=== design 1 ===
--- config.mk ---
export PLATFORM = sky130hd
export DESIGN_NAME = onehot_strobe_decoder
export DESIGN_NICKNAME = d
export VERILOG_FILES = /design/src/rtl/onehot_strobe_decoder.sv
export SDC_FILE = /design/constraint.sdc
export NUM_CORES = 1
export LEC_CHECK = 0
export ABC_AREA = 1
export CAP_MARGIN = 20
export CORE_MARGIN = 8
export CORE_UTILIZATION = 25
export DETAILED_ROUTE_END_ITERATION = 12
export GPL_TIMING_DRIVEN = 0
export PLACE_DENSITY = 0.58
export SYNTH_ARGS = -nofsm -noshare
export SYNTH_HDL_FRONTEND = slang
export SYNTH_SLANG_ARGS = --single-unit
--- constraint.sdc ---
create_clock -name clk -period 4.35 [get_ports clk]
set_input_delay 0.87 -clock clk [delete_from_list [all_inputs] [get_ports clk]]
set_output_delay 0.87 -clock clk [all_outputs]
set_load 0.05 [all_outputs]
--- src/rtl/onehot_strobe_decoder.sv ---
// onehot_strobe_decoder: registered 3-to-8 decoder producing timed one-hot strobes.
// Each accepted code drives one output line for (hold+1) cycles. Strobes may run
// back-to-back with no gap, or return to all-zero when no new code is offered.
module onehot_strobe_decoder #(
  parameter int unsigned HOLD_W = 4
) (
  input  logic              clk,
  input  logic              rst,
  input  logic              in_valid,
  output logic              in_ready,
  input  logic [2:0]        in_code,
  input  logic [HOLD_W-1:0] in_hold,
  input  logic              flush,
  output logic [7:0]        out,
  output logic              out_valid,
  output logic              last
);

  typedef enum logic {
    IDLE  = 1'b0,
    DRIVE = 1'b1
  } state_t;

  state_t              state_q, state_d;
  logic [HOLD_W-1:0]   cnt_q, cnt_d;
  logic [2:0]          code_q, code_d;
  logic [7:0]          out_q, out_d;
  logic                out_valid_q, out_valid_d;
  logic                last_q, last_d;
  logic                xfer;

  // Accept a new code when idle or on the final cycle of the current strobe.
  always_comb begin
    in_ready = !flush && ((state_q == IDLE) || (cnt_q == '0));
    xfer     = in_valid && in_ready;
  end

  // Next-state and next-output logic; outputs are derived from the next state
  // so that they can be registered alongside it.
  always_comb begin
    state_d = state_q;
    cnt_d   = cnt_q;
    code_d  = code_q;
    if (flush) begin
      state_d = IDLE;
      cnt_d   = '0;
    end else if (xfer) begin
      state_d = DRIVE;
      cnt_d   = in_hold;
      code_d  = in_code;
    end else if (state_q == DRIVE) begin
      if (cnt_q != '0) begin
        cnt_d = cnt_q - 1'b1;
      end else begin
        state_d = IDLE;
      end
    end
    out_d       = (state_d == DRIVE) ? (8'h01 << code_d) : '0;
    out_valid_d = (state_d == DRIVE);
    last_d      = (state_d == DRIVE) && (cnt_d == '0);
  end

  // State, counter, code and registered outputs.
  always_ff @(posedge clk) begin
    if (rst) begin
      state_q     <= IDLE;
      cnt_q       <= '0;
      code_q      <= '0;
      out_q       <= '0;
      out_valid_q <= 1'b0;
      last_q      <= 1'b0;
    end else begin
      state_q     <= state_d;
      cnt_q       <= cnt_d;
      code_q      <= code_d;
      out_q       <= out_d;
      out_valid_q <= out_valid_d;
      last_q      <= last_d;
    end
  end

  always_comb begin
    out       = out_q;
    out_valid = out_valid_q;
    last      = last_q;
  end

endmodule
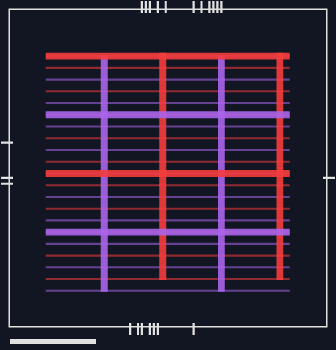
(design_1/power_grid.png)
Scale bar: 20 µm. Pins as bars on the die edge.
- VSS: purple
- VDD: red
- met4 straps: 4
- met1 rails: 21
- met5 straps: 4
- signal pins: 22
- rows: 20

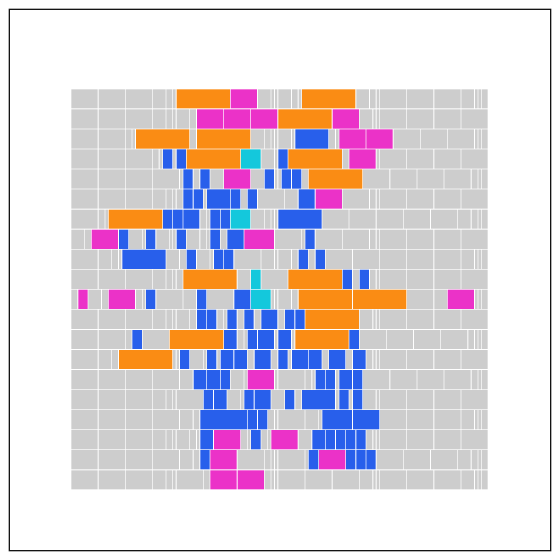
(design_1/placement_by_type.png)
Fill, decap, tap and diode cells in grey.
- combinational and other logic: blue (cells 93; share of their area 44%)
- other buffers and delay cells: magenta (cells 22; share of their area 21%)
- flops: orange (cells 17; share of their area 33%)
- clock drivers and dummy loads: cyan (cells 4; share of their area 2.5%)
Seq/total area: 30.91%
Cell Rows: 20
Final Core Density: 35.77%
Core ar.: 0.003078 mm²

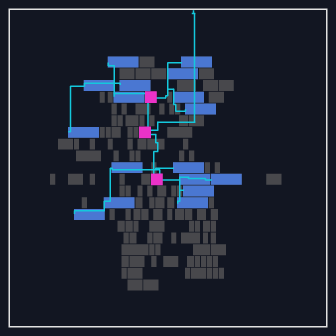
(design_1/clk_routes.png)
- clock drivers: magenta (count 3)
- clock wires: cyan (length 183 µm)
- flip-flops: blue (count 17)
- routed clock nets: 4
Final Skew: 0.003041 ns
clk pwr: 78.6 µW
clock share of power: 25.3%

## cell families (layout without fill, tap and decap cells)
kind of cell / Yosys count / count (layout) / share of synthesized area (%)
AND-OR/OR-AND: 8 / 8 / 9.160
buffers and inverters: 20 / 44 / 10.08
AND/OR/NAND/NOR: 66 / 66 / 37.71
adder cells (fa/ha/maj): 1 / 1 / 1.526
flip-flops: 17 / 17 / 41.53
## tightest hold or removal path: stages, from the launching register on
cell and delay (ns):
dfxtp_1 0.32, inv_1 0.06, nand2_2 0.06, o21ai_4 0.06
nor2_1 0.04
## cells in the final DEF, fill, tap and decap left out, types with 2 or more instances in the layout
| master | Yosys | layout |
|---|---|---|
| inv_1 | 16 | 16 |
| nand3_1 | 9 | 9 |
| nor2_2 | 2 | 2 |
| clkbuf_4 | 0 | 3 |
| nand2_1 | 27 | 27 |
| dfxtp_1 | 17 | 17 |
| nand2_2 | 5 | 5 |
| nor2_1 | 18 | 18 |
| a21oi_1 | 2 | 2 |
| clkdlybuf4s50_1 | 0 | 20 |
| inv_2 | 2 | 2 |
| o21ai_4 | 2 | 2 |
## flip-flops by register name (all words and copies together) (netlist names)
register / cells
out: 8
cnt_q: 4
code_q: 3
last: 1
out_valid: 1
==> qor.yml <==
setup_path:
  path_common_cell: "clkdlybuf4s50_1"
  critPathLaunchType: "input port"
  end_kind: "output port"
  crit_family: "buffers and inverters"
  critPathLaunch: "flush"
global_route:
  grt_pass1_vias: 707
  grt_max_degree: 11
run:
  warnings: 26
layout:
  final.signal_buffer_count: 22
  syn2layout_area_growth_pct: 34.35
  fin_area_mm2: 0.001101
  register_area_um2: 340.3
  antennaDiodeCount: 0
timing:
  min_period_over_period_pct: 73.57
  slew_violations: 0
  tns_ns: 0
  rsz0062_at_grt: "false"
  setup_violations: 0
placed_design:
  hpwlAfterDp_um: 1538
synthesis:
  top_cells_by_count: "nand2_1 (27), nor2_1 (18), dfxtp_1 (17), inv_1 (16), nand3_1 (9)"
  synth_flops: 17
  synth_top_area_share_pct: 41.53
  ys_types: 22
  async_flop_share_pct: 0
power:
  fin_total_pwr_uw: 311.2
  p_int_uw: 223.6
  cellPowerDensity_mw_per_mm2: 282.6
  p_comb_uw: 68.3
  p_comb_share_pct: 22.0
min_path:
  worstHoldEndpoint: "code_q[1]$_SDFF_PP0_"
route:
  vias_per_cell: 4.056
  wl_um: 1826
run_status:
  status: "finished clean"
clocking:
  cts_tree: "yes"
  clock-root-buffer: "clkbuf_4"
  cts_sinks: 17
floorplan:
  die_x_um: 73.26

=== design 2 ===
==> design_2/power_grid.png <==
Scale bar: 20 µm. Pins as bars on the die edge.
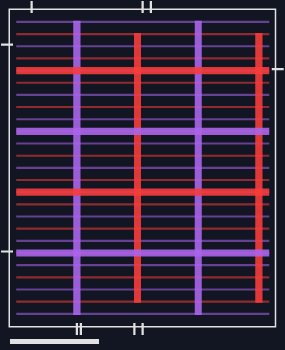
==> design_2/placement_by_type.png <==
Fill, decap, tap and diode cells in grey.
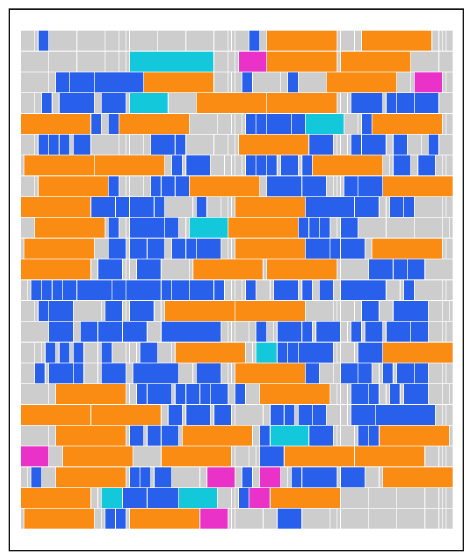
**config.mk**
```make
export PLATFORM = sky130hd
export DESIGN_NAME = button_debounce_flat
export DESIGN_NICKNAME = d
export VERILOG_FILES = /design/src/rtl/button_debounce_pkg.sv /design/src/rtl/button_debounce_if.sv /design/src/rtl/button_debounce_channel.sv /design/src/rtl/button_debounce.sv /design/src/flat_wrapper.sv
export SDC_FILE = /design/constraint.sdc
export NUM_CORES = 1
export LEC_CHECK = 0
export ABC_AREA = 0
export CORE_ASPECT_RATIO = 1.2
export CORE_UTILIZATION = 63
export CTS_BUF_LIST = sky130_fd_sc_hd__clkbuf_8
export DETAILED_ROUTE_END_ITERATION = 8
export PLACE_DENSITY = 0.85
export SYNTH_ARGS = -nofsm -noshare
export SYNTH_HDL_FRONTEND = slang
export SYNTH_HIERARCHICAL = 1
export SYNTH_SLANG_ARGS = --single-unit
```
**constraint.sdc**
```tcl
create_clock -name clk -period 2.5 [get_ports clk]
set_input_delay 0.375 -clock clk [delete_from_list [all_inputs] [get_ports clk]]
set_output_delay 0.375 -clock clk [all_outputs]
set_load 0.05 [all_outputs]
```
**src/rtl/button_debounce_pkg.sv**
```systemverilog
// Shared constants, types and sizing helper for the push-button debouncer.
// Included by the channel sub-module and the top.
package button_debounce_pkg;

    localparam int BOARD_DEBOUNCE_CYCLES = 1_000_000;  // 10 ms at 100 MHz
    localparam int SIM_DEBOUNCE_CYCLES   = 4;

    // Smallest counter width that can hold DEBOUNCE_CYCLES-1
    function automatic int min_cnt_width(input int cycles);
        return (cycles <= 2) ? 1 : $clog2(cycles);
    endfunction

    typedef struct packed {
        logic level;
        logic press;
        logic rel;
    } chan_out_t;

endpackage

```
**src/rtl/button_debounce_if.sv**
```systemverilog
// Button bundle between the board pins, the debouncer and its consumer.
// The debouncer takes the slave side; pin driver / consumer takes master.
interface button_debounce_if #(parameter int WIDTH = 2);

    logic [WIDTH-1:0] btn_in;
    logic [WIDTH-1:0] btn_level;
    logic [WIDTH-1:0] btn_press;
    logic [WIDTH-1:0] btn_release;

    modport master (output btn_in, input btn_level, btn_press, btn_release);
    modport slave  (input btn_in, output btn_level, btn_press, btn_release);

endinterface

```
**src/rtl/button_debounce_channel.sv**
```systemverilog
// One debounce channel: 2-FF synchronizer, stability counter, level register
// and press/release pulse registers (pulses only with BUTTON_DEBOUNCE_EDGE_EN).
module debounce_channel
    import button_debounce_pkg::*;
#(
    parameter int DEBOUNCE_CYCLES = BOARD_DEBOUNCE_CYCLES,
    parameter int CNT_WIDTH       = 20,
    parameter bit INVERT          = 1'b0
) (
    input  logic      clk,
    input  logic      reset,
    input  logic      pin,
    output chan_out_t out
);

    localparam logic [CNT_WIDTH-1:0] LAST = CNT_WIDTH'(DEBOUNCE_CYCLES - 1);

    logic                 sync0, sync1, s, level;
    logic [1:0]           primed;
    logic [CNT_WIDTH-1:0] cnt;
    logic                 differ, accept;
    logic                 press, rel;

    assign s = sync1 ^ INVERT;

    // Synchronizer contents are not real pin samples for two cycles after
    // reset; with INVERT their zero reset value would look like a press.
    assign differ = (s != level) && primed[1];
    assign accept = differ && (cnt == LAST);

    always_ff @(posedge clk or posedge reset) begin
        if (reset) begin
            sync0  <= 1'b0;
            sync1  <= 1'b0;
            primed <= 2'b00;
            cnt    <= '0;
            level  <= 1'b0;
        end else begin
            sync0  <= pin;
            sync1  <= sync0;
            primed <= {primed[0], 1'b1};
            if (!differ || accept) cnt <= '0;
            else                   cnt <= cnt + 1'b1;
            if (accept) level <= s;
        end
    end

`ifdef BUTTON_DEBOUNCE_EDGE_EN
    always_ff @(posedge clk or posedge reset) begin
        if (reset) begin
            press <= 1'b0;
            rel   <= 1'b0;
        end else begin
            press <= accept &  s;
            rel   <= accept & ~s;
        end
    end
`else
    assign press = 1'b0;
    assign rel   = 1'b0;
`endif

    assign out = '{level: level, press: press, rel: rel};

endmodule

```
**src/rtl/button_debounce.sv**
```systemverilog
// Push-button conditioner: WIDTH independent debounce channels.
// Define BUTTON_DEBOUNCE_EDGE_EN to get press/release pulses; otherwise tied 0.
module button_debounce
    import button_debounce_pkg::*;
#(
    parameter int WIDTH           = 2,
    parameter int DEBOUNCE_CYCLES = BOARD_DEBOUNCE_CYCLES,
    parameter int CNT_WIDTH       = 20,
    parameter bit INVERT          = 1'b0
) (
    input  logic             clk,
    input  logic             reset,
    button_debounce_if.slave btn
);

    chan_out_t [WIDTH-1:0] ch;

    for (genvar i = 0; i < WIDTH; i++) begin : g_ch
        debounce_channel #(
            .DEBOUNCE_CYCLES (DEBOUNCE_CYCLES),
            .CNT_WIDTH       (CNT_WIDTH),
            .INVERT          (INVERT)
        ) u_ch (
            .clk   (clk),
            .reset (reset),
            .pin   (btn.btn_in[i]),
            .out   (ch[i])
        );
    end

    always_comb begin
        btn.btn_level   = '0;
        btn.btn_press   = '0;
        btn.btn_release = '0;
        for (int i = 0; i < WIDTH; i++) begin
            btn.btn_level[i]   = ch[i].level;
            btn.btn_press[i]   = ch[i].press;
            btn.btn_release[i] = ch[i].rel;
        end
    end

endmodule

```
**src/flat_wrapper.sv**
```systemverilog
// flat-port wrapper written by rule: the top's interface ports become plain ports
module button_debounce_flat import button_debounce_pkg::*;
#(
    parameter int WIDTH           = 2,
    parameter int DEBOUNCE_CYCLES = BOARD_DEBOUNCE_CYCLES,
    parameter int CNT_WIDTH       = 20,
    parameter bit INVERT          = 1'b0
)
  (clk, reset, btn_btn_in, btn_btn_level, btn_btn_press, btn_btn_release);
  button_debounce_if #(.WIDTH(WIDTH)) btn_i ();
  input  logic clk;
  input  logic reset;
  input wire logic [$bits(btn_i.btn_in)-1:0] btn_btn_in;
  output wire logic [$bits(btn_i.btn_level)-1:0] btn_btn_level;
  output wire logic [$bits(btn_i.btn_press)-1:0] btn_btn_press;
  output wire logic [$bits(btn_i.btn_release)-1:0] btn_btn_release;
  assign btn_i.btn_in = btn_btn_in;
  assign btn_btn_level = btn_i.btn_level;
  assign btn_btn_press = btn_i.btn_press;
  assign btn_btn_release = btn_i.btn_release;
  button_debounce #(.WIDTH(WIDTH), .DEBOUNCE_CYCLES(DEBOUNCE_CYCLES), .CNT_WIDTH(CNT_WIDTH), .INVERT(INVERT)) u_core (.clk(clk), .reset(reset), .btn(btn_i));
endmodule
```
==> qor.yml <==
power:
  p_comb_share_pct: 3.9
  ir_drop_mv: 0.4333
  p_seq_share_pct: 57.3
  fin_total_pwr_uw: 1436
  cellPowerDensity_mw_per_mm2: 544.9
  power.share.clock_pct: 38.8
  p_leak_uw: 0.001072
  swShare_pct: 21.54
timing:
  min_period_over_period_pct: 75.72
  layout_setup_ws_ns: 0.6069
  slew_violations: 0
  tns_ns: 0
  hold_viol: 0
  post-route-min-period_ns: 1.893
  max_freq_mhz: 528.2
global_route:
  grt_first_pass_wirelength_um: 7279
  antenna_found_initial: 0
  grt_util_all_layers_pct: 22.86
  grt_max_degree: 26
  overflow: 0
synthesis:
  yosysTopAreaCell: "dfrtp_1"
  logic_family: "simple AND/OR/NAND/NOR gates"
  synth_top_area_share_pct: 50.56
  mux_area_share_pct: 0.9100
  ys_chip_area_mm2: 0.002475
  top_cells_by_count: "dfrtp_1 (50), nor2_1 (46), xnor2_1 (28), inv_1 (14), nor3_1 (14)"
  ys_types: 27
  aoi_share_pct: 3.842
  synth_flops: 50
  adder_share_pct: 1.011
  xor_area_share_pct: 11.32
  async_flop_share_pct: 100.0
setup_path:
  reg2reg_depth: 5
  r2r_end: "u_core/g_ch[1].u_ch/level$_DFFE_PP0P_"
  cp_max_fo: 3
  cp.buffers_inverters: 1
  r2r_slack_ns: 0.64
  crit_family: "buffers and inverters"
  cp.arrival_ns: 1.52
placed_design:
  hpwlAfterDp_um: 2914
  port_buffers: 5
  place_inst: 287
clocking:
  clk_path_buf_depth: 2
  htreeDepth: 2
  cts_tree: "yes"
  post_cts_buffers: 0
  cts_hold_buf: 0
  clock-root-buffer: "clkbuf_8"
  post_cts_resized: 0
  cts_sinks: 50
run_status:
  status: "finished clean"
layout:
  final_common_cell: "dfrtp_1"
  largest_register: "u_core/g_ch.u_ch/cnt"
  largest_reg_flops: 40
  antennaDiodeCount: 0
  reg_top3: "u_core/g_ch.u_ch/cnt x40, u_core/g_ch.u_ch/primed x4"
  register_area_mm2: 0.001251
  fin_nets: 248
min_path:
  whs_path_depth: 0
  hold_path_startpoint: "u_core/g_ch[0].u_ch/primed[0]$_DFF_PP0_"
  worstHoldEndpoint: "u_core/g_ch[0].u_ch/primed[1]$_DFF_PP0_"
route:
  drt_iter0_drc: 106
  postRouteAntennaNets: 0
  vias: 1666
  wl_um: 4101
floorplan:
  io_pins: 10
  fp.dieArea_mm2: 0.004184
Notes on design_2/power_grid.png above:
- VSS: purple
- VDD: red
- met4 straps: 4
- signal pins: 10

Notes on design_2/placement_by_type.png above:
- other buffers and delay cells: magenta (cells 7; share of their area 2.5%)
- combinational and other logic: blue (cells 178; share of their area 44%)
- flops: orange (cells 50; share of their area 49%)
- clock drivers and dummy loads: cyan (cells 8; share of their area 4.4%)
final instance area: 0.002636 mm²
Seq/total area: 47.46%
Core ar.: 0.003694 mm²
Cell Rows: 24
Final Core Density: 71.38%

[power by group through the flow]
stage	Combinational, µW	Sequential (µW)	Clock [µW]
after global placement	56.5	838	0
after CTS	57.3	823	575
after detailed placement	57.3	839	0
after global routing	63.9	824	609
after floorplan	50.0	838	0
final	56.4	823	557
[layer usage]
layer,vias up,GRT usage (%),share of wire (%)
met4,0,9.259,1.1
met3,5,3.839,2.2
li1,801,-,-
met5,-,0,0
met1,834,26.12,40
met2,26,41.20,57
[cell type report]
type                    count  share of cell area, %
inverters                  14                  1.993
well taps                  52                  2.468
repair buffers              7                  2.468
multi-input cells         164                  41.29
clock inverters             3                  1.709
flip-flops and latches     50                  47.46
clock buffers               5                  2.610
[worst max path at each step]
stage	to	slack, ns	cells past startpoint
floorplan	u_core/g_ch[0].u_ch/level$_DFFE_PP0P_	0.78	6
global placement	u_core/g_ch[0].u_ch/level$_DFFE_PP0P_	0.68	5
detailed placement	u_core/g_ch[1].u_ch/level$_DFFE_PP0P_	0.65	5
CTS	btn_btn_level[1]	0.58	1
global route	u_core/g_ch[1].u_ch/cnt[9]$_DFF_PP0_	0.51	5
finish	btn_btn_level[1]	0.61	1

=== design 3 ===
<file path="config.mk">
export PLATFORM = sky130hd
export DESIGN_NAME = pattern_detector_gen
export DESIGN_NICKNAME = d
export VERILOG_FILES = /design/src/rtl/pattern_detector_gen.sv
export SDC_FILE = /design/constraint.sdc
export NUM_CORES = 1
export LEC_CHECK = 0
export CAP_MARGIN = 10
export CELL_PAD_IN_SITES_DETAIL_PLACEMENT = 0
export CELL_PAD_IN_SITES_GLOBAL_PLACEMENT = 1
export CORE_UTILIZATION = 43
export CTS_CLUSTER_DIAMETER = 30
export CTS_CLUSTER_SIZE = 12
export DETAILED_ROUTE_END_ITERATION = 16
export GPL_ROUTABILITY_DRIVEN = 0
export PLACE_DENSITY_LB_ADDON = 0.1
export SKIP_CTS_REPAIR_TIMING = 1
export SLEW_MARGIN = 25
export SYNTH_ARGS = -nofsm -noshare
export SYNTH_HDL_FRONTEND = slang
export SYNTH_SLANG_ARGS = --single-unit
</file>
<file path="constraint.sdc">
create_clock -name clk -period 3.58 [get_ports clk]
set_input_delay 0.895 -clock clk [delete_from_list [all_inputs] [get_ports clk]]
set_output_delay 0.895 -clock clk [all_outputs]
set_load 0.03 [all_outputs]
</file>
<file path="src/rtl/pattern_detector_gen.sv">
// Sliding-window repeated-pattern detector: locks on PAT_LEN symbols at any alignment, then counts back-to-back copies.
// Optional feature macro PATTERN_DET_REARM_EN: pattern_found becomes a 1-cycle pulse and the detector re-arms itself.
module pattern_detector_gen #(
  parameter int unsigned DATA_W  = 8,
  parameter int unsigned PAT_LEN = 4,
  parameter int unsigned CNT_W   = 8
) (
  input  logic                      clk,
  input  logic                      rst_n,
  input  logic                      data_valid,
  input  logic [DATA_W-1:0]         data_in,
  input  logic [DATA_W*PAT_LEN-1:0] pattern,
  input  logic [CNT_W-1:0]          n_repeats,
  input  logic                      clear,
  output logic                      pattern_found,
  output logic                      locked,
  output logic [CNT_W-1:0]          repeat_count
);

  localparam int unsigned PW     = DATA_W * PAT_LEN;
  localparam int unsigned FILL_W = $clog2(PAT_LEN + 1);
  localparam int unsigned PH_W   = $clog2(PAT_LEN);

  typedef enum logic [1:0] {SEARCH, LOCKED, FOUND} state_t;

  state_t              state;
  logic [PW-1:0]       window;
  logic [PW-1:0]       window_nxt;
  logic [PW-1:0]       shadow_pat;
  logic [CNT_W-1:0]    shadow_n;
  logic [CNT_W-1:0]    n_eff;
  logic [FILL_W-1:0]   fill;
  logic [FILL_W-1:0]   fill_nxt;
  logic [PH_W-1:0]     phase;
  logic [DATA_W-1:0]   exp_sym;
  logic                live_match;
  logic                sym_match;
  logic                last_phase;
  logic                last_copy;

  // Window after shifting in the current symbol; the fill count gates matching so a flushed window never matches.
  assign window_nxt = {window[PW-DATA_W-1:0], data_in};
  assign fill_nxt   = (fill == FILL_W'(PAT_LEN)) ? fill : fill + 1'b1;
  assign live_match = (fill_nxt == FILL_W'(PAT_LEN)) && (window_nxt == pattern);
  assign n_eff      = (n_repeats == '0) ? CNT_W'(1) : n_repeats;

  // Expected symbol for the current phase; phase 0 is the most significant symbol.
  always_comb begin
    exp_sym = '0;
    for (int i = 0; i < PAT_LEN; i++) begin
      if (phase == PH_W'(i)) exp_sym = shadow_pat[(PAT_LEN-1-i)*DATA_W +: DATA_W];
    end
  end

  assign sym_match  = (data_in == exp_sym);
  assign last_phase = (phase == PH_W'(PAT_LEN - 1));
  assign last_copy  = (CNT_W'(repeat_count + 1'b1) == shadow_n);

  always_ff @(posedge clk or negedge rst_n) begin
    if (!rst_n) begin
      state         <= SEARCH;
      window        <= '0;
      fill          <= '0;
      phase         <= '0;
      shadow_pat    <= '0;
      shadow_n      <= '0;
      repeat_count  <= '0;
      pattern_found <= 1'b0;
      locked        <= 1'b0;
    end else if (clear) begin
      state         <= SEARCH;
      window        <= '0;
      fill          <= '0;
      phase         <= '0;
      repeat_count  <= '0;
      pattern_found <= 1'b0;
      locked        <= 1'b0;
    end else if (state == FOUND) begin
`ifdef PATTERN_DET_REARM_EN
      // Leave FOUND after one cycle; a symbol arriving now starts the freshly flushed window.
      state         <= SEARCH;
      phase         <= '0;
      repeat_count  <= '0;
      pattern_found <= 1'b0;
      locked        <= 1'b0;
      if (data_valid) begin
        window <= window_nxt;
        fill   <= FILL_W'(1);
      end else begin
        fill   <= '0;
      end
`endif
    end else if (data_valid) begin
      window <= window_nxt;
      fill   <= fill_nxt;
      if (state == LOCKED && sym_match) begin
        if (last_phase) begin
          phase        <= '0;
          repeat_count <= repeat_count + 1'b1;
          if (last_copy) begin
            state         <= FOUND;
            pattern_found <= 1'b1;
          end
        end else begin
          phase <= phase + 1'b1;
        end
      end else if (live_match) begin
        // Fresh lock (also re-lock on the same cycle a LOCKED copy breaks).
        shadow_pat   <= pattern;
        shadow_n     <= n_eff;
        repeat_count <= CNT_W'(1);
        phase        <= '0;
        locked       <= 1'b1;
        if (n_eff == CNT_W'(1)) begin
          state         <= FOUND;
          pattern_found <= 1'b1;
        end else begin
          state <= LOCKED;
        end
      end else begin
        state        <= SEARCH;
        repeat_count <= '0;
        phase        <= '0;
        locked       <= 1'b0;
      end
    end
  end

endmodule

</file>
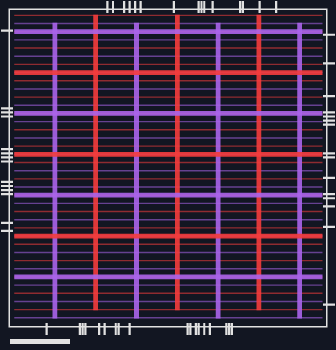
(design_3/power_grid.png)
Scale bar: 20 µm. Pins as bars on the die edge.
- VDD: red
- VSS: purple
- rows: 37
- met5 straps: 7

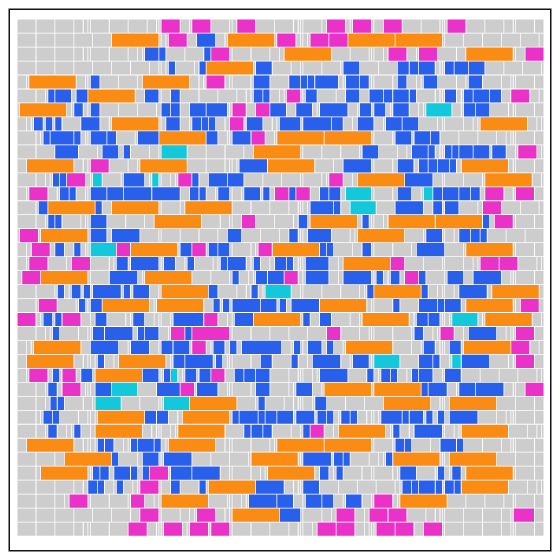
(design_3/placement_by_type.png)
Fill, decap, tap and diode cells in grey.
- combinational and other logic: blue (cells 347; share of their area 45%)
- flops: orange (cells 81; share of their area 37%)
- other buffers and delay cells: magenta (cells 88; share of their area 15%)
- clock drivers and dummy loads: cyan (cells 16; share of their area 3.2%)

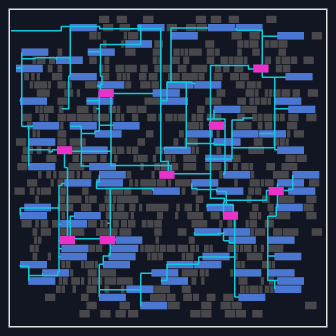
(design_3/clk_routes.png)
- clock drivers: magenta (count 9)
- flip-flops: blue (count 81)
- clock wires: cyan (length 1,120 µm)
- flops lie: all over the die
- routed clock nets: 10
Final Skew: 0.01487 ns
Late-Pin Clk Latency: 0.36 ns
clock share of power: 34.8%
clk pwr: 619 µW

==> flip-flops by register name (all words and copies together) (netlist names) <==
name           count
shadow_n           8
state              2
locked             1
shadow_pat        32
pattern_found      1
fill               3
phase              2
window            24
repeat_count       8
==> metrics by stage <==
step,util (%),hold slack [ns]
2_1_floorplan,-,0.4580
4_1_cts,54.59,0.5005
6_report,54.64,0.4977
3_3_place_gp,52.90,0.4669
5_1_grt,54.64,0.5345
3_5_place_dp,52.90,0.4819
==> cells in the mapped netlist (8+ instances only) <==
cell,n
xor2_1,24
dfrtp_1,81
clkbuf_1,15
nor2_1,10
o21ai_0,11
inv_1,21
nand3_1,9
nand2b_1,8
xnor2_1,9
mux2_4,33
a21oi_1,32
nand2_1,76
==> routing by layer <==
layer	up-vias	global-route usage (%)	part of all wire (%)
met5	-	0	0
met4	0	7.746	1.5
met3	16	4.492	4.7
met2	80	37.89	46
met1	1784	33.68	48
li1	1748	-	-
==> power breakdown <==
group	internal (µW)	leakage (µW)	total (µW)	switching, µW
logic	97.3	0.00125	217	120
clock network	287	0.0000932	619	331
registers	927	0.00112	943	15.5
total	1310	0.00246	1780	467
==> qor.yml <==
layout:
  antennaDiodeCount: 0
  final_cells: 668
  drive_above_1_share_pct: 16.17
  sh_seq_area_pct: 35.94
  mi_logic_area_mm2: 0.002360
  logic_gate_count: 325
  syn2layout_area_growth_pct: 23.30
  final.signal_buffer_count: 88
synthesis:
  ys_chip_area_mm2: 0.004574
  top_cells_by_area: "dfrtp_1 (44%), mux2_4 (11%), nand2_1 (6.2%), xor2_1 (4.6%), a21oi_1 (3.5%)"
  synth_top_area_share_pct: 44.31
  ys_sh_simple_pct: 15.70
  logic_family: "simple AND/OR/NAND/NOR gates"
  mux_area_share_pct: 12.77
  adder_share_pct: 1.915
  synth_area_per_cell_um2: 10.14
  xor_area_share_pct: 6.318
  syn-num-nets: 510
  synthCells: 451
  yosysTopAreaCell: "dfrtp_1"
  ys_warn_count: 0
setup_path:
  crit_family: "simple AND/OR/NAND/NOR gates"
  reg2reg_depth: 9
  r2r_slack_ns: 0.40
  critical_path_class: "in -> reg"
  cp.depth: 10
  cp.arrival_ns: 3.50
  critPathMaxStageDelay_ns: 0.46
  cp_cell_sequence: "clkdlybuf4s50_1 -> xor2_1 -> nor4_1 -> buf_4 -> nand4_1 -> nor4_2 -> nand2_1 -> nor3_4 -> buf_4 -> mux2_1"
  worstPathRequired_ns: 3.83
  cp.buffers_inverters: 3
run:
  warnings: 30
route:
  wl_um: 12440
  vias: 3628
  postRouteAntennaNets: 0
timing:
  max_freq_mhz: 307.7
  rsz0062_at_grt: "false"
  min_period_over_period_pct: 90.78
  tns_ns: 0
  slew_violations: 0
  worst_pin_slew_ns: 0.8034
power:
  cellPowerDensity_mw_per_mm2: 315.3
  ir_drop_mv: 0.2159
placed_design:
  place_inst: 652
  port_buffers: 61
clocking:
  cts_tree: "yes"
  clk_pin_slew_ns: 0.08
global_route:
  grt_pass1_vias: 3717
  grt_max_degree: 82
  antenna_found_initial: 0
floorplan:
  fp.dieArea_mm2: 0.01105
  n_tap_cell: 136
  fp_util_pct: 44.31
  num_rows: 37
  core_mm2: 0.01032
min_path:
  whs_path_depth: 2
  hold_path_startpoint: "pattern_found$_DFFE_PN0P_"
run_status:
  status: "finished clean"

=== design 4 ===
==> design_4/power_grid.png <==
Scale bar: 20 µm. Pins as bars on the die edge.
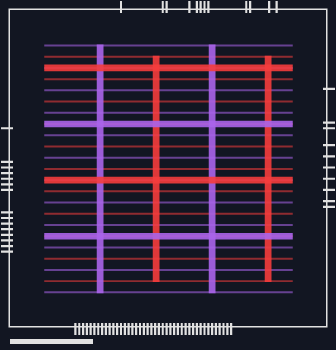
[config.mk]
export PLATFORM = sky130hd
export DESIGN_NAME = fifo_write_arbiter
export DESIGN_NICKNAME = d
export VERILOG_FILES = /design/src/rtl/fifo_write_arbiter.sv
export SDC_FILE = /design/constraint.sdc
export NUM_CORES = 1
export LEC_CHECK = 0
export CORE_MARGIN = 8
export CORE_UTILIZATION = 43
export DETAILED_ROUTE_END_ITERATION = 12
export PLACE_DENSITY = 0.85
export SLEW_MARGIN = 20
export SYNTH_ARGS = -nofsm -noshare
export SYNTH_HDL_FRONTEND = slang
export SYNTH_SLANG_ARGS = --single-unit
[constraint.sdc]
create_clock -name Clk -period 3 [get_ports Clk]
set_input_delay 0.45 -clock Clk [delete_from_list [all_inputs] [get_ports Clk]]
set_output_delay 0.45 -clock Clk [all_outputs]
set_load 0.02 [all_outputs]
[src/rtl/fifo_write_arbiter.sv]
// Round-robin packet arbiter sharing one 512x9 FWFT FIFO write port between NumReq byte streams.
// Define FIFO_ARB_HEADER_EN to emit a per-packet header word instead of a start-of-packet flag.
module fifo_write_arbiter #(
    parameter int unsigned NumReq  = 4,
    parameter int unsigned IdWidth = 2
) (
    input  logic                  Clk,
    input  logic                  ResetN,
    input  logic [NumReq-1:0]     ReqValid,
    input  logic [8*NumReq-1:0]   ReqData,
    input  logic [NumReq-1:0]     ReqLast,
    output logic [NumReq-1:0]     ReqReady,
    output logic [NumReq-1:0]     Grant,
    output logic [8:0]            FifoDin,
    output logic                  FifoWrite,
    input  logic                  FifoFull,
    input  logic                  FifoProgFull,
    output logic                  Busy,
    output logic [15:0]           PktCount
);

    localparam int unsigned PktWidth = 16;

`ifdef FIFO_ARB_HEADER_EN
    localparam logic SopEn = 1'b0;
`else
    localparam logic SopEn = 1'b1;
`endif

    typedef enum logic [1:0] {
        S_IDLE = 2'd0,
`ifdef FIFO_ARB_HEADER_EN
        S_HDR  = 2'd2,
`endif
        S_DATA = 2'd1
    } state_e;

    state_e                state_q, state_d;
    logic [NumReq-1:0]     grant_q, grant_d;
    logic [IdWidth-1:0]    cur_id_q, cur_id_d;
    logic [IdWidth-1:0]    last_id_q, last_id_d;
    logic [PktWidth-1:0]   pkt_cnt_q, pkt_cnt_d;
    logic                  first_q, first_d;

    logic                  arb_found;
    logic [IdWidth-1:0]    arb_id;
    logic [IdWidth-1:0]    cand;
    logic [7:0]            cur_byte;

    // Rotating-priority search starting one past the previous owner.
    always_comb begin
        arb_found = 1'b0;
        arb_id    = '0;
        cand      = '0;
        for (int unsigned k = 1; k <= NumReq; k++) begin
            cand = IdWidth'((32'(last_id_q) + k) % NumReq);
            if (!arb_found && ReqValid[cand]) begin
                arb_found = 1'b1;
                arb_id    = cand;
            end
        end
    end

    assign cur_byte = ReqData[{cur_id_q, 3'b000} +: 8];

    always_ff @(posedge Clk or negedge ResetN) begin
        if (!ResetN) begin
            state_q   <= S_IDLE;
            grant_q   <= '0;
            cur_id_q  <= '0;
            last_id_q <= IdWidth'(NumReq - 1);
            pkt_cnt_q <= '0;
            first_q   <= 1'b0;
        end else begin
            state_q   <= state_d;
            grant_q   <= grant_d;
            cur_id_q  <= cur_id_d;
            last_id_q <= last_id_d;
            pkt_cnt_q <= pkt_cnt_d;
            first_q   <= first_d;
        end
    end

    // Next-state and write-port outputs; the grant is locked until the last byte.
    always_comb begin
        state_d   = state_q;
        grant_d   = grant_q;
        cur_id_d  = cur_id_q;
        last_id_d = last_id_q;
        pkt_cnt_d = pkt_cnt_q;
        first_d   = first_q;
        ReqReady  = '0;
        FifoWrite = 1'b0;
        FifoDin   = 9'h000;

        case (state_q)
            S_IDLE: begin
                if (arb_found && !FifoProgFull) begin
                    grant_d  = NumReq'(1) << arb_id;
                    cur_id_d = arb_id;
                    first_d  = 1'b1;
`ifdef FIFO_ARB_HEADER_EN
                    state_d  = S_HDR;
`else
                    state_d  = S_DATA;
`endif
                end
            end
`ifdef FIFO_ARB_HEADER_EN
            S_HDR: begin
                if (!FifoFull) begin
                    FifoWrite = 1'b1;
                    FifoDin   = {1'b1, 5'b00000, 3'(cur_id_q)};
                    state_d   = S_DATA;
                end
            end
`endif
            S_DATA: begin
                ReqReady[cur_id_q] = !FifoFull;
                if (ReqValid[cur_id_q] && !FifoFull) begin
                    FifoWrite = 1'b1;
                    FifoDin   = {first_q & SopEn, cur_byte};
                    first_d   = 1'b0;
                    if (ReqLast[cur_id_q]) begin
                        state_d   = S_IDLE;
                        grant_d   = '0;
                        last_id_d = cur_id_q;
                        pkt_cnt_d = pkt_cnt_q + PktWidth'(1);
                    end
                end
            end
            default: state_d = S_IDLE;
        endcase
    end

    assign Grant    = grant_q;
    assign PktCount = pkt_cnt_q;
    assign Busy     = (state_q != S_IDLE);

endmodule

==> qor.yml <==
clocking:
  clk_pin_slew_ns: 0.08
  post_cts_resized: 0
  cts_hold_buf: 0
  htreeDepth: 1
  worstSkewPairLatency_ns: 0.26
layout:
  final-nonclk-buf-share_pct: 33.08
  logic_gate_count: 104
  final_cell_mix: "clkdlybuf4s50_1 (78), dfrtp_1 (24), nand2_1 (13), and3_1 (11), mux4_2 (10)"
  syn2layout_area_growth_pct: 55.23
  mi_logic_area_um2: 852.1
  clock_area_share_pct: 1.838
route:
  vias_per_cell: 5.202
  postRouteAntennaNets: 0
  wl_met3_um: 201
  routedWlPerCell_um: 15.95
  wl_um: 4338
timing:
  relSlewSlack_pct: 70.25
  rsz0062_at_grt: "false"
  holdWs_ns: 0.4948
  fin_worst_skew_ns: 0.002963
  max_freq_mhz: 352.4
  slew_violations: 0
setup_path:
  cp_cell_sequence: "clkdlybuf4s50_1 -> mux4_2 -> and3_1 -> clkdlybuf4s50_1"
  cp_slowest_cell: "mux4_2"
  critPathLaunchType: "input port"
  worstPathRequired_ns: 2.55
  cp.arrival_ns: 2.39
run_status:
  status: "finished clean"
floorplan:
  fp_util_pct: 43.79
synthesis:
  async_flop_share_pct: 100.0
  top_cells_by_count: "dfrtp_1 (24), nand2_1 (13), and3_1 (11), mux4_2 (10)"
  syn-num-nets: 191
  synth-main-ff-cell: "dfrtp_1"
  ys_warn_count: 0
  top_cell: "dfrtp_1"
  synth_top_area_share_pct: 38.03
  ys_types: 37
  logic_family: "simple AND/OR/NAND/NOR gates"
  top_cells_by_area: "dfrtp_1 (38%), mux4_2 (14%), xor2_1 (5.0%), and3_1 (4.4%), dfstp_2 (3.3%)"
global_route:
  grt_first_pass_wirelength_um: 7272
  met2_usage_pct: 26.39
  use_met1_pct: 16.57
  gr-usage-met3_pct: 4.481
power:
  seq-power_uw: 554
  swShare_pct: 38.42
  p_seq_share_pct: 33.6
  p_comb_share_pct: 54.5
  p_comb_uw: 897
  cellPowerDensity_mw_per_mm2: 671.2
placed_design:
  gp_congestion: 0.8114
Notes on design_4/power_grid.png above:
- VSS: purple
- VDD: red
- signal pins: 79
- met5 straps: 4
- rows: 22
- met4 straps: 4

sequential cells by signal, indices dropped and copies added, names as in the netlist:
name,cells
PktCount,16
state_q,1
cur_id_q,2
first_q,1
Grant,4
last_id_q,2
stage by stage:
stage	total power [µW]	area, µm²	instances	setup WS (ns)
5_1_grt	1767	2451	272	0.04679
3_3_place_gp	1445	2406	268	0.2051
3_5_place_dp	1463	2406	268	0.1710
2_1_floorplan	1109	1579	146	1.002
4_1_cts	1662	2451	272	0.1579
6_report	1645	2451	272	0.1626
worst paths after layout:
| path | from | endpoint | slack (ns) | depth (start not counted) |
|---|---|---|---|---|
| setup / recovery | ReqValid[3] | FifoDin[5] | 0.16 | 4 |
| hold / removal | PktCount[5]$_DFFE_PN0P_ | PktCount[5]$_DFFE_PN0P_ | 0.49 | 1 |
| setup reg to reg | cur_id_q[0]$_DFFE_PN0P_ | PktCount[1]$_DFFE_PN0P_ | 0.87 | 4 |
| hold reg to reg | PktCount[5]$_DFFE_PN0P_ | PktCount[5]$_DFFE_PN0P_ | 0.49 | 1 |
| max in group asynchronous | ResetN | last_id_q[0]$_DFFE_PN1P_ | 2.16 | 2 |
| min in group asynchronous | ResetN | PktCount[10]$_DFFE_PN0P_ | 0.55 | 2 |

=== design 5 ===
==> design_5/power_grid.png <==
Scale bar: 50 µm. Pins as bars on the die edge.
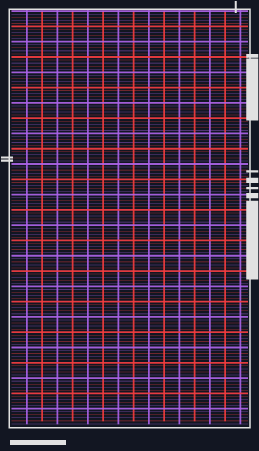
==> design_5/placement_by_type.png <==
Fill, decap, tap and diode cells in grey.
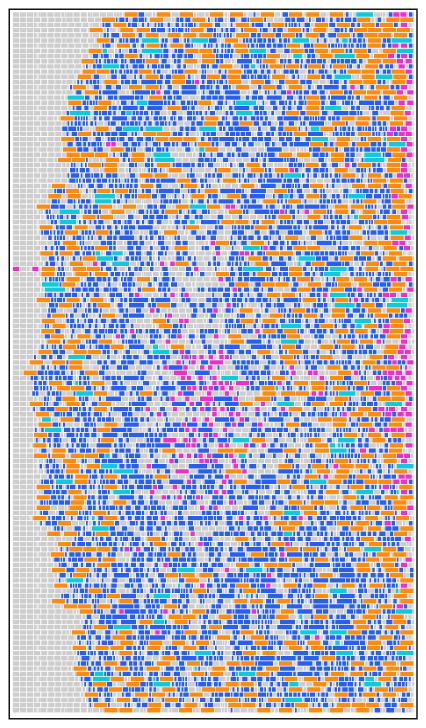
==> design_5/clk_routes.png <==
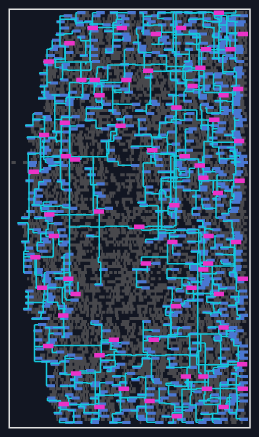
--- src/rtl/pio_in_debounced.sv ---
// Avalon-MM input port: synchronises, debounces and edge-captures external pins, raising irq on masked events.
// Pin to edge_capture takes SYNC_STAGES+2 cycles when debounce is bypassed; the slave never stalls and readdata lags address by one cycle.
module pio_in_debounced #(
  parameter int WIDTH       = 32,
  parameter int SYNC_STAGES = 2,
  parameter int DEB_W       = 16,
  parameter int DEB_DEFAULT = 0,
  parameter int EDGE_TYPE   = 1,
  parameter int IRQ_LEVEL   = 0
) (
  input  logic             clk,
  input  logic             reset,
  input  logic [2:0]       address,
  input  logic             chipselect,
  input  logic             write_n,
  input  logic [31:0]      writedata,
  output logic [31:0]      readdata,
  input  logic [WIDTH-1:0] in_port,
  output logic             irq
);

  logic [WIDTH-1:0] sync_q [SYNC_STAGES];
  logic [WIDTH-1:0] sync_data;
  logic [WIDTH-1:0] stable_data;
  logic [WIDTH-1:0] stable_next;
  logic [WIDTH-1:0] prev_data;
  logic [WIDTH-1:0] edge_event;
  logic [WIDTH-1:0] edge_capture;
  logic [WIDTH-1:0] irq_mask;
  logic [WIDTH-1:0] clear_bits;
  logic [DEB_W-1:0] threshold;
  logic [DEB_W-1:0] cnt      [WIDTH];
  logic [DEB_W-1:0] cnt_next [WIDTH];
  logic             wr_en;
  logic             mask_wr;
  logic             cap_wr;
  logic             thr_wr;
  logic [31:0]      rd_next;

  assign wr_en      = chipselect & ~write_n;
  assign mask_wr    = wr_en && (address == 3'd2);
  assign cap_wr     = wr_en && (address == 3'd3);
  assign thr_wr     = wr_en && (address == 3'd4);
  assign clear_bits = cap_wr ? writedata[WIDTH-1:0] : '0;
  assign sync_data  = sync_q[SYNC_STAGES-1];

  always_ff @(posedge clk) begin
    if (reset) begin
      for (int i = 0; i < SYNC_STAGES; i++) sync_q[i] <= '0;
    end else begin
      sync_q[0] <= in_port;
      for (int i = 1; i < SYNC_STAGES; i++) sync_q[i] <= sync_q[i-1];
    end
  end

  // A bit only follows sync_data after disagreeing for threshold consecutive cycles.
  always_comb begin
    stable_next = stable_data;
    for (int i = 0; i < WIDTH; i++) begin
      cnt_next[i] = '0;
      if (threshold == '0) begin
        stable_next[i] = sync_data[i];
      end else if (sync_data[i] != stable_data[i]) begin
        if (cnt[i] == threshold - DEB_W'(1)) begin
          stable_next[i] = sync_data[i];
        end else if (cnt[i] != '1) begin
          cnt_next[i] = cnt[i] + DEB_W'(1);
        end else begin
          cnt_next[i] = cnt[i];
        end
      end
      if (thr_wr) cnt_next[i] = '0;
    end
  end

  always_comb begin
    case (EDGE_TYPE)
      0:       edge_event = stable_data & ~prev_data;
      1:       edge_event = ~stable_data & prev_data;
      default: edge_event = stable_data ^ prev_data;
    endcase
  end

  always_comb begin
    rd_next = '0;
    case (address)
      3'd0:    rd_next = 32'(stable_data);
      3'd1:    rd_next = 32'(sync_data);
      3'd2:    rd_next = 32'(irq_mask);
      3'd3:    rd_next = 32'(edge_capture);
      3'd4:    rd_next = 32'(threshold);
      default: rd_next = '0;
    endcase
  end

  always_ff @(posedge clk) begin
    if (reset) begin
      stable_data  <= '0;
      prev_data    <= '0;
      edge_capture <= '0;
      irq_mask     <= '0;
      threshold    <= DEB_W'(DEB_DEFAULT);
      readdata     <= '0;
      for (int i = 0; i < WIDTH; i++) cnt[i] <= '0;
    end else begin
      stable_data  <= stable_next;
      prev_data    <= stable_data;
      // A new edge wins over a same-cycle clear so no event is lost.
      edge_capture <= (edge_capture & ~clear_bits) | edge_event;
      readdata     <= rd_next;
      for (int i = 0; i < WIDTH; i++) cnt[i] <= cnt_next[i];
      if (mask_wr) irq_mask <= writedata[WIDTH-1:0];
      if (thr_wr) threshold <= writedata[DEB_W-1:0];
    end
  end

  assign irq = (IRQ_LEVEL != 0) ? |(stable_data & irq_mask) : |(edge_capture & irq_mask);

endmodule
--- config.mk ---
export PLATFORM = sky130hd
export DESIGN_NAME = pio_in_debounced
export DESIGN_NICKNAME = d
export VERILOG_FILES = /design/src/rtl/pio_in_debounced.sv
export SDC_FILE = /design/constraint.sdc
export NUM_CORES = 2
export LEC_CHECK = 0
export ABC_AREA = 0
export CORE_ASPECT_RATIO = 1.75
export CORE_UTILIZATION = 57
export DETAILED_ROUTE_END_ITERATION = 10
export PLACE_DENSITY = 0.77
export SYNTH_ARGS = -nofsm -noshare
export SYNTH_HDL_FRONTEND = slang
export SYNTH_SLANG_ARGS = --single-unit
export TNS_END_PERCENT = 100
--- constraint.sdc ---
create_clock -name clk -period 4.75 [get_ports clk]
set_input_delay 0.7125 -clock clk [delete_from_list [all_inputs] [get_ports clk]]
set_output_delay 0.7125 -clock clk [all_outputs]
set_load 0.05 [all_outputs]
==> qor.yml <==
synthesis:
  async_flop_share_pct: 0
  yosys-stat-cells: 5252
  ys_seq_share_pct: 33.96
  ys_chip_area_mm2: 0.04433
  top_cells_by_area: "dfxtp_1 (34%), xnor3_1 (6.7%), xnor2_1 (6.5%), xor2_1 (6.3%), nor2_1 (5.2%)"
  synthCells: 5252
  ys_types: 95
  synth-main-ff-cell: "dfxtp_1"
  ys_warn_count: 0
floorplan:
  core_mm2: 0.07719
  fp.dieArea_mm2: 0.07894
placed_design:
  gp_congestion: 1.049
  hpwlAfterDp_um: 120400
  detailedPlace.worstSlack_ns: 0.3253
clocking:
  post_cts_resized: 0
  cts_hold_buf: 0
  clk_path_buf_depth: 3
  cts_tree: "yes"
global_route:
  grt_first_pass_wirelength_um: 247400
  use_met1_pct: 45.64
  overflow: 0
  met2_usage_pct: 66.13
timing:
  max_freq_mhz: 218.1
  relSlewSlack_pct: 9.337
  slew_violations: 0
  setup_violations: 0
  rsz0062_at_grt: "false"
setup_path:
  cp_cell_sequence: "or4_2 -> buf_4 -> o41ai_1 -> o22ai_1 -> a2111oi_0 -> nand4_1 -> or4_1 -> o2111ai_1"
  critical_path_class: "reg -> reg"
  reg2reg_depth: 8
  critPathMaxStageDelay_ns: 1.15
  critPathLaunch: "threshold[1]$_SDFFE_PP0P_"
  setup.worst_path.end: "stable_data[18]$_SDFFE_PP0P_"
  cp.depth: 8
  r2r_slack_ns: 0.16
  r2r_end: "stable_data[18]$_SDFFE_PP0P_"
run_status:
  status: "finished clean"
route:
  vias: 42060
  drc: 0
  postRouteAntennaNets: 0
  wl_met3_um: 18990
  drt_iter0_drc: 4838
  top_layer: "met5"
min_path:
  whs_path_depth: 2
  hold_path_startpoint: "reset"
power:
  seq-power_uw: 6460
About design_5/power_grid.png:
- VDD: red
- VSS: purple
- signal pins: 104
- met1 rails: 136
- rows: 135
- met5 straps: 27
- met4 straps: 15

About design_5/placement_by_type.png:
- other buffers and delay cells: magenta (cells 284; share of their area 5.1%)
- combinational and other logic: blue (cells 4,142; share of their area 58%)
- clock drivers and dummy loads: cyan (cells 130; share of their area 5.5%)
- flops: orange (cells 752; share of their area 31%)

About design_5/clk_routes.png:
- flip-flops: blue (count 752)
- clock drivers: magenta (count 71)
- clock wires: cyan (length 9,740 µm)
- flops lie: all over the die
clock share of power: 44.8%
Final Skew: 0.03651 ns
clk pwr: 6510 µW
Late-Pin Clk Latency: 0.70 ns

-- area by class of cell --
cell class | instances | area [µm²]
clock buffers | 89 | 1957
repair buffers | 284 | 2474
flip-flops and latches | 752 | 15080
clock inverters | 41 | 664.4
multi-input cells | 4059 | 27610
fillers | 6542 | 27790
well taps | 1027 | 1285
diodes | 7 | 17.52
inverters | 83 | 311.5
-- stage by stage --
stage	area (µm²)	util [%]	cells	power (µW)	hold slack [ns]
floorplan	44330	-	5252	7367	0.4138
finish	49400	63.99	6342	14530	0.4117
global route	49380	63.97	6336	14790	0.4239
CTS	49370	63.96	6335	14430	0.4012
global placement	46750	60.57	6205	8040	0.4221
detailed placement	46750	60.57	6205	8054	0.4251
-- sequential cells by signal, indices dropped and copies added (netlist names) --
signal / flops
readdata: 32
threshold: 16
irq_mask: 32
stable_data: 32
cnt: 512
edge_capture: 32
sync_q: 64
prev_data: 32
-- cells by family (layout without fill, tap and decap cells) --
group	count (synthesis)	in the layout	share of synthesized area (%)
and+or+nand+nor	2354	2354	27.09
AOI/OAI and AO/OA	785	785	11.84
xor gates and xnor gates	785	785	19.64
DFF	752	752	33.96
buffers and inverters	441	497	4.149
muxes	102	102	2.388
adders and majority gates	33	33	0.9314
other	0	7	0

=== design 6 ===
## src/rtl/dyn_phs_pkg.sv

```systemverilog
// Shared codes for the phase-shift sequencer and the
// dyn_phase_shift_FSM it drives.
package dyn_phs_pkg;

  localparam int PHASE_W_DEF = 10;

  typedef enum logic [1:0] {
    SEQ_IDLE  = 2'd0,
    SEQ_REQ   = 2'd1,
    SEQ_WDONE = 2'd2,
    SEQ_RSVD  = 2'd3
  } seq_state_e;

  typedef enum logic [2:0] {
    FSM_IDLE      = 3'b000,
    FSM_INC_DEC   = 3'b001,
    FSM_STANDBY   = 3'b010,
    FSM_W4LOCK    = 3'b011,
    FSM_W4_PSDONE = 3'b100
  } fsm_state_e;

endpackage

```

## src/rtl/dyn_phase_shift_seq.sv

```systemverilog
// Walks the MMCM fine phase toward a clamped signed
// target, one PH_CHANGE/BUSY handshake per step.
module dyn_phase_shift_seq
  import dyn_phs_pkg::*;
#(
  parameter int PHASE_W = PHASE_W_DEF,
  parameter int PH_MAX  = 511,
  parameter int PH_MIN  = -511,
  parameter int TMO     = 15
) (
  input  logic               CLK,
  input  logic               RST,
  input  logic               LOAD,
  input  logic [PHASE_W-1:0] TARGET,
  input  logic               BUSY,
  input  logic [2:0]         DYN_PHS_STATE,
  output logic               PH_CHANGE,
  output logic               INCDEC,
  output logic [PHASE_W-1:0] CUR_PHASE,
  output logic               AT_TARGET,
  output logic               ERR,
  output logic [1:0]         SEQ_STATE
);

  typedef logic signed [PHASE_W-1:0] ph_t;

  localparam ph_t        PMAX     = ph_t'(PH_MAX);
  localparam ph_t        PMIN     = ph_t'(PH_MIN);
  localparam logic [3:0] TMO_LAST = 4'(TMO - 1);

  seq_state_e state;
  ph_t        tgt_in;
  ph_t        tgt_clamped;
  ph_t        tgt_q;
  ph_t        cur_q;
  logic [3:0] tmo_cnt;
  logic       go_q;
  logic       standby;
  logic       can_go;
  logic       up;

  assign tgt_in  = TARGET;
  assign standby = (DYN_PHS_STATE == FSM_STANDBY);
  assign can_go  = standby && !ERR && (tgt_q != cur_q);
  assign up      = (tgt_q > cur_q);

  always_comb begin
    tgt_clamped = tgt_in;
    if (tgt_in > PMAX)
      tgt_clamped = PMAX;
    else if (tgt_in < PMIN)
      tgt_clamped = PMIN;
  end

  // go_q gives the IDLE compare its own cycle, so a
  // freshly updated CUR_PHASE or TGT_Q is seen first.
  always_ff @(posedge CLK) begin
    if (RST) begin
      state     <= SEQ_IDLE;
      tgt_q     <= '0;
      cur_q     <= '0;
      tmo_cnt   <= '0;
      go_q      <= 1'b0;
      PH_CHANGE <= 1'b0;
      INCDEC    <= 1'b0;
      ERR       <= 1'b0;
      AT_TARGET <= 1'b0;
    end else begin
      go_q      <= 1'b0;
      AT_TARGET <= (state == SEQ_IDLE)
                   && (cur_q == tgt_q);
      unique case (state)
        SEQ_IDLE: begin
          go_q <= can_go;
          if (go_q && can_go) begin
            state     <= SEQ_REQ;
            INCDEC    <= up;
            PH_CHANGE <= 1'b1;
            tmo_cnt   <= '0;
            go_q      <= 1'b0;
          end
        end
        SEQ_REQ: begin
          if (BUSY) begin
            PH_CHANGE <= 1'b0;
            state     <= SEQ_WDONE;
          end else if (tmo_cnt == TMO_LAST) begin
            PH_CHANGE <= 1'b0;
            ERR       <= 1'b1;
            state     <= SEQ_IDLE;
          end else begin
            tmo_cnt <= tmo_cnt + 4'd1;
          end
        end
        SEQ_WDONE: begin
          if (!BUSY) begin
            cur_q <= INCDEC ? cur_q + ph_t'(1)
                            : cur_q - ph_t'(1);
            state <= SEQ_IDLE;
          end
        end
        default: begin
          state     <= SEQ_IDLE;
          PH_CHANGE <= 1'b0;
          INCDEC    <= 1'b0;
        end
      endcase
      if (LOAD) begin
        tgt_q <= tgt_clamped;
        ERR   <= 1'b0;
      end
    end
  end

  assign CUR_PHASE = cur_q;
  assign SEQ_STATE = state;

endmodule

```

## config.mk

```make
export PLATFORM = sky130hd
export DESIGN_NAME = dyn_phase_shift_seq
export DESIGN_NICKNAME = d
export VERILOG_FILES = /design/src/rtl/dyn_phs_pkg.sv /design/src/rtl/dyn_phase_shift_seq.sv
export SDC_FILE = /design/constraint.sdc
export NUM_CORES = 1
export LEC_CHECK = 0
export ABC_AREA = 1
export CAP_MARGIN = 30
export CELL_PAD_IN_SITES_DETAIL_PLACEMENT = 2
export CELL_PAD_IN_SITES_GLOBAL_PLACEMENT = 2
export CORE_MARGIN = 4
export CORE_UTILIZATION = 27
export DETAILED_ROUTE_END_ITERATION = 10
export PLACE_DENSITY_LB_ADDON = 0.1
export SYNTH_ARGS = -nofsm -noshare
export SYNTH_HDL_FRONTEND = slang
export SYNTH_SLANG_ARGS = --single-unit
```

## constraint.sdc

```tcl
create_clock -name CLK -period 1.9 [get_ports CLK]
set_clock_uncertainty 0.15 [all_clocks]
set_input_delay 0.19 -clock CLK [delete_from_list [all_inputs] [get_ports CLK]]
set_output_delay 0.19 -clock CLK [all_outputs]
set_load 0.02 [all_outputs]
```

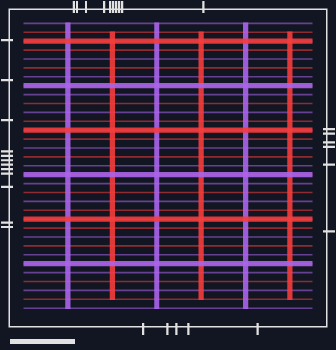
(design_6/power_grid.png)
Scale bar: 20 µm. Pins as bars on the die edge.
- VSS: purple
- VDD: red
- met1 rails: 33
- rows: 32
- signal pins: 33
- met5 straps: 6
- met4 straps: 6
width of the die: 96.58 µm
IR drop worst, VDD: 0.4788 mV
die span in y: 96.58 µm

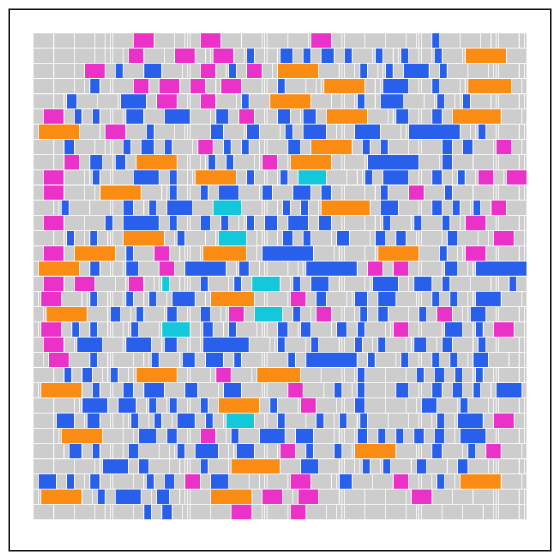
(design_6/placement_by_type.png)
Fill, decap, tap and diode cells in grey.
- other buffers and delay cells: magenta (cells 65; share of their area 19%)
- flops: orange (cells 31; share of their area 22%)
- clock drivers and dummy loads: cyan (cells 8; share of their area 3.4%)
- combinational and other logic: blue (cells 263; share of their area 55%)
Cell Rows: 32
Seq/total area: 20.93%
Final Core Density: 39.58%
final instance area: 0.003043 mm²
Core ar.: 0.007687 mm²

==> qor.yml <==
synthesis:
  top_cell: "nand2_1"
  top_cells_by_count: "nand2_1 (63), inv_1 (52), dfxtp_1 (31), ha_1 (24), a21oi_1 (22)"
  yosysTopAreaCell: "dfxtp_1"
  syn-num-nets: 341
timing:
  min_period_over_period_pct: 95.25
  slew_violations: 0
  hold_viol: 0
  setup_violations: 0
power:
  fin_total_pwr_uw: 3769
route:
  met2WireLength_um: 3909
  routedWlPerCell_um: 15.66
  vias: 2166
setup_path:
  cp_max_fo: 5
clocking:
  clk_path_buf_depth: 2
global_route:
  overflow: 0
  grt_pass1_vias: 2338
layout:
  final_cells: 469
run_status:
  status: "finished clean"
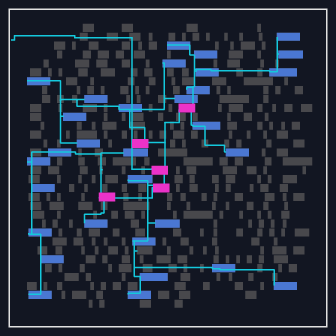
(design_6/clk_routes.png)
- flip-flops: blue (count 31)
- clock wires: cyan (length 567 µm)
- clock drivers: magenta (count 5)
- routed clock nets: 6
clk pwr: 592 µW
clock share of power: 15.7%
Late-Pin Clk Latency: 0.28 ns

==> power by group <==
part           internal, µW  switching, µW  leakage, µW
combinational           994           1340      0.00108
sequential              756           83.6     0.000257
clock                   331            261    0.0000515
==> flip-flops by register name, summed over array words and instances (netlist names) <==
name       count
go_q           1
SEQ_STATE      2
tmo_cnt        4
tgt_q         10
AT_TARGET      1
INCDEC         1
CUR_PHASE     10
PH_CHANGE      1
ERR            1
==> final cells by class <==
cell class                      count  area [µm²]
Clock buffer                        8       100.1
Fill cell                         919        4644
Inverter                           56       215.2
Multi-Input combinational cell    207        1395
Sequential cell                    31       636.9
Tap cell                          102       127.6
Timing Repair Buffer               65       568.0
==> logic make-up (layout without fill, tap and decap cells) <==
family,Yosys count,in the layout,synth area share (%)
simple gates,124,125,27.76
buf+inv,62,129,11.05
compound gates,51,51,14.29
flops,31,31,29.30
fa+ha+maj,25,25,15.12
xor+xnor,6,6,2.481
==> worst max-delay path: stages, from the launching register on <==
cell and delay [ns]:
dfxtp_4 0.35, inv_1 0.06, ha_1 0.31, nand2_2 0.08, nor2_4 0.18, nand3b_4 0.12
nand3_4 0.10, nand2_2 0.11, nand2_4 0.11, nand2_1 0.07, a21oi_2 0.12

=== design 7 ===
==> design_7/power_grid.png <==
Scale bar: 20 µm. Pins as bars on the die edge.
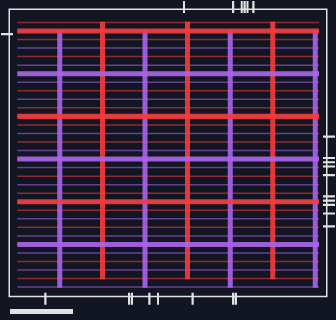
==> design_7/placement_by_type.png <==
Fill, decap, tap and diode cells in grey.
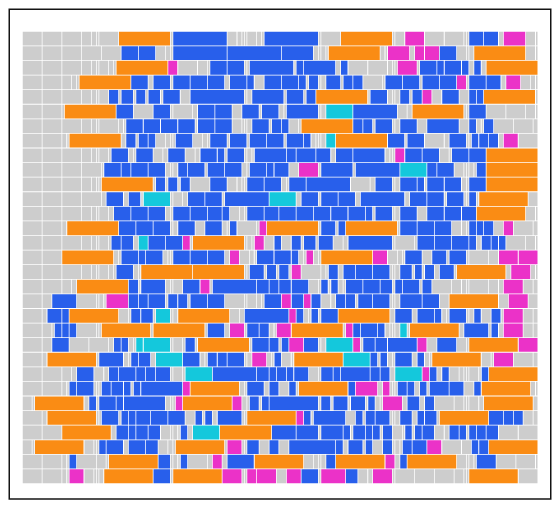
==> design_7/clk_routes.png <==
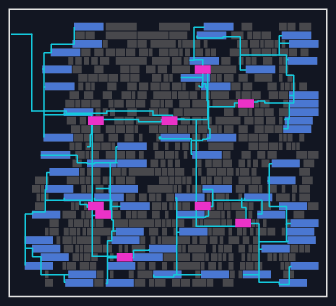
--- src/rtl/tx_framer.sv ---
// tx_framer: GMII transmit framer. Emits preamble, SFD, queued payload, zero pad, CRC-32 FCS, then the inter-frame gap.
// Latency: the first 0x55 appears one cycle after frame_ready is seen in IDLE. Payload byte 0 directly follows the SFD.
// Backpressure: the wire is never stalled. If the queue runs dry mid-frame, the frame is aborted with an inverted FCS and an underrun pulse.
//
// Ports:
//   clk, reset_n           single clock, asynchronous active-low reset
//   frame_ready            queue holds at least one complete frame
//   rd_o / data_i / empty_i  queue read strobe, {last, byte} word one cycle after rd_o, queue empty flag
//   tx_data / tx_ctrl      GMII TXD / TX_EN, both registered
//   underrun               one-cycle pulse when a mid-frame read finds the queue empty
//   busy                   high from the first preamble byte through the last IFG cycle
module tx_framer #(
  parameter int P_MIN_FRAME = 60,
  parameter int P_IFG       = 12
) (
  input  logic       clk,
  input  logic       reset_n,
  input  logic       frame_ready,
  output logic       rd_o,
  input  logic [8:0] data_i,
  input  logic       empty_i,
  output logic [7:0] tx_data,
  output logic       tx_ctrl,
  output logic       underrun,
  output logic       busy
);

  typedef enum logic [2:0] {
    IDLE,
    PREAMBLE,
    SFD,
    DATA,
    PAD,
    FCS,
    IFG
  } state_t;

  localparam int          IW        = (P_IFG > 1) ? $clog2(P_IFG) : 1;
  localparam logic [IW-1:0] IFG_LAST = IW'(P_IFG - 1);
  localparam logic [10:0] MIN_LEN   = 11'(P_MIN_FRAME);
  localparam logic [10:0] CNT_MAX   = 11'h7FF;
  localparam logic [31:0] CRC_INIT  = 32'hFFFF_FFFF;
  localparam logic [31:0] CRC_POLY  = 32'hEDB8_8320;
  localparam logic [7:0]  PRE_BYTE  = 8'h55;
  localparam logic [7:0]  SFD_BYTE  = 8'hD5;

  // Reflected CRC-32, one byte per call, data consumed LSB first.
  function automatic logic [31:0] crc_byte(input logic [31:0] crc_in, input logic [7:0] byte_in);
    logic [31:0] r;
    r = crc_in;
    for (int i = 0; i < 8; i++) begin
      if (r[0] ^ byte_in[i]) begin
        r = (r >> 1) ^ CRC_POLY;
      end else begin
        r = r >> 1;
      end
    end
    return r;
  endfunction

  state_t        state_q, state_nx;
  logic [10:0]   byte_cnt_q, byte_cnt_nx;  // payload + pad bytes loaded so far
  logic [2:0]    sub_q, sub_nx;            // preamble index, then FCS byte index
  logic [IW-1:0] ifg_q, ifg_nx;
  logic [31:0]   crc_q, crc_nx;
  logic          uflag_q, uflag_nx;        // this frame was cut short by an underrun
  logic          rd_pend_q;                // a read was issued last cycle, so data_i is valid now
  logic [7:0]    data_nx;
  logic          ctrl_nx;
  logic          urun_nx;
  logic          start;
  logic [31:0]   fcs_word;
  logic [10:0]   cnt_inc;

  // An aborted frame sends the raw register, i.e. the bitwise inverse of a good FCS.
  assign fcs_word = uflag_q ? crc_q : ~crc_q;
  assign cnt_inc  = (byte_cnt_q == CNT_MAX) ? byte_cnt_q : byte_cnt_q + 11'd1;
  assign busy     = (state_q != IDLE);

  always_comb begin
    state_nx    = state_q;
    byte_cnt_nx = byte_cnt_q;
    sub_nx      = sub_q;
    ifg_nx      = ifg_q;
    crc_nx      = crc_q;
    uflag_nx    = uflag_q;
    data_nx     = tx_data;
    ctrl_nx     = tx_ctrl;
    urun_nx     = 1'b0;
    rd_o        = 1'b0;
    start       = 1'b0;

    case (state_q)
      IDLE: begin
        data_nx = 8'h00;
        ctrl_nx = 1'b0;
        start   = frame_ready;
      end

      PREAMBLE: begin
        if (sub_q == 3'd6) begin
          // The last preamble cycle issues the first read, so byte 0 is
          // available while the SFD is on the wire.
          data_nx  = SFD_BYTE;
          state_nx = SFD;
          if (empty_i) begin
            uflag_nx = 1'b1;
            urun_nx  = 1'b1;
          end else begin
            rd_o = 1'b1;
          end
        end else begin
          data_nx = PRE_BYTE;
          sub_nx  = sub_q + 3'd1;
        end
      end

      // The SFD, DATA and PAD states share one decision. A pending read
      // delivers a payload byte. Otherwise the payload is finished, so the
      // framer either pads or starts the FCS.
      SFD, DATA, PAD: begin
        if (rd_pend_q) begin
          data_nx     = data_i[7:0];
          crc_nx      = crc_byte(crc_q, data_i[7:0]);
          byte_cnt_nx = cnt_inc;
          state_nx    = DATA;
          // rd_o is gated by the last flag of the word arriving now. This
          // keeps the read count equal to the frame length.
          if (!data_i[8]) begin
            if (empty_i) begin
              uflag_nx = 1'b1;
              urun_nx  = 1'b1;
            end else begin
              rd_o = 1'b1;
            end
          end
        end else if (uflag_q || (byte_cnt_q >= MIN_LEN)) begin
          data_nx  = fcs_word[7:0];
          sub_nx   = 3'd1;
          state_nx = FCS;
        end else begin
          data_nx     = 8'h00;
          crc_nx      = crc_byte(crc_q, 8'h00);
          byte_cnt_nx = cnt_inc;
          state_nx    = PAD;
        end
      end

      FCS: begin
        if (sub_q == 3'd4) begin
          data_nx  = 8'h00;
          ctrl_nx  = 1'b0;
          ifg_nx   = '0;
          state_nx = IFG;
        end else begin
          data_nx = fcs_word[{sub_q[1:0], 3'b000} +: 8];
          sub_nx  = sub_q + 3'd1;
        end
      end

      IFG: begin
        data_nx = 8'h00;
        ctrl_nx = 1'b0;
        // The last gap cycle may launch the next preamble directly. This
        // gives exactly P_IFG idle cycles between back-to-back frames.
        if (ifg_q == IFG_LAST) begin
          state_nx = IDLE;
          start    = frame_ready;
        end else begin
          ifg_nx = ifg_q + IW'(1);
        end
      end

      default: begin
        state_nx = IDLE;
      end
    endcase

    if (start) begin
      state_nx    = PREAMBLE;
      sub_nx      = 3'd0;
      byte_cnt_nx = 11'd0;
      crc_nx      = CRC_INIT;
      uflag_nx    = 1'b0;
      data_nx     = PRE_BYTE;
      ctrl_nx     = 1'b1;
    end
  end

  always_ff @(posedge clk or negedge reset_n) begin
    if (!reset_n) begin
      state_q    <= IDLE;
      byte_cnt_q <= 11'd0;
      sub_q      <= 3'd0;
      ifg_q      <= '0;
      crc_q      <= CRC_INIT;
      uflag_q    <= 1'b0;
      rd_pend_q  <= 1'b0;
      tx_data    <= 8'h00;
      tx_ctrl    <= 1'b0;
      underrun   <= 1'b0;
    end else begin
      state_q    <= state_nx;
      byte_cnt_q <= byte_cnt_nx;
      sub_q      <= sub_nx;
      ifg_q      <= ifg_nx;
      crc_q      <= crc_nx;
      uflag_q    <= uflag_nx;
      rd_pend_q  <= rd_o;
      tx_data    <= data_nx;
      tx_ctrl    <= ctrl_nx;
      underrun   <= urun_nx;
    end
  end

endmodule

--- config.mk ---
export PLATFORM = sky130hd
export DESIGN_NAME = tx_framer
export DESIGN_NICKNAME = d
export VERILOG_FILES = /design/src/rtl/tx_framer.sv
export SDC_FILE = /design/constraint.sdc
export NUM_CORES = 1
export LEC_CHECK = 0
export CAP_MARGIN = 20
export CORE_ASPECT_RATIO = 0.9
export CORE_MARGIN = 2
export CORE_UTILIZATION = 60
export CTS_CLUSTER_SIZE = 25
export DETAILED_ROUTE_END_ITERATION = 10
export GPL_TIMING_DRIVEN = 0
export PLACE_DENSITY = 0.78
export SKIP_LAST_GASP = 1
export SYNTH_ARGS = -nofsm -noshare
export SYNTH_HDL_FRONTEND = slang
export SYNTH_SLANG_ARGS = --single-unit
--- constraint.sdc ---
create_clock -name clk -period 2.4 [get_ports clk]
set_input_delay 0.6 -clock clk [delete_from_list [all_inputs] [get_ports clk]]
set_output_delay 0.6 -clock clk [all_outputs]
set_load 0.005 [all_outputs]
==> qor.yml <==
synthesis:
  synth_top_area_share_pct: 17.87
  ys_sh_simple_pct: 12.84
  yosys-stat-cells: 530
  synthCells: 530
  ys_types: 61
  yosysTopAreaCell: "xnor2_1"
  ys_warn_count: 0
  mux_area_share_pct: 3.966
global_route:
  grt_max_degree: 66
layout:
  fin_nets: 584
  reg_top3: "crc_q x32, byte_cnt_q x11, tx_data x8"
  inv_count: 9
  final-nonclk-buf-share_pct: 7.591
min_path:
  hp-class: "in -> async"
timing:
  post-route-min-period_ns: 2.368
  layout_setup_ws_ns: 0.03206
placed_design:
  place_inst: 648
clocking:
  clk_pin_slew_ns: 0.07
floorplan:
  n_tap_cell: 99
  fp.dieArea_mm2: 0.009163
run_status:
  status: "finished clean"
About design_7/power_grid.png:
- VSS: purple
- VDD: red
- signal pins: 25
- met4 straps: 7
- met5 straps: 6
width of the die: 100.7 µm
Core ar.: 0.008107 mm²
die span in y: 91.01 µm

About design_7/placement_by_type.png:
- other buffers and delay cells: magenta (cells 61; share of their area 7.8%)
- clock drivers and dummy loads: cyan (cells 16; share of their area 3.2%)
- flops: orange (cells 65; share of their area 30%)
- combinational and other logic: blue (cells 428; share of their area 59%)

About design_7/clk_routes.png:
- clock drivers: magenta (count 9)
- clock wires: cyan (length 905 µm)
- flip-flops: blue (count 65)
- routed clock nets: 10
Final Skew: 0.01117 ns

-- layer usage --
layer / track usage [%] / part of all wire [%]
met4: 12.79 / 3.1
met2: 49.06 / 46
met5: 0 / 0
met1: 43.13 / 42
met3: 5.928 / 9.1
-- final timing paths --
| kind | startpoint | endpoint | slack (ns) | depth (start not counted) |
|---|---|---|---|---|
| worst min-delay path | reset_n | byte_cnt_q[9]$_DFFE_PN0P_ | 0.33 | 1 |
| worst min register to register | ifg_q[3]$_DFFE_PN0P_ | ifg_q[3]$_DFFE_PN0P_ | 0.49 | 1 |
| max in group asynchronous | reset_n | rd_pend_q$_DFF_PN0_ | 1.46 | 1 |
| worst max-delay path | state_q[2]$_DFFE_PN0P_ | busy | 0.03 | 4 |
| worst max register to register | ifg_q[0]$_DFFE_PN0P_ | crc_q[11]$_DFFE_PN1P_ | 0.12 | 8 |
| min in group clk | ifg_q[3]$_DFFE_PN0P_ | ifg_q[3]$_DFFE_PN0P_ | 0.49 | 1 |
-- worst max-delay path, cell delays in order, from the launching register on --
cell and delay (ns):
dfrtp_1 0.41, buf_4 0.18, nor2_1 0.25, nand2_1 0.12
clkdlybuf4s50_1 0.45

=== design 8 ===
==> design_8/power_grid.png <==
Scale bar: 50 µm. Pins as bars on the die edge.
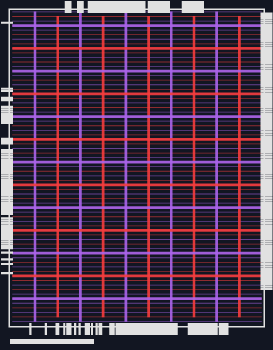
==> design_8/placement_by_type.png <==
Fill, decap, tap and diode cells in grey.
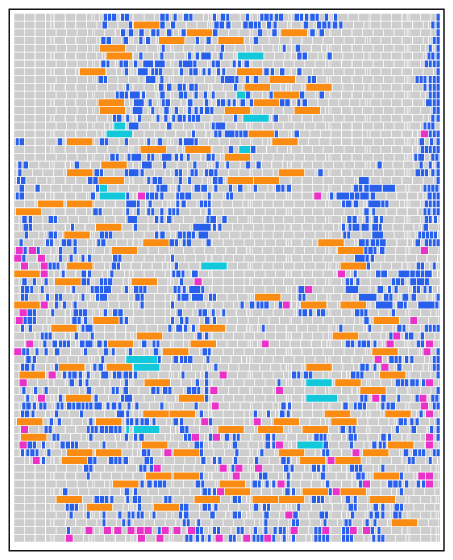
--- src/rtl/mem_pkg.sv ---
// Shared types and decode helpers for the memory-stage data-bus initiator.
// Opcode values follow the execute stage's aluop encoding.
package mem_pkg;

    localparam int ADEL_BIT_DEF = 4;
    localparam int ADES_BIT_DEF = 5;

    localparam logic [7:0] OP_LB  = 8'hE0;
    localparam logic [7:0] OP_LH  = 8'hE1;
    localparam logic [7:0] OP_LW  = 8'hE3;
    localparam logic [7:0] OP_LBU = 8'hE4;
    localparam logic [7:0] OP_LHU = 8'hE5;
    localparam logic [7:0] OP_SB  = 8'hE8;
    localparam logic [7:0] OP_SH  = 8'hE9;
    localparam logic [7:0] OP_SW  = 8'hEB;

    localparam logic [1:0] SIZE_B = 2'd0;
    localparam logic [1:0] SIZE_H = 2'd1;
    localparam logic [1:0] SIZE_W = 2'd2;

    typedef enum logic [2:0] {
        S_IDLE    = 3'd0,
        S_ADDR    = 3'd1,
        S_DATA    = 3'd2,
        S_DONE    = 3'd3,
        S_DRAIN_A = 3'd4,
        S_DRAIN_D = 3'd5
    } mem_state_e;

    typedef struct packed {
        logic       is_load;
        logic       is_store;
        logic       sign_ext;
        logic [1:0] size;
    } op_dec_t;

    typedef struct packed {
        logic        wr;
        logic [1:0]  size;
        logic [31:0] addr;
        logic [31:0] wdata;
        logic [3:0]  wstrb;
    } bus_req_t;

    function automatic op_dec_t decode_op(input logic [7:0] op);
        op_dec_t d;
        d = '0;
        case (op)
            OP_LB:   begin d.is_load  = 1'b1; d.sign_ext = 1'b1; d.size = SIZE_B; end
            OP_LBU:  begin d.is_load  = 1'b1; d.size = SIZE_B; end
            OP_LH:   begin d.is_load  = 1'b1; d.sign_ext = 1'b1; d.size = SIZE_H; end
            OP_LHU:  begin d.is_load  = 1'b1; d.size = SIZE_H; end
            OP_LW:   begin d.is_load  = 1'b1; d.size = SIZE_W; end
            OP_SB:   begin d.is_store = 1'b1; d.size = SIZE_B; end
            OP_SH:   begin d.is_store = 1'b1; d.size = SIZE_H; end
            OP_SW:   begin d.is_store = 1'b1; d.size = SIZE_W; end
            default: d = '0;
        endcase
        return d;
    endfunction

    function automatic logic is_misaligned(input logic [1:0] size, input logic [1:0] addr_lo);
        return ((size == SIZE_H) && addr_lo[0]) || ((size == SIZE_W) && (addr_lo != 2'b00));
    endfunction

endpackage

--- src/rtl/mem_lane_align.sv ---
// Byte-lane steering: store data replication and strobes, load byte/half
// extraction with sign or zero extension.
module mem_lane_align
    import mem_pkg::*;
(
    input  logic [1:0]  size,
    input  logic        sign_ext,
    input  logic        is_store,
    input  logic [1:0]  addr_lo,
    input  logic [31:0] reg2,
    input  logic [31:0] rdata,
    output logic [31:0] wdata,
    output logic [3:0]  wstrb,
    output logic [31:0] load_data
);

    logic [7:0]  byte_sel;
    logic [15:0] half_sel;

    always_comb begin
        wdata = reg2;
        wstrb = 4'h0;
        case (size)
            SIZE_B:  wdata = {4{reg2[7:0]}};
            SIZE_H:  wdata = {2{reg2[15:0]}};
            default: wdata = reg2;
        endcase
        if (is_store) begin
            case (size)
                SIZE_B:  wstrb = 4'b0001 << addr_lo;
                SIZE_H:  wstrb = addr_lo[1] ? 4'b1100 : 4'b0011;
                default: wstrb = 4'hF;
            endcase
        end
    end

    always_comb begin
        byte_sel  = rdata[7:0];
        half_sel  = addr_lo[1] ? rdata[31:16] : rdata[15:0];
        load_data = rdata;
        case (addr_lo)
            2'd0:    byte_sel = rdata[7:0];
            2'd1:    byte_sel = rdata[15:8];
            2'd2:    byte_sel = rdata[23:16];
            default: byte_sel = rdata[31:24];
        endcase
        case (size)
            SIZE_B:  load_data = {{24{sign_ext & byte_sel[7]}}, byte_sel};
            SIZE_H:  load_data = {{16{sign_ext & half_sel[15]}}, half_sel};
            default: load_data = rdata;
        endcase
    end

endmodule

--- src/rtl/mem_data_access.sv ---
// Memory-stage initiator: issues loads/stores on the data bus, raises address
// errors, and stalls the pipeline until the access has completed.
module mem_data_access
    import mem_pkg::*;
#(
    parameter int ADEL_BIT = ADEL_BIT_DEF,
    parameter int ADES_BIT = ADES_BIT_DEF
) (
    input  logic        clk,
    input  logic        rst,
    input  logic        en,
    input  logic        flush,
    input  logic [7:0]  mem_aluop,
    input  logic [31:0] mem_mem_addr,
    input  logic [31:0] mem_reg2,
    input  logic [31:0] mem_wdata,
    input  logic [31:0] mem_except_type,
    output logic        data_req,
    output logic        data_wr,
    output logic [1:0]  data_size,
    output logic [31:0] data_addr,
    output logic [31:0] data_wdata,
    output logic [3:0]  data_wstrb,
    input  logic        data_addr_ok,
    input  logic        data_data_ok,
    input  logic [31:0] data_rdata,
    output logic [31:0] result_o,
    output logic [31:0] except_type_o,
    output logic [31:0] badvaddr_o,
    output logic        stall_req
);

    // Bus handshake: a request is accepted in the cycle data_req && data_addr_ok;
    // its completion is the first later-or-same cycle with data_data_ok. Once
    // raised, data_req and every bus field stay stable until accepted.

    mem_state_e  state_q, state_d;
    op_dec_t     dec;
    bus_req_t    bus_new, bus_q, bus_out;
    logic [31:0] load_q;
    logic [31:0] lane_wdata, lane_load;
    logic [3:0]  lane_wstrb;
    logic [31:0] exc_add;
    logic        is_mem, misaligned, acc_valid;
    logic        req_c, stall_c, use_held, take_data, drive;

    assign dec        = decode_op(mem_aluop);
    assign is_mem     = dec.is_load | dec.is_store;
    assign misaligned = is_mem & is_misaligned(dec.size, mem_mem_addr[1:0]);
    assign acc_valid  = is_mem && (mem_except_type == 32'd0) && !misaligned && !flush;

    mem_lane_align u_lane (
        .size      (dec.size),
        .sign_ext  (dec.sign_ext),
        .is_store  (dec.is_store),
        .addr_lo   (mem_mem_addr[1:0]),
        .reg2      (mem_reg2),
        .rdata     (data_rdata),
        .wdata     (lane_wdata),
        .wstrb     (lane_wstrb),
        .load_data (lane_load)
    );

    always_comb begin
        bus_new       = '0;
        bus_new.wr    = dec.is_store;
        bus_new.size  = dec.size;
        bus_new.addr  = mem_mem_addr;
        bus_new.wdata = lane_wdata;
        bus_new.wstrb = lane_wstrb;
    end

    always_comb begin
        state_d   = state_q;
        req_c     = 1'b0;
        stall_c   = 1'b0;
        use_held  = 1'b0;
        take_data = 1'b0;
        case (state_q)
            S_IDLE: begin
                if (acc_valid) begin
                    req_c   = 1'b1;
                    stall_c = 1'b1;
                    if (data_addr_ok && data_data_ok) begin
                        state_d   = S_DONE;
                        take_data = 1'b1;
                    end else if (data_addr_ok) begin
                        state_d = S_DATA;
                    end else begin
                        state_d = S_ADDR;
                    end
                end
            end
            S_ADDR: begin
                req_c    = 1'b1;
                stall_c  = 1'b1;
                use_held = 1'b1;
                // A flush that coincides with acceptance must not re-raise the request.
                if (data_addr_ok) begin
                    if (flush) begin
                        state_d = data_data_ok ? S_IDLE : S_DRAIN_D;
                    end else if (data_data_ok) begin
                        state_d   = S_DONE;
                        take_data = 1'b1;
                    end else begin
                        state_d = S_DATA;
                    end
                end else if (flush) begin
                    state_d = S_DRAIN_A;
                end
            end
            S_DATA: begin
                stall_c = 1'b1;
                if (data_data_ok) begin
                    state_d   = flush ? S_IDLE : S_DONE;
                    take_data = !flush;
                end else if (flush) begin
                    state_d = S_DRAIN_D;
                end
            end
            S_DONE: begin
                if (flush || en) state_d = S_IDLE;
            end
            S_DRAIN_A: begin
                req_c    = 1'b1;
                use_held = 1'b1;
                stall_c  = acc_valid;
                if (data_addr_ok) state_d = data_data_ok ? S_IDLE : S_DRAIN_D;
            end
            S_DRAIN_D: begin
                stall_c = acc_valid;
                if (data_data_ok) state_d = S_IDLE;
            end
            default: state_d = S_IDLE;
        endcase
    end

    always_ff @(posedge clk or negedge rst) begin
        if (!rst) begin
            state_q <= S_IDLE;
            load_q  <= 32'd0;
            bus_q   <= '0;
        end else begin
            state_q <= state_d;
            if (take_data) load_q <= lane_load;
            if (state_q == S_IDLE && acc_valid) bus_q <= bus_new;
        end
    end

    always_comb begin
        exc_add           = 32'd0;
        exc_add[ADEL_BIT] = misaligned & dec.is_load;
        exc_add[ADES_BIT] = misaligned & dec.is_store;
    end

    // Outputs are gated by the asynchronous reset so they clear immediately.
    assign drive   = rst & req_c;
    assign bus_out = use_held ? bus_q : bus_new;

    assign data_req      = drive;
    assign data_wr       = drive & bus_out.wr;
    assign data_size     = drive ? bus_out.size  : 2'd0;
    assign data_addr     = drive ? bus_out.addr  : 32'd0;
    assign data_wdata    = drive ? bus_out.wdata : 32'd0;
    assign data_wstrb    = drive ? bus_out.wstrb : 4'd0;
    assign stall_req     = rst & stall_c;
    assign result_o      = !rst ? 32'd0 :
                           ((state_q == S_DONE) && dec.is_load) ? load_q : mem_wdata;
    assign except_type_o = rst ? (mem_except_type | exc_add) : 32'd0;
    assign badvaddr_o    = (rst && misaligned) ? mem_mem_addr : 32'd0;

endmodule

--- config.mk ---
export PLATFORM = sky130hd
export DESIGN_NAME = mem_data_access
export DESIGN_NICKNAME = d
export VERILOG_FILES = /design/src/rtl/mem_pkg.sv /design/src/rtl/mem_lane_align.sv /design/src/rtl/mem_data_access.sv
export SDC_FILE = /design/constraint.sdc
export NUM_CORES = 1
export LEC_CHECK = 0
export ABC_AREA = 1
export CAP_MARGIN = 15
export CORE_ASPECT_RATIO = 1.25
export CORE_UTILIZATION = 29
export DETAILED_ROUTE_END_ITERATION = 10
export DONT_BUFFER_PORTS = 1
export PLACE_DENSITY = 0.45
export SLEW_MARGIN = 10
export SYNTH_ARGS = -nofsm -noshare
export SYNTH_HDL_FRONTEND = slang
export SYNTH_HIERARCHICAL = 1
export SYNTH_SLANG_ARGS = --single-unit
export TNS_END_PERCENT = 1
--- constraint.sdc ---
create_clock -name clk -period 6.4 [get_ports clk]
set_input_delay 1.28 -clock clk [delete_from_list [all_inputs] [get_ports clk]]
set_output_delay 1.28 -clock clk [all_outputs]
set_load 0.05 [all_outputs]
==> qor.yml <==
global_route:
  grt_first_pass_wirelength_um: 39400
  use_met1_pct: 22.07
  grt_pass1_vias: 7015
  grt_max_degree: 172
  overflow: 0
power:
  p_comb_uw: 1170
  clockNetworkPower_uw: 639
  p_leak_uw: 0.005009
  top_power_group: "combinational cells"
placed_design:
  hpwlAfterDp_um: 18730
  place_inst: 1666
timing:
  post-route-min-period_ns: 5.251
  holdWs_ns: 0.4900
synthesis:
  top_cells_by_count: "nand2_1 (380), inv_1 (231), o21ai_0 (179), nor2_1 (138), dfrtp_1 (106)"
  top_cells_by_area: "dfrtp_1 (33%), nand2_1 (18%), o21ai_0 (11%), inv_1 (11%), nor2_1 (6.4%)"
  edf_count: 0
  synth.cell_area_mm2: 0.008099
  synth_top_area_share_pct: 32.75
  async_flop_share_pct: 100.0
clocking:
  cts_hold_buf: 0
  post_cts_resized: 0
  clk_pin_slew_ns: 0.08
  cts_tree: "yes"
setup_path:
  cp_max_fo: 26
  crit_family: "simple AND/OR/NAND/NOR gates"
layout:
  nClkBuffers: 10
  fin_nets: 1505
  logic_gate_count: 886
  reg_top3: "bus_q x71, load_q x32, state_q x3"
route:
  postRouteAntennaNets: 0
  top_layer: "met4"
  vias_per_cell: 4.682
  drt-met1-wl_um: 10930
run_status:
  status: "finished clean"
run:
  maxCapViolations: 0
floorplan:
  num_rows: 68
## Picture notes: design_8/power_grid.png
- VDD: red
- VSS: purple
- signal pins: 343
- met1 rails: 69
- rows: 68
- met4 straps: 10
die span in y: 188.8 µm
Core ar.: 0.02757 mm²
width of the die: 151.5 µm
IR drop worst, VDD: 0.1799 mV

## Picture notes: design_8/placement_by_type.png
- other buffers and delay cells: magenta (cells 85; share of their area 7.4%)
- combinational and other logic: blue (cells 1,125; share of their area 58%)
- clock drivers and dummy loads: cyan (cells 16; share of their area 3.8%)
- flops: orange (cells 106; share of their area 31%)

-- kinds of logic after synthesis --
kind of cell    share of synthesized area, %
compound gates                         16.31
buf+inv                                17.02
flops                                  32.75
fa+ha+maj                             0.6180
simple gates                           33.29
-- worst paths after layout --
path,slack [ns],cells after the start,to,from
worst max-delay path,1.15,12,data_wdata[25],mem_aluop[6]
worst min-delay path,0.49,2,bus_q[43]$_DFFE_PN0P_,bus_q[43]$_DFFE_PN0P_
worst max register to register,4.03,5,bus_q[7]$_DFFE_PN0P_,state_q[1]$_DFFE_PN0P_
worst min register to register,0.49,2,bus_q[43]$_DFFE_PN0P_,bus_q[43]$_DFFE_PN0P_
max in group asynchronous,5.60,0,state_q[0]$_DFFE_PN0P_,rst
min in group asynchronous,0.60,0,bus_q[25]$_DFFE_PN0P_,rst
-- cells in the final DEF (no fill, tap or decap), drive strengths merged, types with 3 or more instances in the layout --
| cell type | n |
|---|---|
| ha | 4 |
| nor2 | 145 |
| buf | 85 |
| a31oi | 3 |
| nand3 | 88 |
| o21ai | 192 |
| inv | 240 |
| nor3 | 5 |
| clkbuf | 10 |
| o211ai | 9 |
| dfrtp | 106 |
| nand2 | 386 |
| a21oi | 40 |

=== design 9 ===
==> src/rtl/mp_arith_pkg.sv <==
// Shared definitions for the multi-precision adder/subtractor pair:
// sequencer state encoding and limb-count helper.
package mp_arith_pkg;

   typedef enum logic [1:0] {
      IDLE = 2'd0,
      RUN  = 2'd1,
      DONE = 2'd2
   } state_e;

   function automatic int limbCount(input int width, input int limbWidth);
      return width / limbWidth;
   endfunction

endpackage

==> src/rtl/mp_subtractor_if.sv <==
// Start/done handshake and operand/result bus shared by the multi-precision units.
interface mp_subtractor_if #(
   parameter int OPERAND_WIDTH = 128
);
   logic                     iStart;
   logic [OPERAND_WIDTH-1:0] iOpA;
   logic [OPERAND_WIDTH-1:0] iOpB;
   logic [OPERAND_WIDTH:0]   oRes;
   logic                     oDone;

   modport master (
      output iStart, iOpA, iOpB,
      input  oRes, oDone
   );

   modport slave (
      input  iStart, iOpA, iOpB,
      output oRes, oDone
   );
endinterface

==> src/rtl/mp_subtractor_limb.sv <==
// One limb of the subtract chain: {cout, diff} = a + ~b + cin.
module limb_subtractor #(
   parameter int ADDER_WIDTH = 32
) (
   input  logic [ADDER_WIDTH-1:0] a,
   input  logic [ADDER_WIDTH-1:0] b,
   input  logic                   cin,
   output logic [ADDER_WIDTH-1:0] diff,
   output logic                   cout
);
   assign {cout, diff} = {1'b0, a} + {1'b0, ~b} + (ADDER_WIDTH + 1)'(cin);
endmodule

==> src/rtl/mp_subtractor.sv <==
// Multi-cycle multi-precision subtractor: one limb per clock, LSB first,
// registered borrow chain, oRes = {borrow, A - B}. Needs at least two limbs.
module mp_subtractor
   import mp_arith_pkg::*;
#(
   parameter int OPERAND_WIDTH = 128,
   parameter int ADDER_WIDTH   = 32
) (
   input  logic          iClk,
   input  logic          iRst,
   mp_subtractor_if.slave bus
);
   localparam int NUM_LIMBS = limbCount(OPERAND_WIDTH, ADDER_WIDTH);
   localparam int CNT_W     = $clog2(NUM_LIMBS + 1);
   localparam logic [CNT_W-1:0] LAST_LIMB = CNT_W'(NUM_LIMBS - 1);

   state_e                               state;
   logic [CNT_W-1:0]                     limbCnt;
   logic                                 carry;
   logic [OPERAND_WIDTH-1:0]             opA;
   logic [OPERAND_WIDTH-1:0]             opB;
   logic [OPERAND_WIDTH-ADDER_WIDTH-1:0] resSh;
   logic [OPERAND_WIDTH:0]               res;
   logic                                 done;

   logic [ADDER_WIDTH-1:0]               diff;
   logic                                 cout;
   logic [OPERAND_WIDTH-1:0]             resFull;

   limb_subtractor #(
      .ADDER_WIDTH(ADDER_WIDTH)
   ) uLimb (
      .a   (opA[ADDER_WIDTH-1:0]),
      .b   (opB[ADDER_WIDTH-1:0]),
      .cin (carry),
      .diff(diff),
      .cout(cout)
   );

   // The shift register holds every finished limb except the current one,
   // so the full result is the new limb on top of it.
   assign resFull = {diff, resSh};

   always_ff @(posedge iClk or negedge iRst) begin
      if (!iRst) begin
         state   <= IDLE;
         limbCnt <= '0;
         carry   <= 1'b0;
         opA     <= '0;
         opB     <= '0;
         resSh   <= '0;
         res     <= '0;
         done    <= 1'b0;
      end else begin
         done <= 1'b0;
         case (state)
            IDLE: begin
               if (bus.iStart) begin
                  opA     <= bus.iOpA;
                  opB     <= bus.iOpB;
                  limbCnt <= '0;
                  carry   <= 1'b1;
                  state   <= RUN;
               end
            end
            RUN: begin
               resSh   <= resFull[OPERAND_WIDTH-1:ADDER_WIDTH];
               opA     <= opA >> ADDER_WIDTH;
               opB     <= opB >> ADDER_WIDTH;
               carry   <= cout;
               limbCnt <= limbCnt + CNT_W'(1);
               if (limbCnt == LAST_LIMB) begin
                  res   <= {~cout, resFull};
                  done  <= 1'b1;
                  state <= DONE;
               end
            end
            DONE:    state <= IDLE;
            default: state <= IDLE;
         endcase
      end
   end

   assign bus.oRes  = res;
   assign bus.oDone = done;
endmodule
==> src/flat_wrapper.sv <==
// flat-port wrapper written by rule: the top's interface ports become plain ports
module mp_subtractor_flat import mp_arith_pkg::*;
#(
   parameter int OPERAND_WIDTH = 128,
   parameter int ADDER_WIDTH   = 32
)
  (iClk, iRst, bus_iStart, bus_iOpA, bus_iOpB, bus_oRes, bus_oDone);
  mp_subtractor_if #(.OPERAND_WIDTH(OPERAND_WIDTH)) bus_i ();
  input  logic iClk;
  input  logic iRst;
  input wire logic [$bits(bus_i.iStart)-1:0] bus_iStart;
  input wire logic [$bits(bus_i.iOpA)-1:0] bus_iOpA;
  input wire logic [$bits(bus_i.iOpB)-1:0] bus_iOpB;
  output wire logic [$bits(bus_i.oRes)-1:0] bus_oRes;
  output wire logic [$bits(bus_i.oDone)-1:0] bus_oDone;
  assign bus_i.iStart = bus_iStart;
  assign bus_i.iOpA = bus_iOpA;
  assign bus_i.iOpB = bus_iOpB;
  assign bus_oRes = bus_i.oRes;
  assign bus_oDone = bus_i.oDone;
  mp_subtractor #(.OPERAND_WIDTH(OPERAND_WIDTH), .ADDER_WIDTH(ADDER_WIDTH)) u_core (.iClk(iClk), .iRst(iRst), .bus(bus_i));
endmodule
==> config.mk <==
export PLATFORM = sky130hd
export DESIGN_NAME = mp_subtractor_flat
export DESIGN_NICKNAME = d
export VERILOG_FILES = /design/src/rtl/mp_arith_pkg.sv /design/src/rtl/mp_subtractor_if.sv /design/src/rtl/mp_subtractor_limb.sv /design/src/rtl/mp_subtractor.sv /design/src/flat_wrapper.sv
export SDC_FILE = /design/constraint.sdc
export NUM_CORES = 1
export LEC_CHECK = 0
export ABC_AREA = 1
export CORE_ASPECT_RATIO = 0.9
export CORE_MARGIN = 5
export CORE_UTILIZATION = 50
export CTS_CLUSTER_SIZE = 24
export DETAILED_ROUTE_END_ITERATION = 10
export PLACE_DENSITY_LB_ADDON = 0.25
export SYNTH_ARGS = -nofsm -noshare
export SYNTH_HDL_FRONTEND = slang
export SYNTH_SLANG_ARGS = --single-unit
==> constraint.sdc <==
create_clock -name iClk -period 2.8 [get_ports iClk]
set_input_delay 0.28 -clock iClk [delete_from_list [all_inputs] [get_ports iClk]]
set_output_delay 0.28 -clock iClk [all_outputs]
set_load 0.01 [all_outputs]
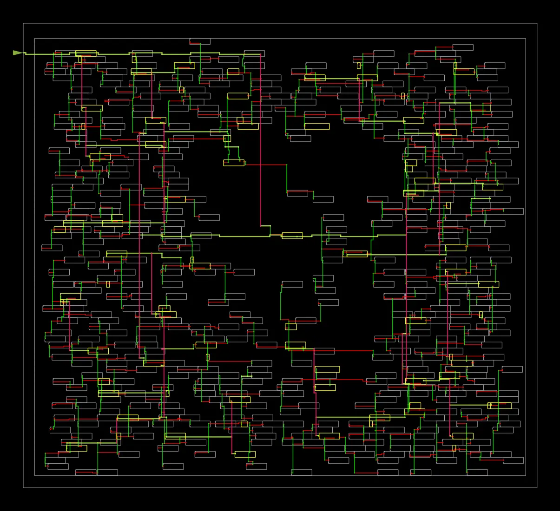
(design_9/clocks.png)
flop count: 488
clk pwr: 6470 µW
clkbuf count: 75

==> qor.yml <==
run:
  warnings: 47
  maxCapViolations: 0
synthesis:
  synth_flops: 488
  yosysTopAreaCell: "dfrtp_1"
  async_flop_share_pct: 100.0
  ys_types: 29
  syn-num-nets: 2865
  top_cells_by_area: "dfrtp_1 (56%), nand2_1 (12%), o21ai_1 (5.1%), a21oi_1 (4.9%), nor2_1 (4.0%)"
  synth_area_per_cell_um2: 8.477
setup_path:
  reg2reg_depth: 10
  critical_path_class: "reg -> reg"
  worstPathRequired_ns: 3.22
  cp.buffers_inverters: 2
  cp_slowest_cell: "fa_1"
  cp.depth: 10
  cp.arrival_ns: 2.77
  r2r_slack_ns: 0.45
  setup.worst_path.end: "u_core.resSh[72]$_DFFE_PN0P_"
  cp_cell_sequence: "inv_1 -> fa_1 -> inv_1 -> fa_1 -> nand3_1 -> nand3_1 -> nand2_1 -> nand2_1 -> xnor2_1 -> o21ai_0"
route:
  met2WireLength_um: 29710
  postRouteAntennaNets: 0
  wl_met3_um: 4868
  vias_per_cell: 5.374
  top_layer: "met5"
  wl_um: 66210
clocking:
  cts_tree: "yes"
  clk_pin_slew_ns: 0.06
  clock-root-buffer: "clkbuf_16"
  post_cts_resized: 0
  cts_buffers: 50
  htreeDepth: 2
min_path:
  whs_path_depth: 3
  hp-class: "in -> reg"
  hold_path_startpoint: "bus_iOpB[127]"
power:
  p_seq_share_pct: 33.5
  power.share.clock_pct: 17.0
  cellPowerDensity_mw_per_mm2: 1377
  p_leak_uw: 0.01319
floorplan:
  fp.dieArea_mm2: 0.04787
  die_x_um: 230.1
global_route:
  antenna_found_initial: 26
  grt_max_degree: 203
  grt.busiest_layer: "met2"
  overflow: 0
  grt_util_all_layers_pct: 27.47
  use_met1_pct: 39.84
  grt_first_pass_wirelength_um: 105700
run_status:
  status: "finished clean"
layout:
  final_common_cell: "nand2_1"
  fin_area_mm2: 0.02764
  fin_nets: 3179
  largest_reg_flops: 129
placed_design:
  place_inst: 3387
  detailedPlace.worstSlack_ns: 0.4791
  hpwlAfterDp_um: 46940
timing:
  layout_setup_ws_ns: 0.4512
  max_freq_mhz: 425.7
  setup_violations: 0
  post-route-min-period_ns: 2.349
  hold_viol: 0
==> cell type report <==
class / instances / area [µm²]
Inverter: 218 / 825.8
Multi-Input combinational cell: 1718 / 8089
Clock buffer: 75 / 1446
Antenna cell: 13 / 32.53
Timing Repair Buffer: 409 / 4224
Tap cell: 555 / 694.4
Sequential cell: 488 / 12210
Fill cell: 3628 / 15420
Clock inverter: 11 / 117.6
==> power by group through the flow <==
| stage | Combinational, µW | Clock (µW) | Sequential (µW) |
|---|---|---|---|
| after floorplan | 12200 | 0 | 12500 |
| after global placement | 18500 | 0 | 12700 |
| after detailed placement | 18800 | 0 | 12800 |
| after CTS | 18900 | 6580 | 12700 |
| after global routing | 21300 | 6900 | 13100 |
| final | 18800 | 6470 | 12800 |
==> kinds of logic (layout without fill, tap and decap cells) <==
group           Yosys count  count (layout)  share of synthesized area [%]
xor+xnor                 14              14                         0.5626
buf+inv                 365             713                          6.998
other cells               0              13                              0
flops                   488             488                          56.03
fa+ha+maj                35              35                          2.078
simple gates           1036            1036                          18.46
compound gates          633             633                          15.86
==> timing repair <==
action / 4_1_cts / 5_1_grt
hold buffers: 1 / 0
setup buffers: 0 / 0
hold endpoints to repair: 73 / 0

=== design 10 ===
**src/rtl/seq_detect_moore_p_if.sv**
```systemverilog
// Serial-detector bus: sample enable and data in, match flag, state and match count out.
interface seq_detect_moore_p_if #(
    parameter int unsigned SW    = 3,
    parameter int unsigned CNT_W = 8
) ();
    logic             en;
    logic             in;
    logic             out;
    logic [SW-1:0]    current;
    logic [CNT_W-1:0] match_cnt;

    modport master (output en, in, input out, current, match_cnt);
    modport slave  (input en, in, output out, current, match_cnt);
endinterface

```
**src/rtl/seq_detect_moore_p.sv**
```systemverilog
// Parametrised Moore serial pattern detector; state is the matched prefix length,
// transitions come from a KMP table built from PATTERN at elaboration.
module seq_detect_moore_p #(
    parameter int unsigned        LEN     = 6,
    parameter logic [LEN-1:0]     PATTERN = 6'b100000,
    parameter bit                 OVERLAP = 1'b0,
    parameter int unsigned        CNT_W   = 8,
    localparam int unsigned       SW      = $clog2(LEN + 1)
) (
    input logic              clk,
    input logic              r,
    seq_detect_moore_p_if.slave bus
);

    localparam logic [SW-1:0] LenS = SW'(LEN);

    // Longest j <= k+1 such that (first k pattern bits, then b) ends with the first j pattern bits.
    function automatic int kmp_next(input int k, input logic b);
        int   res;
        int   idx;
        logic ok;
        logic sbit;
        res = 0;
        for (int j = 1; j <= int'(LEN); j++) begin
            if (j <= k + 1) begin
                ok = 1'b1;
                for (int i = 0; i < j; i++) begin
                    idx  = k + 1 - j + i;
                    sbit = (idx == k) ? b : PATTERN[int'(LEN) - 1 - idx];
                    if (sbit != PATTERN[int'(LEN) - 1 - i]) ok = 1'b0;
                end
                if (ok) res = j;
            end
        end
        return res;
    endfunction

    logic [SW-1:0] nxt0 [LEN+1];
    logic [SW-1:0] nxt1 [LEN+1];

    for (genvar k = 0; k <= int'(LEN); k++) begin : g_tbl
        localparam int N0 = kmp_next(k, 1'b0);
        localparam int N1 = kmp_next(k, 1'b1);
        assign nxt0[k] = SW'(N0);
        assign nxt1[k] = SW'(N1);
    end

    logic [SW-1:0]    current_q, current_d;
    logic [CNT_W-1:0] cnt_q, cnt_d;

    always_comb begin
        current_d = current_q;
        cnt_d     = cnt_q;
        if (bus.en) begin
            if (current_q > LenS) begin
                current_d = '0;
            end else if (current_q == LenS && !OVERLAP) begin
                current_d = (bus.in == PATTERN[LEN-1]) ? SW'(1) : '0;
            end else begin
                current_d = bus.in ? nxt1[current_q] : nxt0[current_q];
            end
            // Counts every entry into LEN, including LEN -> LEN.
            if (current_d == LenS && cnt_q != {CNT_W{1'b1}}) begin
                cnt_d = cnt_q + 1'b1;
            end
        end
    end

    always_ff @(posedge clk) begin
        if (r) begin
            current_q <= '0;
            cnt_q     <= '0;
        end else begin
            current_q <= current_d;
            cnt_q     <= cnt_d;
        end
    end

    assign bus.out       = (current_q == LenS);
    assign bus.current   = current_q;
    assign bus.match_cnt = cnt_q;

endmodule
```
**src/flat_wrapper.sv**
```systemverilog
// flat-port wrapper written by rule: the top's interface ports become plain ports
module seq_detect_moore_p_flat 
#(
    parameter int unsigned        LEN     = 6,
    parameter logic [LEN-1:0]     PATTERN = 6'b100000,
    parameter bit                 OVERLAP = 1'b0,
    parameter int unsigned        CNT_W   = 8,
    localparam int unsigned       SW      = $clog2(LEN + 1)
)
  (clk, r, bus_en, bus_in, bus_out, bus_current, bus_match_cnt);
  seq_detect_moore_p_if #(.CNT_W(CNT_W)) bus_i ();
  input logic clk;
  input logic r;
  input wire logic [$bits(bus_i.en)-1:0] bus_en;
  input wire logic [$bits(bus_i.in)-1:0] bus_in;
  output wire logic [$bits(bus_i.out)-1:0] bus_out;
  output wire logic [$bits(bus_i.current)-1:0] bus_current;
  output wire logic [$bits(bus_i.match_cnt)-1:0] bus_match_cnt;
  assign bus_i.en = bus_en;
  assign bus_i.in = bus_in;
  assign bus_out = bus_i.out;
  assign bus_current = bus_i.current;
  assign bus_match_cnt = bus_i.match_cnt;
  seq_detect_moore_p #(.LEN(LEN), .PATTERN(PATTERN), .OVERLAP(OVERLAP), .CNT_W(CNT_W)) u_core (.clk(clk), .r(r), .bus(bus_i));
endmodule
```
**config.mk**
```make
export PLATFORM = sky130hd
export DESIGN_NAME = seq_detect_moore_p_flat
export DESIGN_NICKNAME = d
export VERILOG_FILES = /design/src/rtl/seq_detect_moore_p_if.sv /design/src/rtl/seq_detect_moore_p.sv /design/src/flat_wrapper.sv
export SDC_FILE = /design/constraint.sdc
export NUM_CORES = 1
export LEC_CHECK = 0
export ABC_AREA = 1
export CAP_MARGIN = 20
export CORE_MARGIN = 4
export CORE_UTILIZATION = 41
export CTS_CLUSTER_SIZE = 28
export DETAILED_ROUTE_END_ITERATION = 7
export PLACE_DENSITY = 0.78
export SYNTH_ARGS = -nofsm -noshare
export SYNTH_HDL_FRONTEND = slang
export SYNTH_SLANG_ARGS = --single-unit
```
**constraint.sdc**
```tcl
create_clock -name clk -period 3.7 [get_ports clk]
set_input_delay 0.925 -clock clk [delete_from_list [all_inputs] [get_ports clk]]
set_output_delay 0.925 -clock clk [all_outputs]
set_load 0.02 [all_outputs]
```
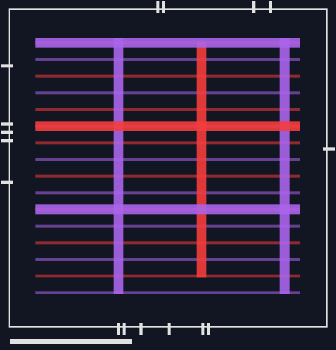
(design_10/power_grid.png)
Scale bar: 20 µm. Pins as bars on the die edge.
- VDD: red
- VSS: purple
- met4 straps: 3
- met1 rails: 16
- signal pins: 16
Core ar.: 0.001764 mm²
width of the die: 51.60 µm
IR drop worst, VDD: 0.1824 mV
die span in y: 51.60 µm

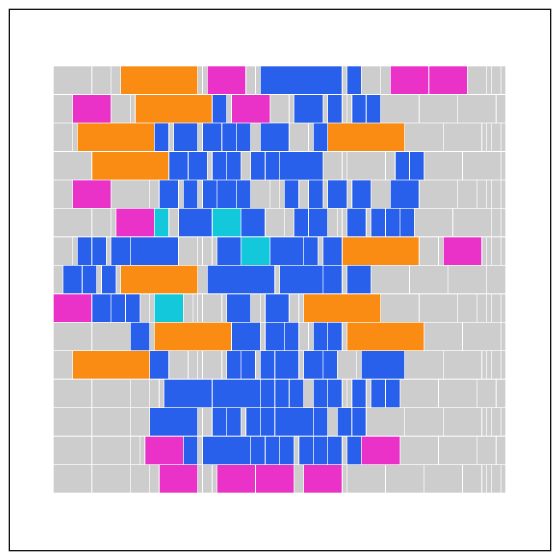
(design_10/placement_by_type.png)
Fill, decap, tap and diode cells in grey.
- clock drivers and dummy loads: cyan (cells 4; share of their area 2.8%)
- other buffers and delay cells: magenta (cells 15; share of their area 16%)
- combinational and other logic: blue (cells 103; share of their area 58%)
- flops: orange (cells 11; share of their area 23%)
Final Core Density: 55.74%
final instance area: 983.4 µm²
Cell Rows: 15
Seq/total area: 22.39%

==> qor.yml <==
setup_path:
  reg2reg_depth: 10
  r2r_end: "u_core.bus.match_cnt[1]$_SDFFE_PP0P_"
  worstPathRequired_ns: 2.77
  critPathLaunchType: "register"
timing:
  rsz0062_at_grt: "false"
  post-route-min-period_ns: 2.592
route:
  postRouteAntennaNets: 0
  drc: 0
synthesis:
  synth_flops: 11
  synthCells: 115
  syn-num-nets: 124
  edf_count: 0
  async_flop_share_pct: 0
floorplan:
  n_tap_cell: 25
run_status:
  status: "finished clean"
clocking:
  post_cts_resized: 0
  worstSkewPairLatency_ns: 0.27
layout:
  syn2layout_area_growth_pct: 26.16
  antennaDiodeCount: 0
  final.signal_buffer_count: 15
placed_design:
  port_buffers: 15
global_route:
  antenna_found_initial: 0
## metrics by stage
step / power, µW / setup WS, ns / instances
floorplan: 143.8 / 1.743 / 115
global placement: 153.9 / 1.403 / 154
detailed placement: 154.5 / 1.381 / 154
CTS: 236.3 / 1.090 / 158
global route: 249.2 / 0.9899 / 158
finish: 236.8 / 1.108 / 158
## placed cells by master (no fill, tap or decap), drive strengths merged
| master | instances |
|---|---|
| a211oi | 1 |
| clkinv | 2 |
| clkbuf | 4 |
| nand4 | 5 |
| dfxtp | 11 |
| clkdlybuf4s50 | 15 |
| nor2 | 13 |
| inv | 17 |
| ha | 5 |
| a21oi | 9 |
| nand3b | 3 |
| xor2 | 2 |
| nand3 | 6 |
| o21ai | 4 |
| nand2 | 36 |
## power by group through the flow
stage	logic, µW	registers, µW	clock network, µW
global placement	29.0	125	0
CTS	29.5	122	84.6
floorplan	17.0	127	0
global route	33.3	123	93.2
finish	29.4	122	85.3
detailed placement	29.5	125	0
## cells by family after synthesis
family / after synthesis
flops: 11
buf+inv: 20
compound gates: 14
fa+ha+maj: 5
xor+xnor: 2
simple gates: 63
## registers in the layout (all words and copies together), names as in the netlist
register / flops
u_core.bus.current: 3
u_core.bus.match_cnt: 8

=== design 11 ===
==> design_11/power_grid.png <==
Scale bar: 10 µm. Pins as bars on the die edge.
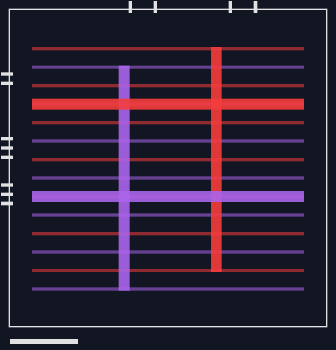
==> design_11/placement_by_type.png <==
Fill, decap, tap and diode cells in grey.
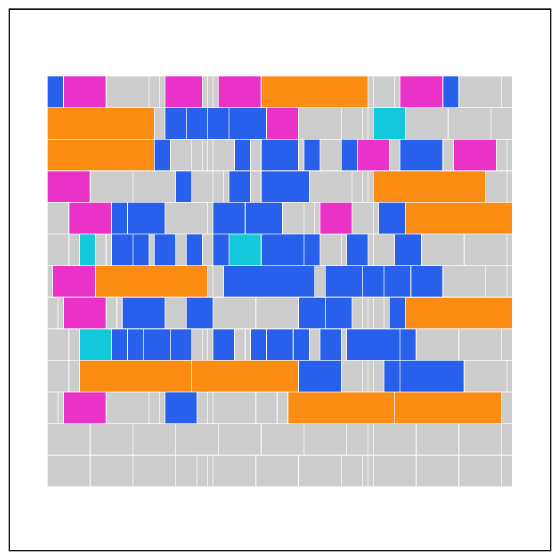
## config.mk

```make
export PLATFORM = sky130hd
export DESIGN_NAME = dtack_generator
export DESIGN_NICKNAME = d
export VERILOG_FILES = /design/src/rtl/dtack_pkg.sv /design/src/rtl/bus_timeout_watchdog.sv /design/src/rtl/dtack_generator.sv
export SDC_FILE = /design/constraint.sdc
export NUM_CORES = 1
export LEC_CHECK = 0
export CAP_MARGIN = 20
export CORE_MARGIN = 3
export CORE_UTILIZATION = 40
export DETAILED_ROUTE_END_ITERATION = 8
export GPL_ROUTABILITY_DRIVEN = 0
export PLACE_DENSITY = 0.75
export REMOVE_ABC_BUFFERS = 1
export SYNTH_ARGS = -nofsm -noshare
export SYNTH_HDL_FRONTEND = slang
export SYNTH_HIERARCHICAL = 1
export SYNTH_SLANG_ARGS = --single-unit
```

## constraint.sdc

```tcl
create_clock -name Clock -period 2.2 [get_ports Clock]
set_input_delay 0.66 -clock Clock [delete_from_list [all_inputs] [get_ports Clock]]
set_output_delay 0.66 -clock Clock [all_outputs]
set_load 0.03 [all_outputs]
```

## src/rtl/dtack_pkg.sv

```systemverilog
// Shared types and helpers for the 68000 DTACK/BERR generator.
package dtack_pkg;

   // Width of the per-region wait-state counter
   localparam int WAIT_W = 4;

   // Width of the bus-timeout counter
   localparam int TMO_W  = 16;

   typedef enum logic [2:0] {
      S_IDLE,
      S_WAIT,
      S_ACK,
      S_BERR,
      S_HOLD
   } state_t;

   typedef enum logic [2:0] {
      R_ROM,
      R_RAM,
      R_IO,
      R_CAN,
      R_DRAM,
      R_NONE
   } region_t;

   // Fixed-priority region pick. On-chip RAM must beat DRAM because their
   // decodes overlap at 0800_0000-0803_FFFF.
   function automatic region_t decode_region(
      input logic rom,
      input logic ram,
      input logic io,
      input logic can,
      input logic dram
   );
      if (rom)       return R_ROM;
      else if (ram)  return R_RAM;
      else if (io)   return R_IO;
      else if (can)  return R_CAN;
      else if (dram) return R_DRAM;
      else           return R_NONE;
   endfunction

endpackage

```

## src/rtl/bus_timeout_watchdog.sv

```systemverilog
// 16-bit bus-cycle watchdog: cleared at cycle start, counts while the
// cycle waits, flags expiry at TIMEOUT_CYCLES-1.
module bus_timeout_watchdog
   import dtack_pkg::*;
#(
   parameter int TIMEOUT_CYCLES = 256
) (
   input  logic clk,
   input  logic rst,
   input  logic clear,
   input  logic enable,
   output logic expired
);

   logic [TMO_W-1:0] count_reg;

   // Cycle counter: clear has priority over counting
   always_ff @(posedge clk or posedge rst) begin
      if (rst) begin
         count_reg <= '0;
      end else if (clear) begin
         count_reg <= '0;
      end else if (enable) begin
         count_reg <= count_reg + 1'b1;
      end
   end

   assign expired = (count_reg == TMO_W'(TIMEOUT_CYCLES - 1));

endmodule

```

## src/rtl/dtack_generator.sv

```systemverilog
// 68000 DTACK_L / BERR_L generator with per-region wait states.
// Optional bus-error watchdog enabled by defining DTACK_BUS_TIMEOUT_EN;
// without it BERR_L is tied high and unacknowledged cycles wait for AS_L.
module dtack_generator
   import dtack_pkg::*;
#(
   parameter int ROM_WAIT       = 0,
   parameter int RAM_WAIT       = 0,
   parameter int IO_WAIT        = 2,
   parameter int CAN_WAIT       = 4,
   parameter int TIMEOUT_CYCLES = 256
) (
   input  logic Clock,
   input  logic Reset_H,
   input  logic AS_L,
   input  logic OnChipRomSelect_H,
   input  logic OnChipRamSelect_H,
   input  logic DramSelect_H,
   input  logic IOSelect_H,
   input  logic CanBusSelect_H,
   input  logic DramDtack_L,
   output logic DTACK_L,
   output logic BERR_L,
   output logic Busy_H
);

   state_t              state_reg, state_next;
   region_t             region_reg, region_next;
   logic [WAIT_W-1:0]   wait_cnt_reg, wait_cnt_next;
   logic                dtack_l_reg;
   logic                ack_now;
   logic                wd_clear;
   logic                wd_enable;
   logic                timeout_hit;

   // Wait-state preload for a freshly latched region
   function automatic logic [WAIT_W-1:0] wait_load(input region_t r);
      case (r)
         R_ROM:   return WAIT_W'(ROM_WAIT);
         R_RAM:   return WAIT_W'(RAM_WAIT);
         R_IO:    return WAIT_W'(IO_WAIT);
         R_CAN:   return WAIT_W'(CAN_WAIT);
         default: return '0;
      endcase
   endfunction

   // State, region and wait-counter registers
   always_ff @(posedge Clock or posedge Reset_H) begin
      if (Reset_H) begin
         state_reg    <= S_IDLE;
         region_reg   <= R_NONE;
         wait_cnt_reg <= '0;
      end else begin
         state_reg    <= state_next;
         region_reg   <= region_next;
         wait_cnt_reg <= wait_cnt_next;
      end
   end

   // Next-state logic; abort beats acknowledge, acknowledge beats timeout
   always_comb begin
      state_next    = state_reg;
      region_next   = region_reg;
      wait_cnt_next = wait_cnt_reg;
      ack_now       = 1'b0;
      wd_clear      = 1'b0;
      wd_enable     = 1'b0;
      case (state_reg)
         S_IDLE: begin
            if (!AS_L) begin
               region_next   = decode_region(OnChipRomSelect_H, OnChipRamSelect_H,
                                             IOSelect_H, CanBusSelect_H, DramSelect_H);
               wait_cnt_next = wait_load(region_next);
               wd_clear      = 1'b1;
               state_next    = S_WAIT;
            end
         end
         S_WAIT: begin
            wd_enable = 1'b1;
            if (AS_L) begin
               state_next = S_IDLE;
            end else begin
               case (region_reg)
                  R_DRAM:  ack_now = !DramDtack_L;
                  R_NONE:  ack_now = 1'b0;
                  default: begin
                     if (wait_cnt_reg == '0) begin
                        ack_now = 1'b1;
                     end else begin
                        wait_cnt_next = wait_cnt_reg - 1'b1;
                     end
                  end
               endcase
               if (ack_now) begin
                  state_next = S_ACK;
               end else if (timeout_hit) begin
                  state_next = S_BERR;
               end
            end
         end
         S_ACK: begin
            state_next = S_HOLD;
         end
         S_HOLD, S_BERR: begin
            if (AS_L) begin
               state_next = S_IDLE;
            end
         end
         default: begin
            state_next = S_IDLE;
         end
      endcase
   end

   // DTACK_L follows the current state one edge later, so it stays low
   // for the edge after AS_L is seen high
   always_ff @(posedge Clock or posedge Reset_H) begin
      if (Reset_H) begin
         dtack_l_reg <= 1'b1;
      end else begin
         dtack_l_reg <= !((state_reg == S_ACK) || (state_reg == S_HOLD));
      end
   end

   assign DTACK_L = dtack_l_reg;
   assign Busy_H  = (state_reg != S_IDLE);

`ifdef DTACK_BUS_TIMEOUT_EN
   logic berr_l_reg;

   bus_timeout_watchdog #(
      .TIMEOUT_CYCLES (TIMEOUT_CYCLES)
   ) u_watchdog (
      .clk     (Clock),
      .rst     (Reset_H),
      .clear   (wd_clear),
      .enable  (wd_enable),
      .expired (timeout_hit)
   );

   // BERR_L is low exactly while the machine sits in BERR
   always_ff @(posedge Clock or posedge Reset_H) begin
      if (Reset_H) begin
         berr_l_reg <= 1'b1;
      end else begin
         berr_l_reg <= (state_next != S_BERR);
      end
   end

   assign BERR_L = berr_l_reg;
`else
   logic unused_wd;

   assign timeout_hit = 1'b0;
   assign unused_wd   = wd_clear ^ wd_enable;
   assign BERR_L      = 1'b1;
`endif

endmodule

```

==> qor.yml <==
min_path:
  hp-class: "reg -> reg"
setup_path:
  worstPathRequired_ns: 1.54
  setup.worst_path.end: "DTACK_L"
  cp.buffers_inverters: 1
  cp.depth: 1
  cp_cell_sequence: "clkdlybuf4s50_1"
  critical_path_class: "reg -> out"
  critPathLaunch: "DTACK_L$_DFF_PP1_"
global_route:
  grt_pass1_vias: 512
  antenna_found_initial: 0
  grt_first_pass_wirelength_um: 2070
  gr-usage-met3_pct: 8.203
  grt.busiest_layer: "met2"
synthesis:
  synth_area_per_cell_um2: 9.502
  yosysTopAreaCell: "dfrtp_1"
  synth_flops: 11
  edf_count: 0
  synth.cell_area_um2: 655.6
  yosys-stat-cells: 69
  synth-main-ff-cell: "dfrtp_1"
  ys_types: 33
  ys_warn_count: 6
  async_flop_share_pct: 100.0
placed_design:
  port_buffers: 10
layout:
  fin_nets: 93
  ff_count: 11
  final.signal_buffer_count: 13
  mi_logic_area_um2: 309.0
  drive_above_1_share_pct: 15.85
  final_cells: 97
timing:
  tns_ns: 0
  fin_worst_skew_ns: 0.005413
  worst_pin_slew_ns: 0.5686
  setup_violations: 0
run_status:
  status: "finished clean"
clocking:
  cts_tree: "yes"
  cts_buffers: 3
  worstSkewPairLatency_ns: 0.27
  clock-root-buffer: "clkbuf_4"
  post_cts_buffers: 0
route:
  wl_met3_um: 65
  vias_per_cell: 5.464
  postRouteAntennaNets: 0
floorplan:
  fp_util_pct: 46.33
  n_tap_cell: 15
  die_x_um: 46.49
power:
  cellPowerDensity_mw_per_mm2: 1111
About design_11/power_grid.png:
- VDD: red
- VSS: purple
- signal pins: 12
- met4 straps: 2

About design_11/placement_by_type.png:
- clock drivers and dummy loads: cyan (cells 4; share of their area 3.4%)
- combinational and other logic: blue (cells 54; share of their area 45%)
- flops: orange (cells 11; share of their area 36%)
- other buffers and delay cells: magenta (cells 13; share of their area 16%)
Final Core Density: 55.70%
Core ar.: 0.001415 mm²
Seq/total area: 35.40%

[report_power, final]
part | total (µW) | internal, µW | switching, µW
combinational | 403 | 186 | 217
sequential | 336 | 283 | 52.9
clock | 137 | 70.3 | 66.7
total | 876 | 539 | 337
[placed cells by master (no fill, tap or decap), types with 2 or more instances in the layout]
cell type	synthesis	layout
nand2_1	3	3
buf_4	1	3
clkbuf_4	0	3
nor3_1	2	2
nor2_1	6	6
dfstp_2	3	3
dfrtp_1	8	8
a2111oi_0	2	2
a31oi_1	2	2
mux2i_1	2	2
a21oi_1	5	5
inv_1	9	9
nand3_1	2	2
o21ai_0	2	2
nor3b_1	2	2
clkdlybuf4s50_1	0	9
[repair_timing]
| action | 4_1_cts | 5_1_grt |
|---|---|---|
| resized | 1 | 0 |
| hold buffers | 0 | 0 |
| endpoints found under the hold margin | 0 | 0 |
| endpoints found under the setup margin | 1 | 0 |
[logic make-up after synthesis]
logic type | Yosys count | synth area share [%]
buffers and inverters | 13 | 10.30
DFF | 11 | 42.56
and+or+nand+nor | 22 | 17.94
other | 1 | 0.5720
AOI/OAI and AO/OA | 17 | 20.04
xor gates and xnor gates | 1 | 1.336
muxes | 3 | 5.343
adders and majority gates | 1 | 1.908


## Gallery

Clock nets.
shot_01.png
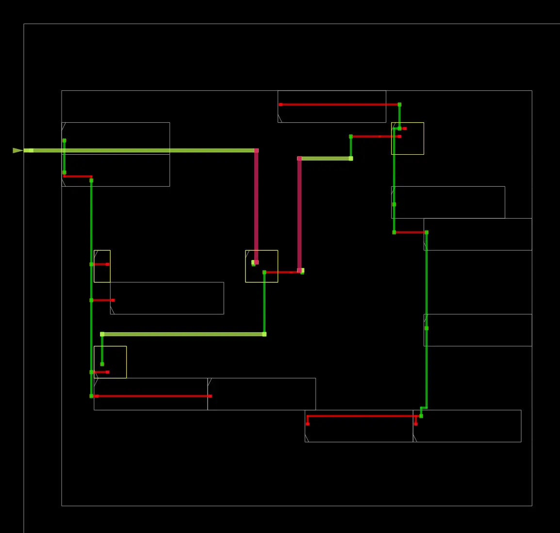
shot_02.png
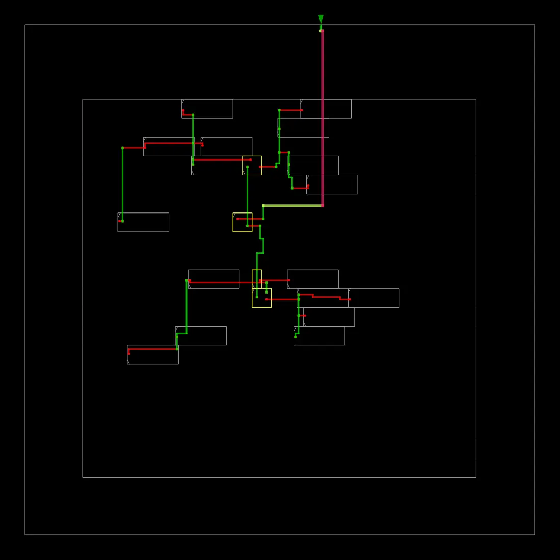
shot_03.png
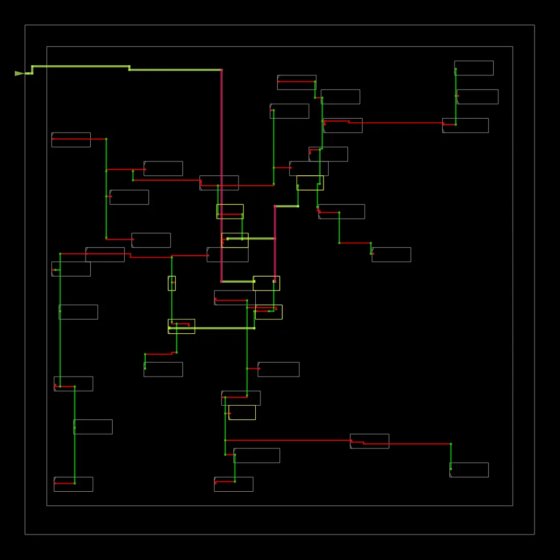
shot_04.png
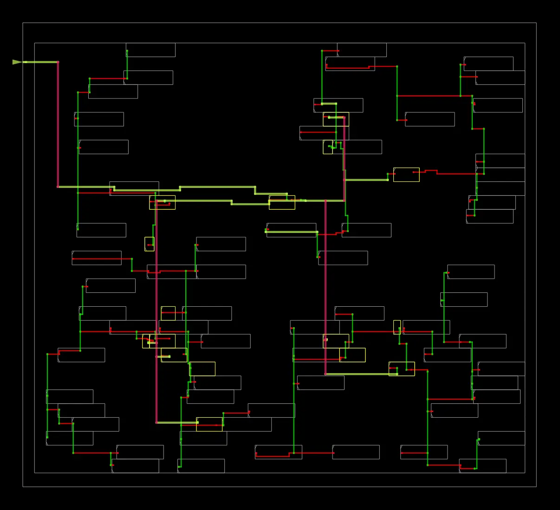
shot_05.png
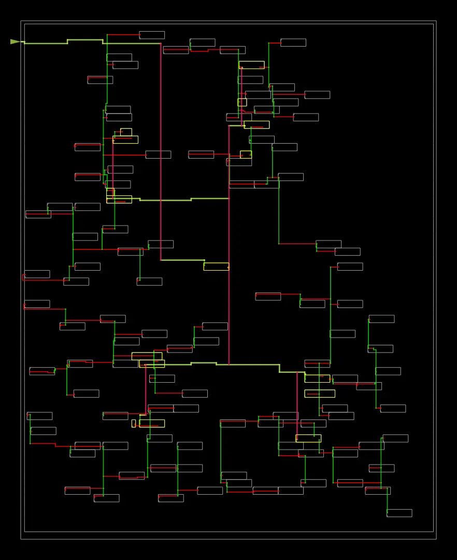
shot_06.png
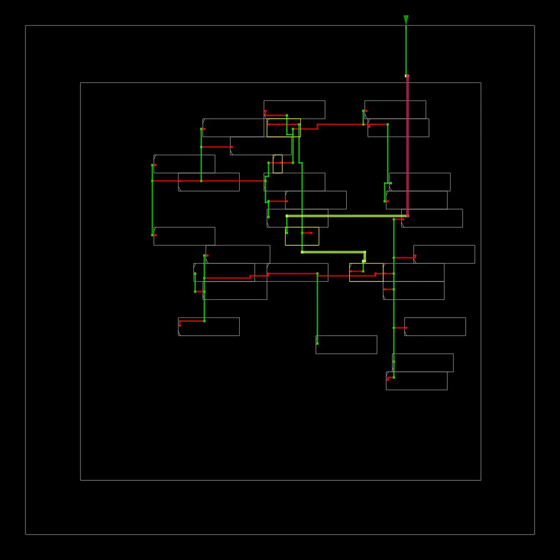
The one with the fewest sequential cells is shot_01.png.
The one with the most sequential cells is shot_05.png.
- shot_06.png = design 4
- shot_02.png = design 1
- shot_03.png = design 6
- shot_01.png = design 11
- shot_05.png = design 8
- shot_04.png = design 7


==> layout pictures side by side <==
Clock network drawn from the DEF.
picture 1
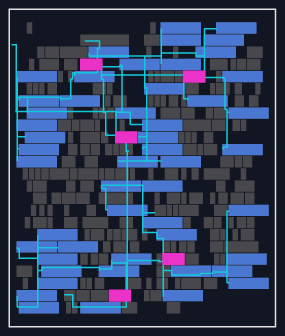
picture 2
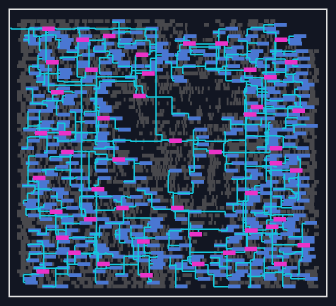
picture 3
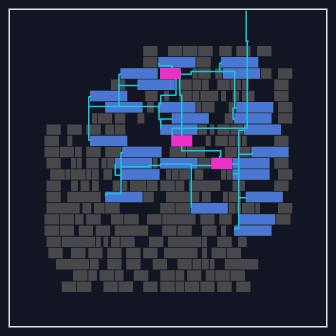
picture 4
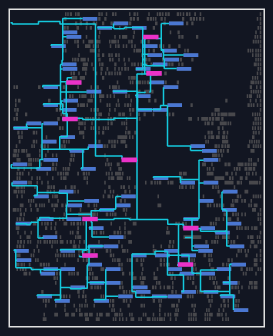
picture 5
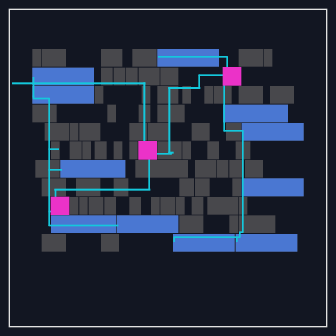
picture 6
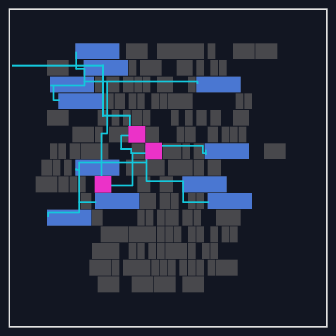
- most sequential cells: picture 2
picture 1: design 2
picture 4: design 8
picture 3: design 4
picture 5: design 11
picture 6: design 10
picture 2: design 9

Key to picture 5:
- clock drivers: magenta (count 3)
- flip-flops: blue (count 11)
- clock wires: cyan (length 165 µm)
- routed clock nets: 4

Power and IR drop assume default switching activity.
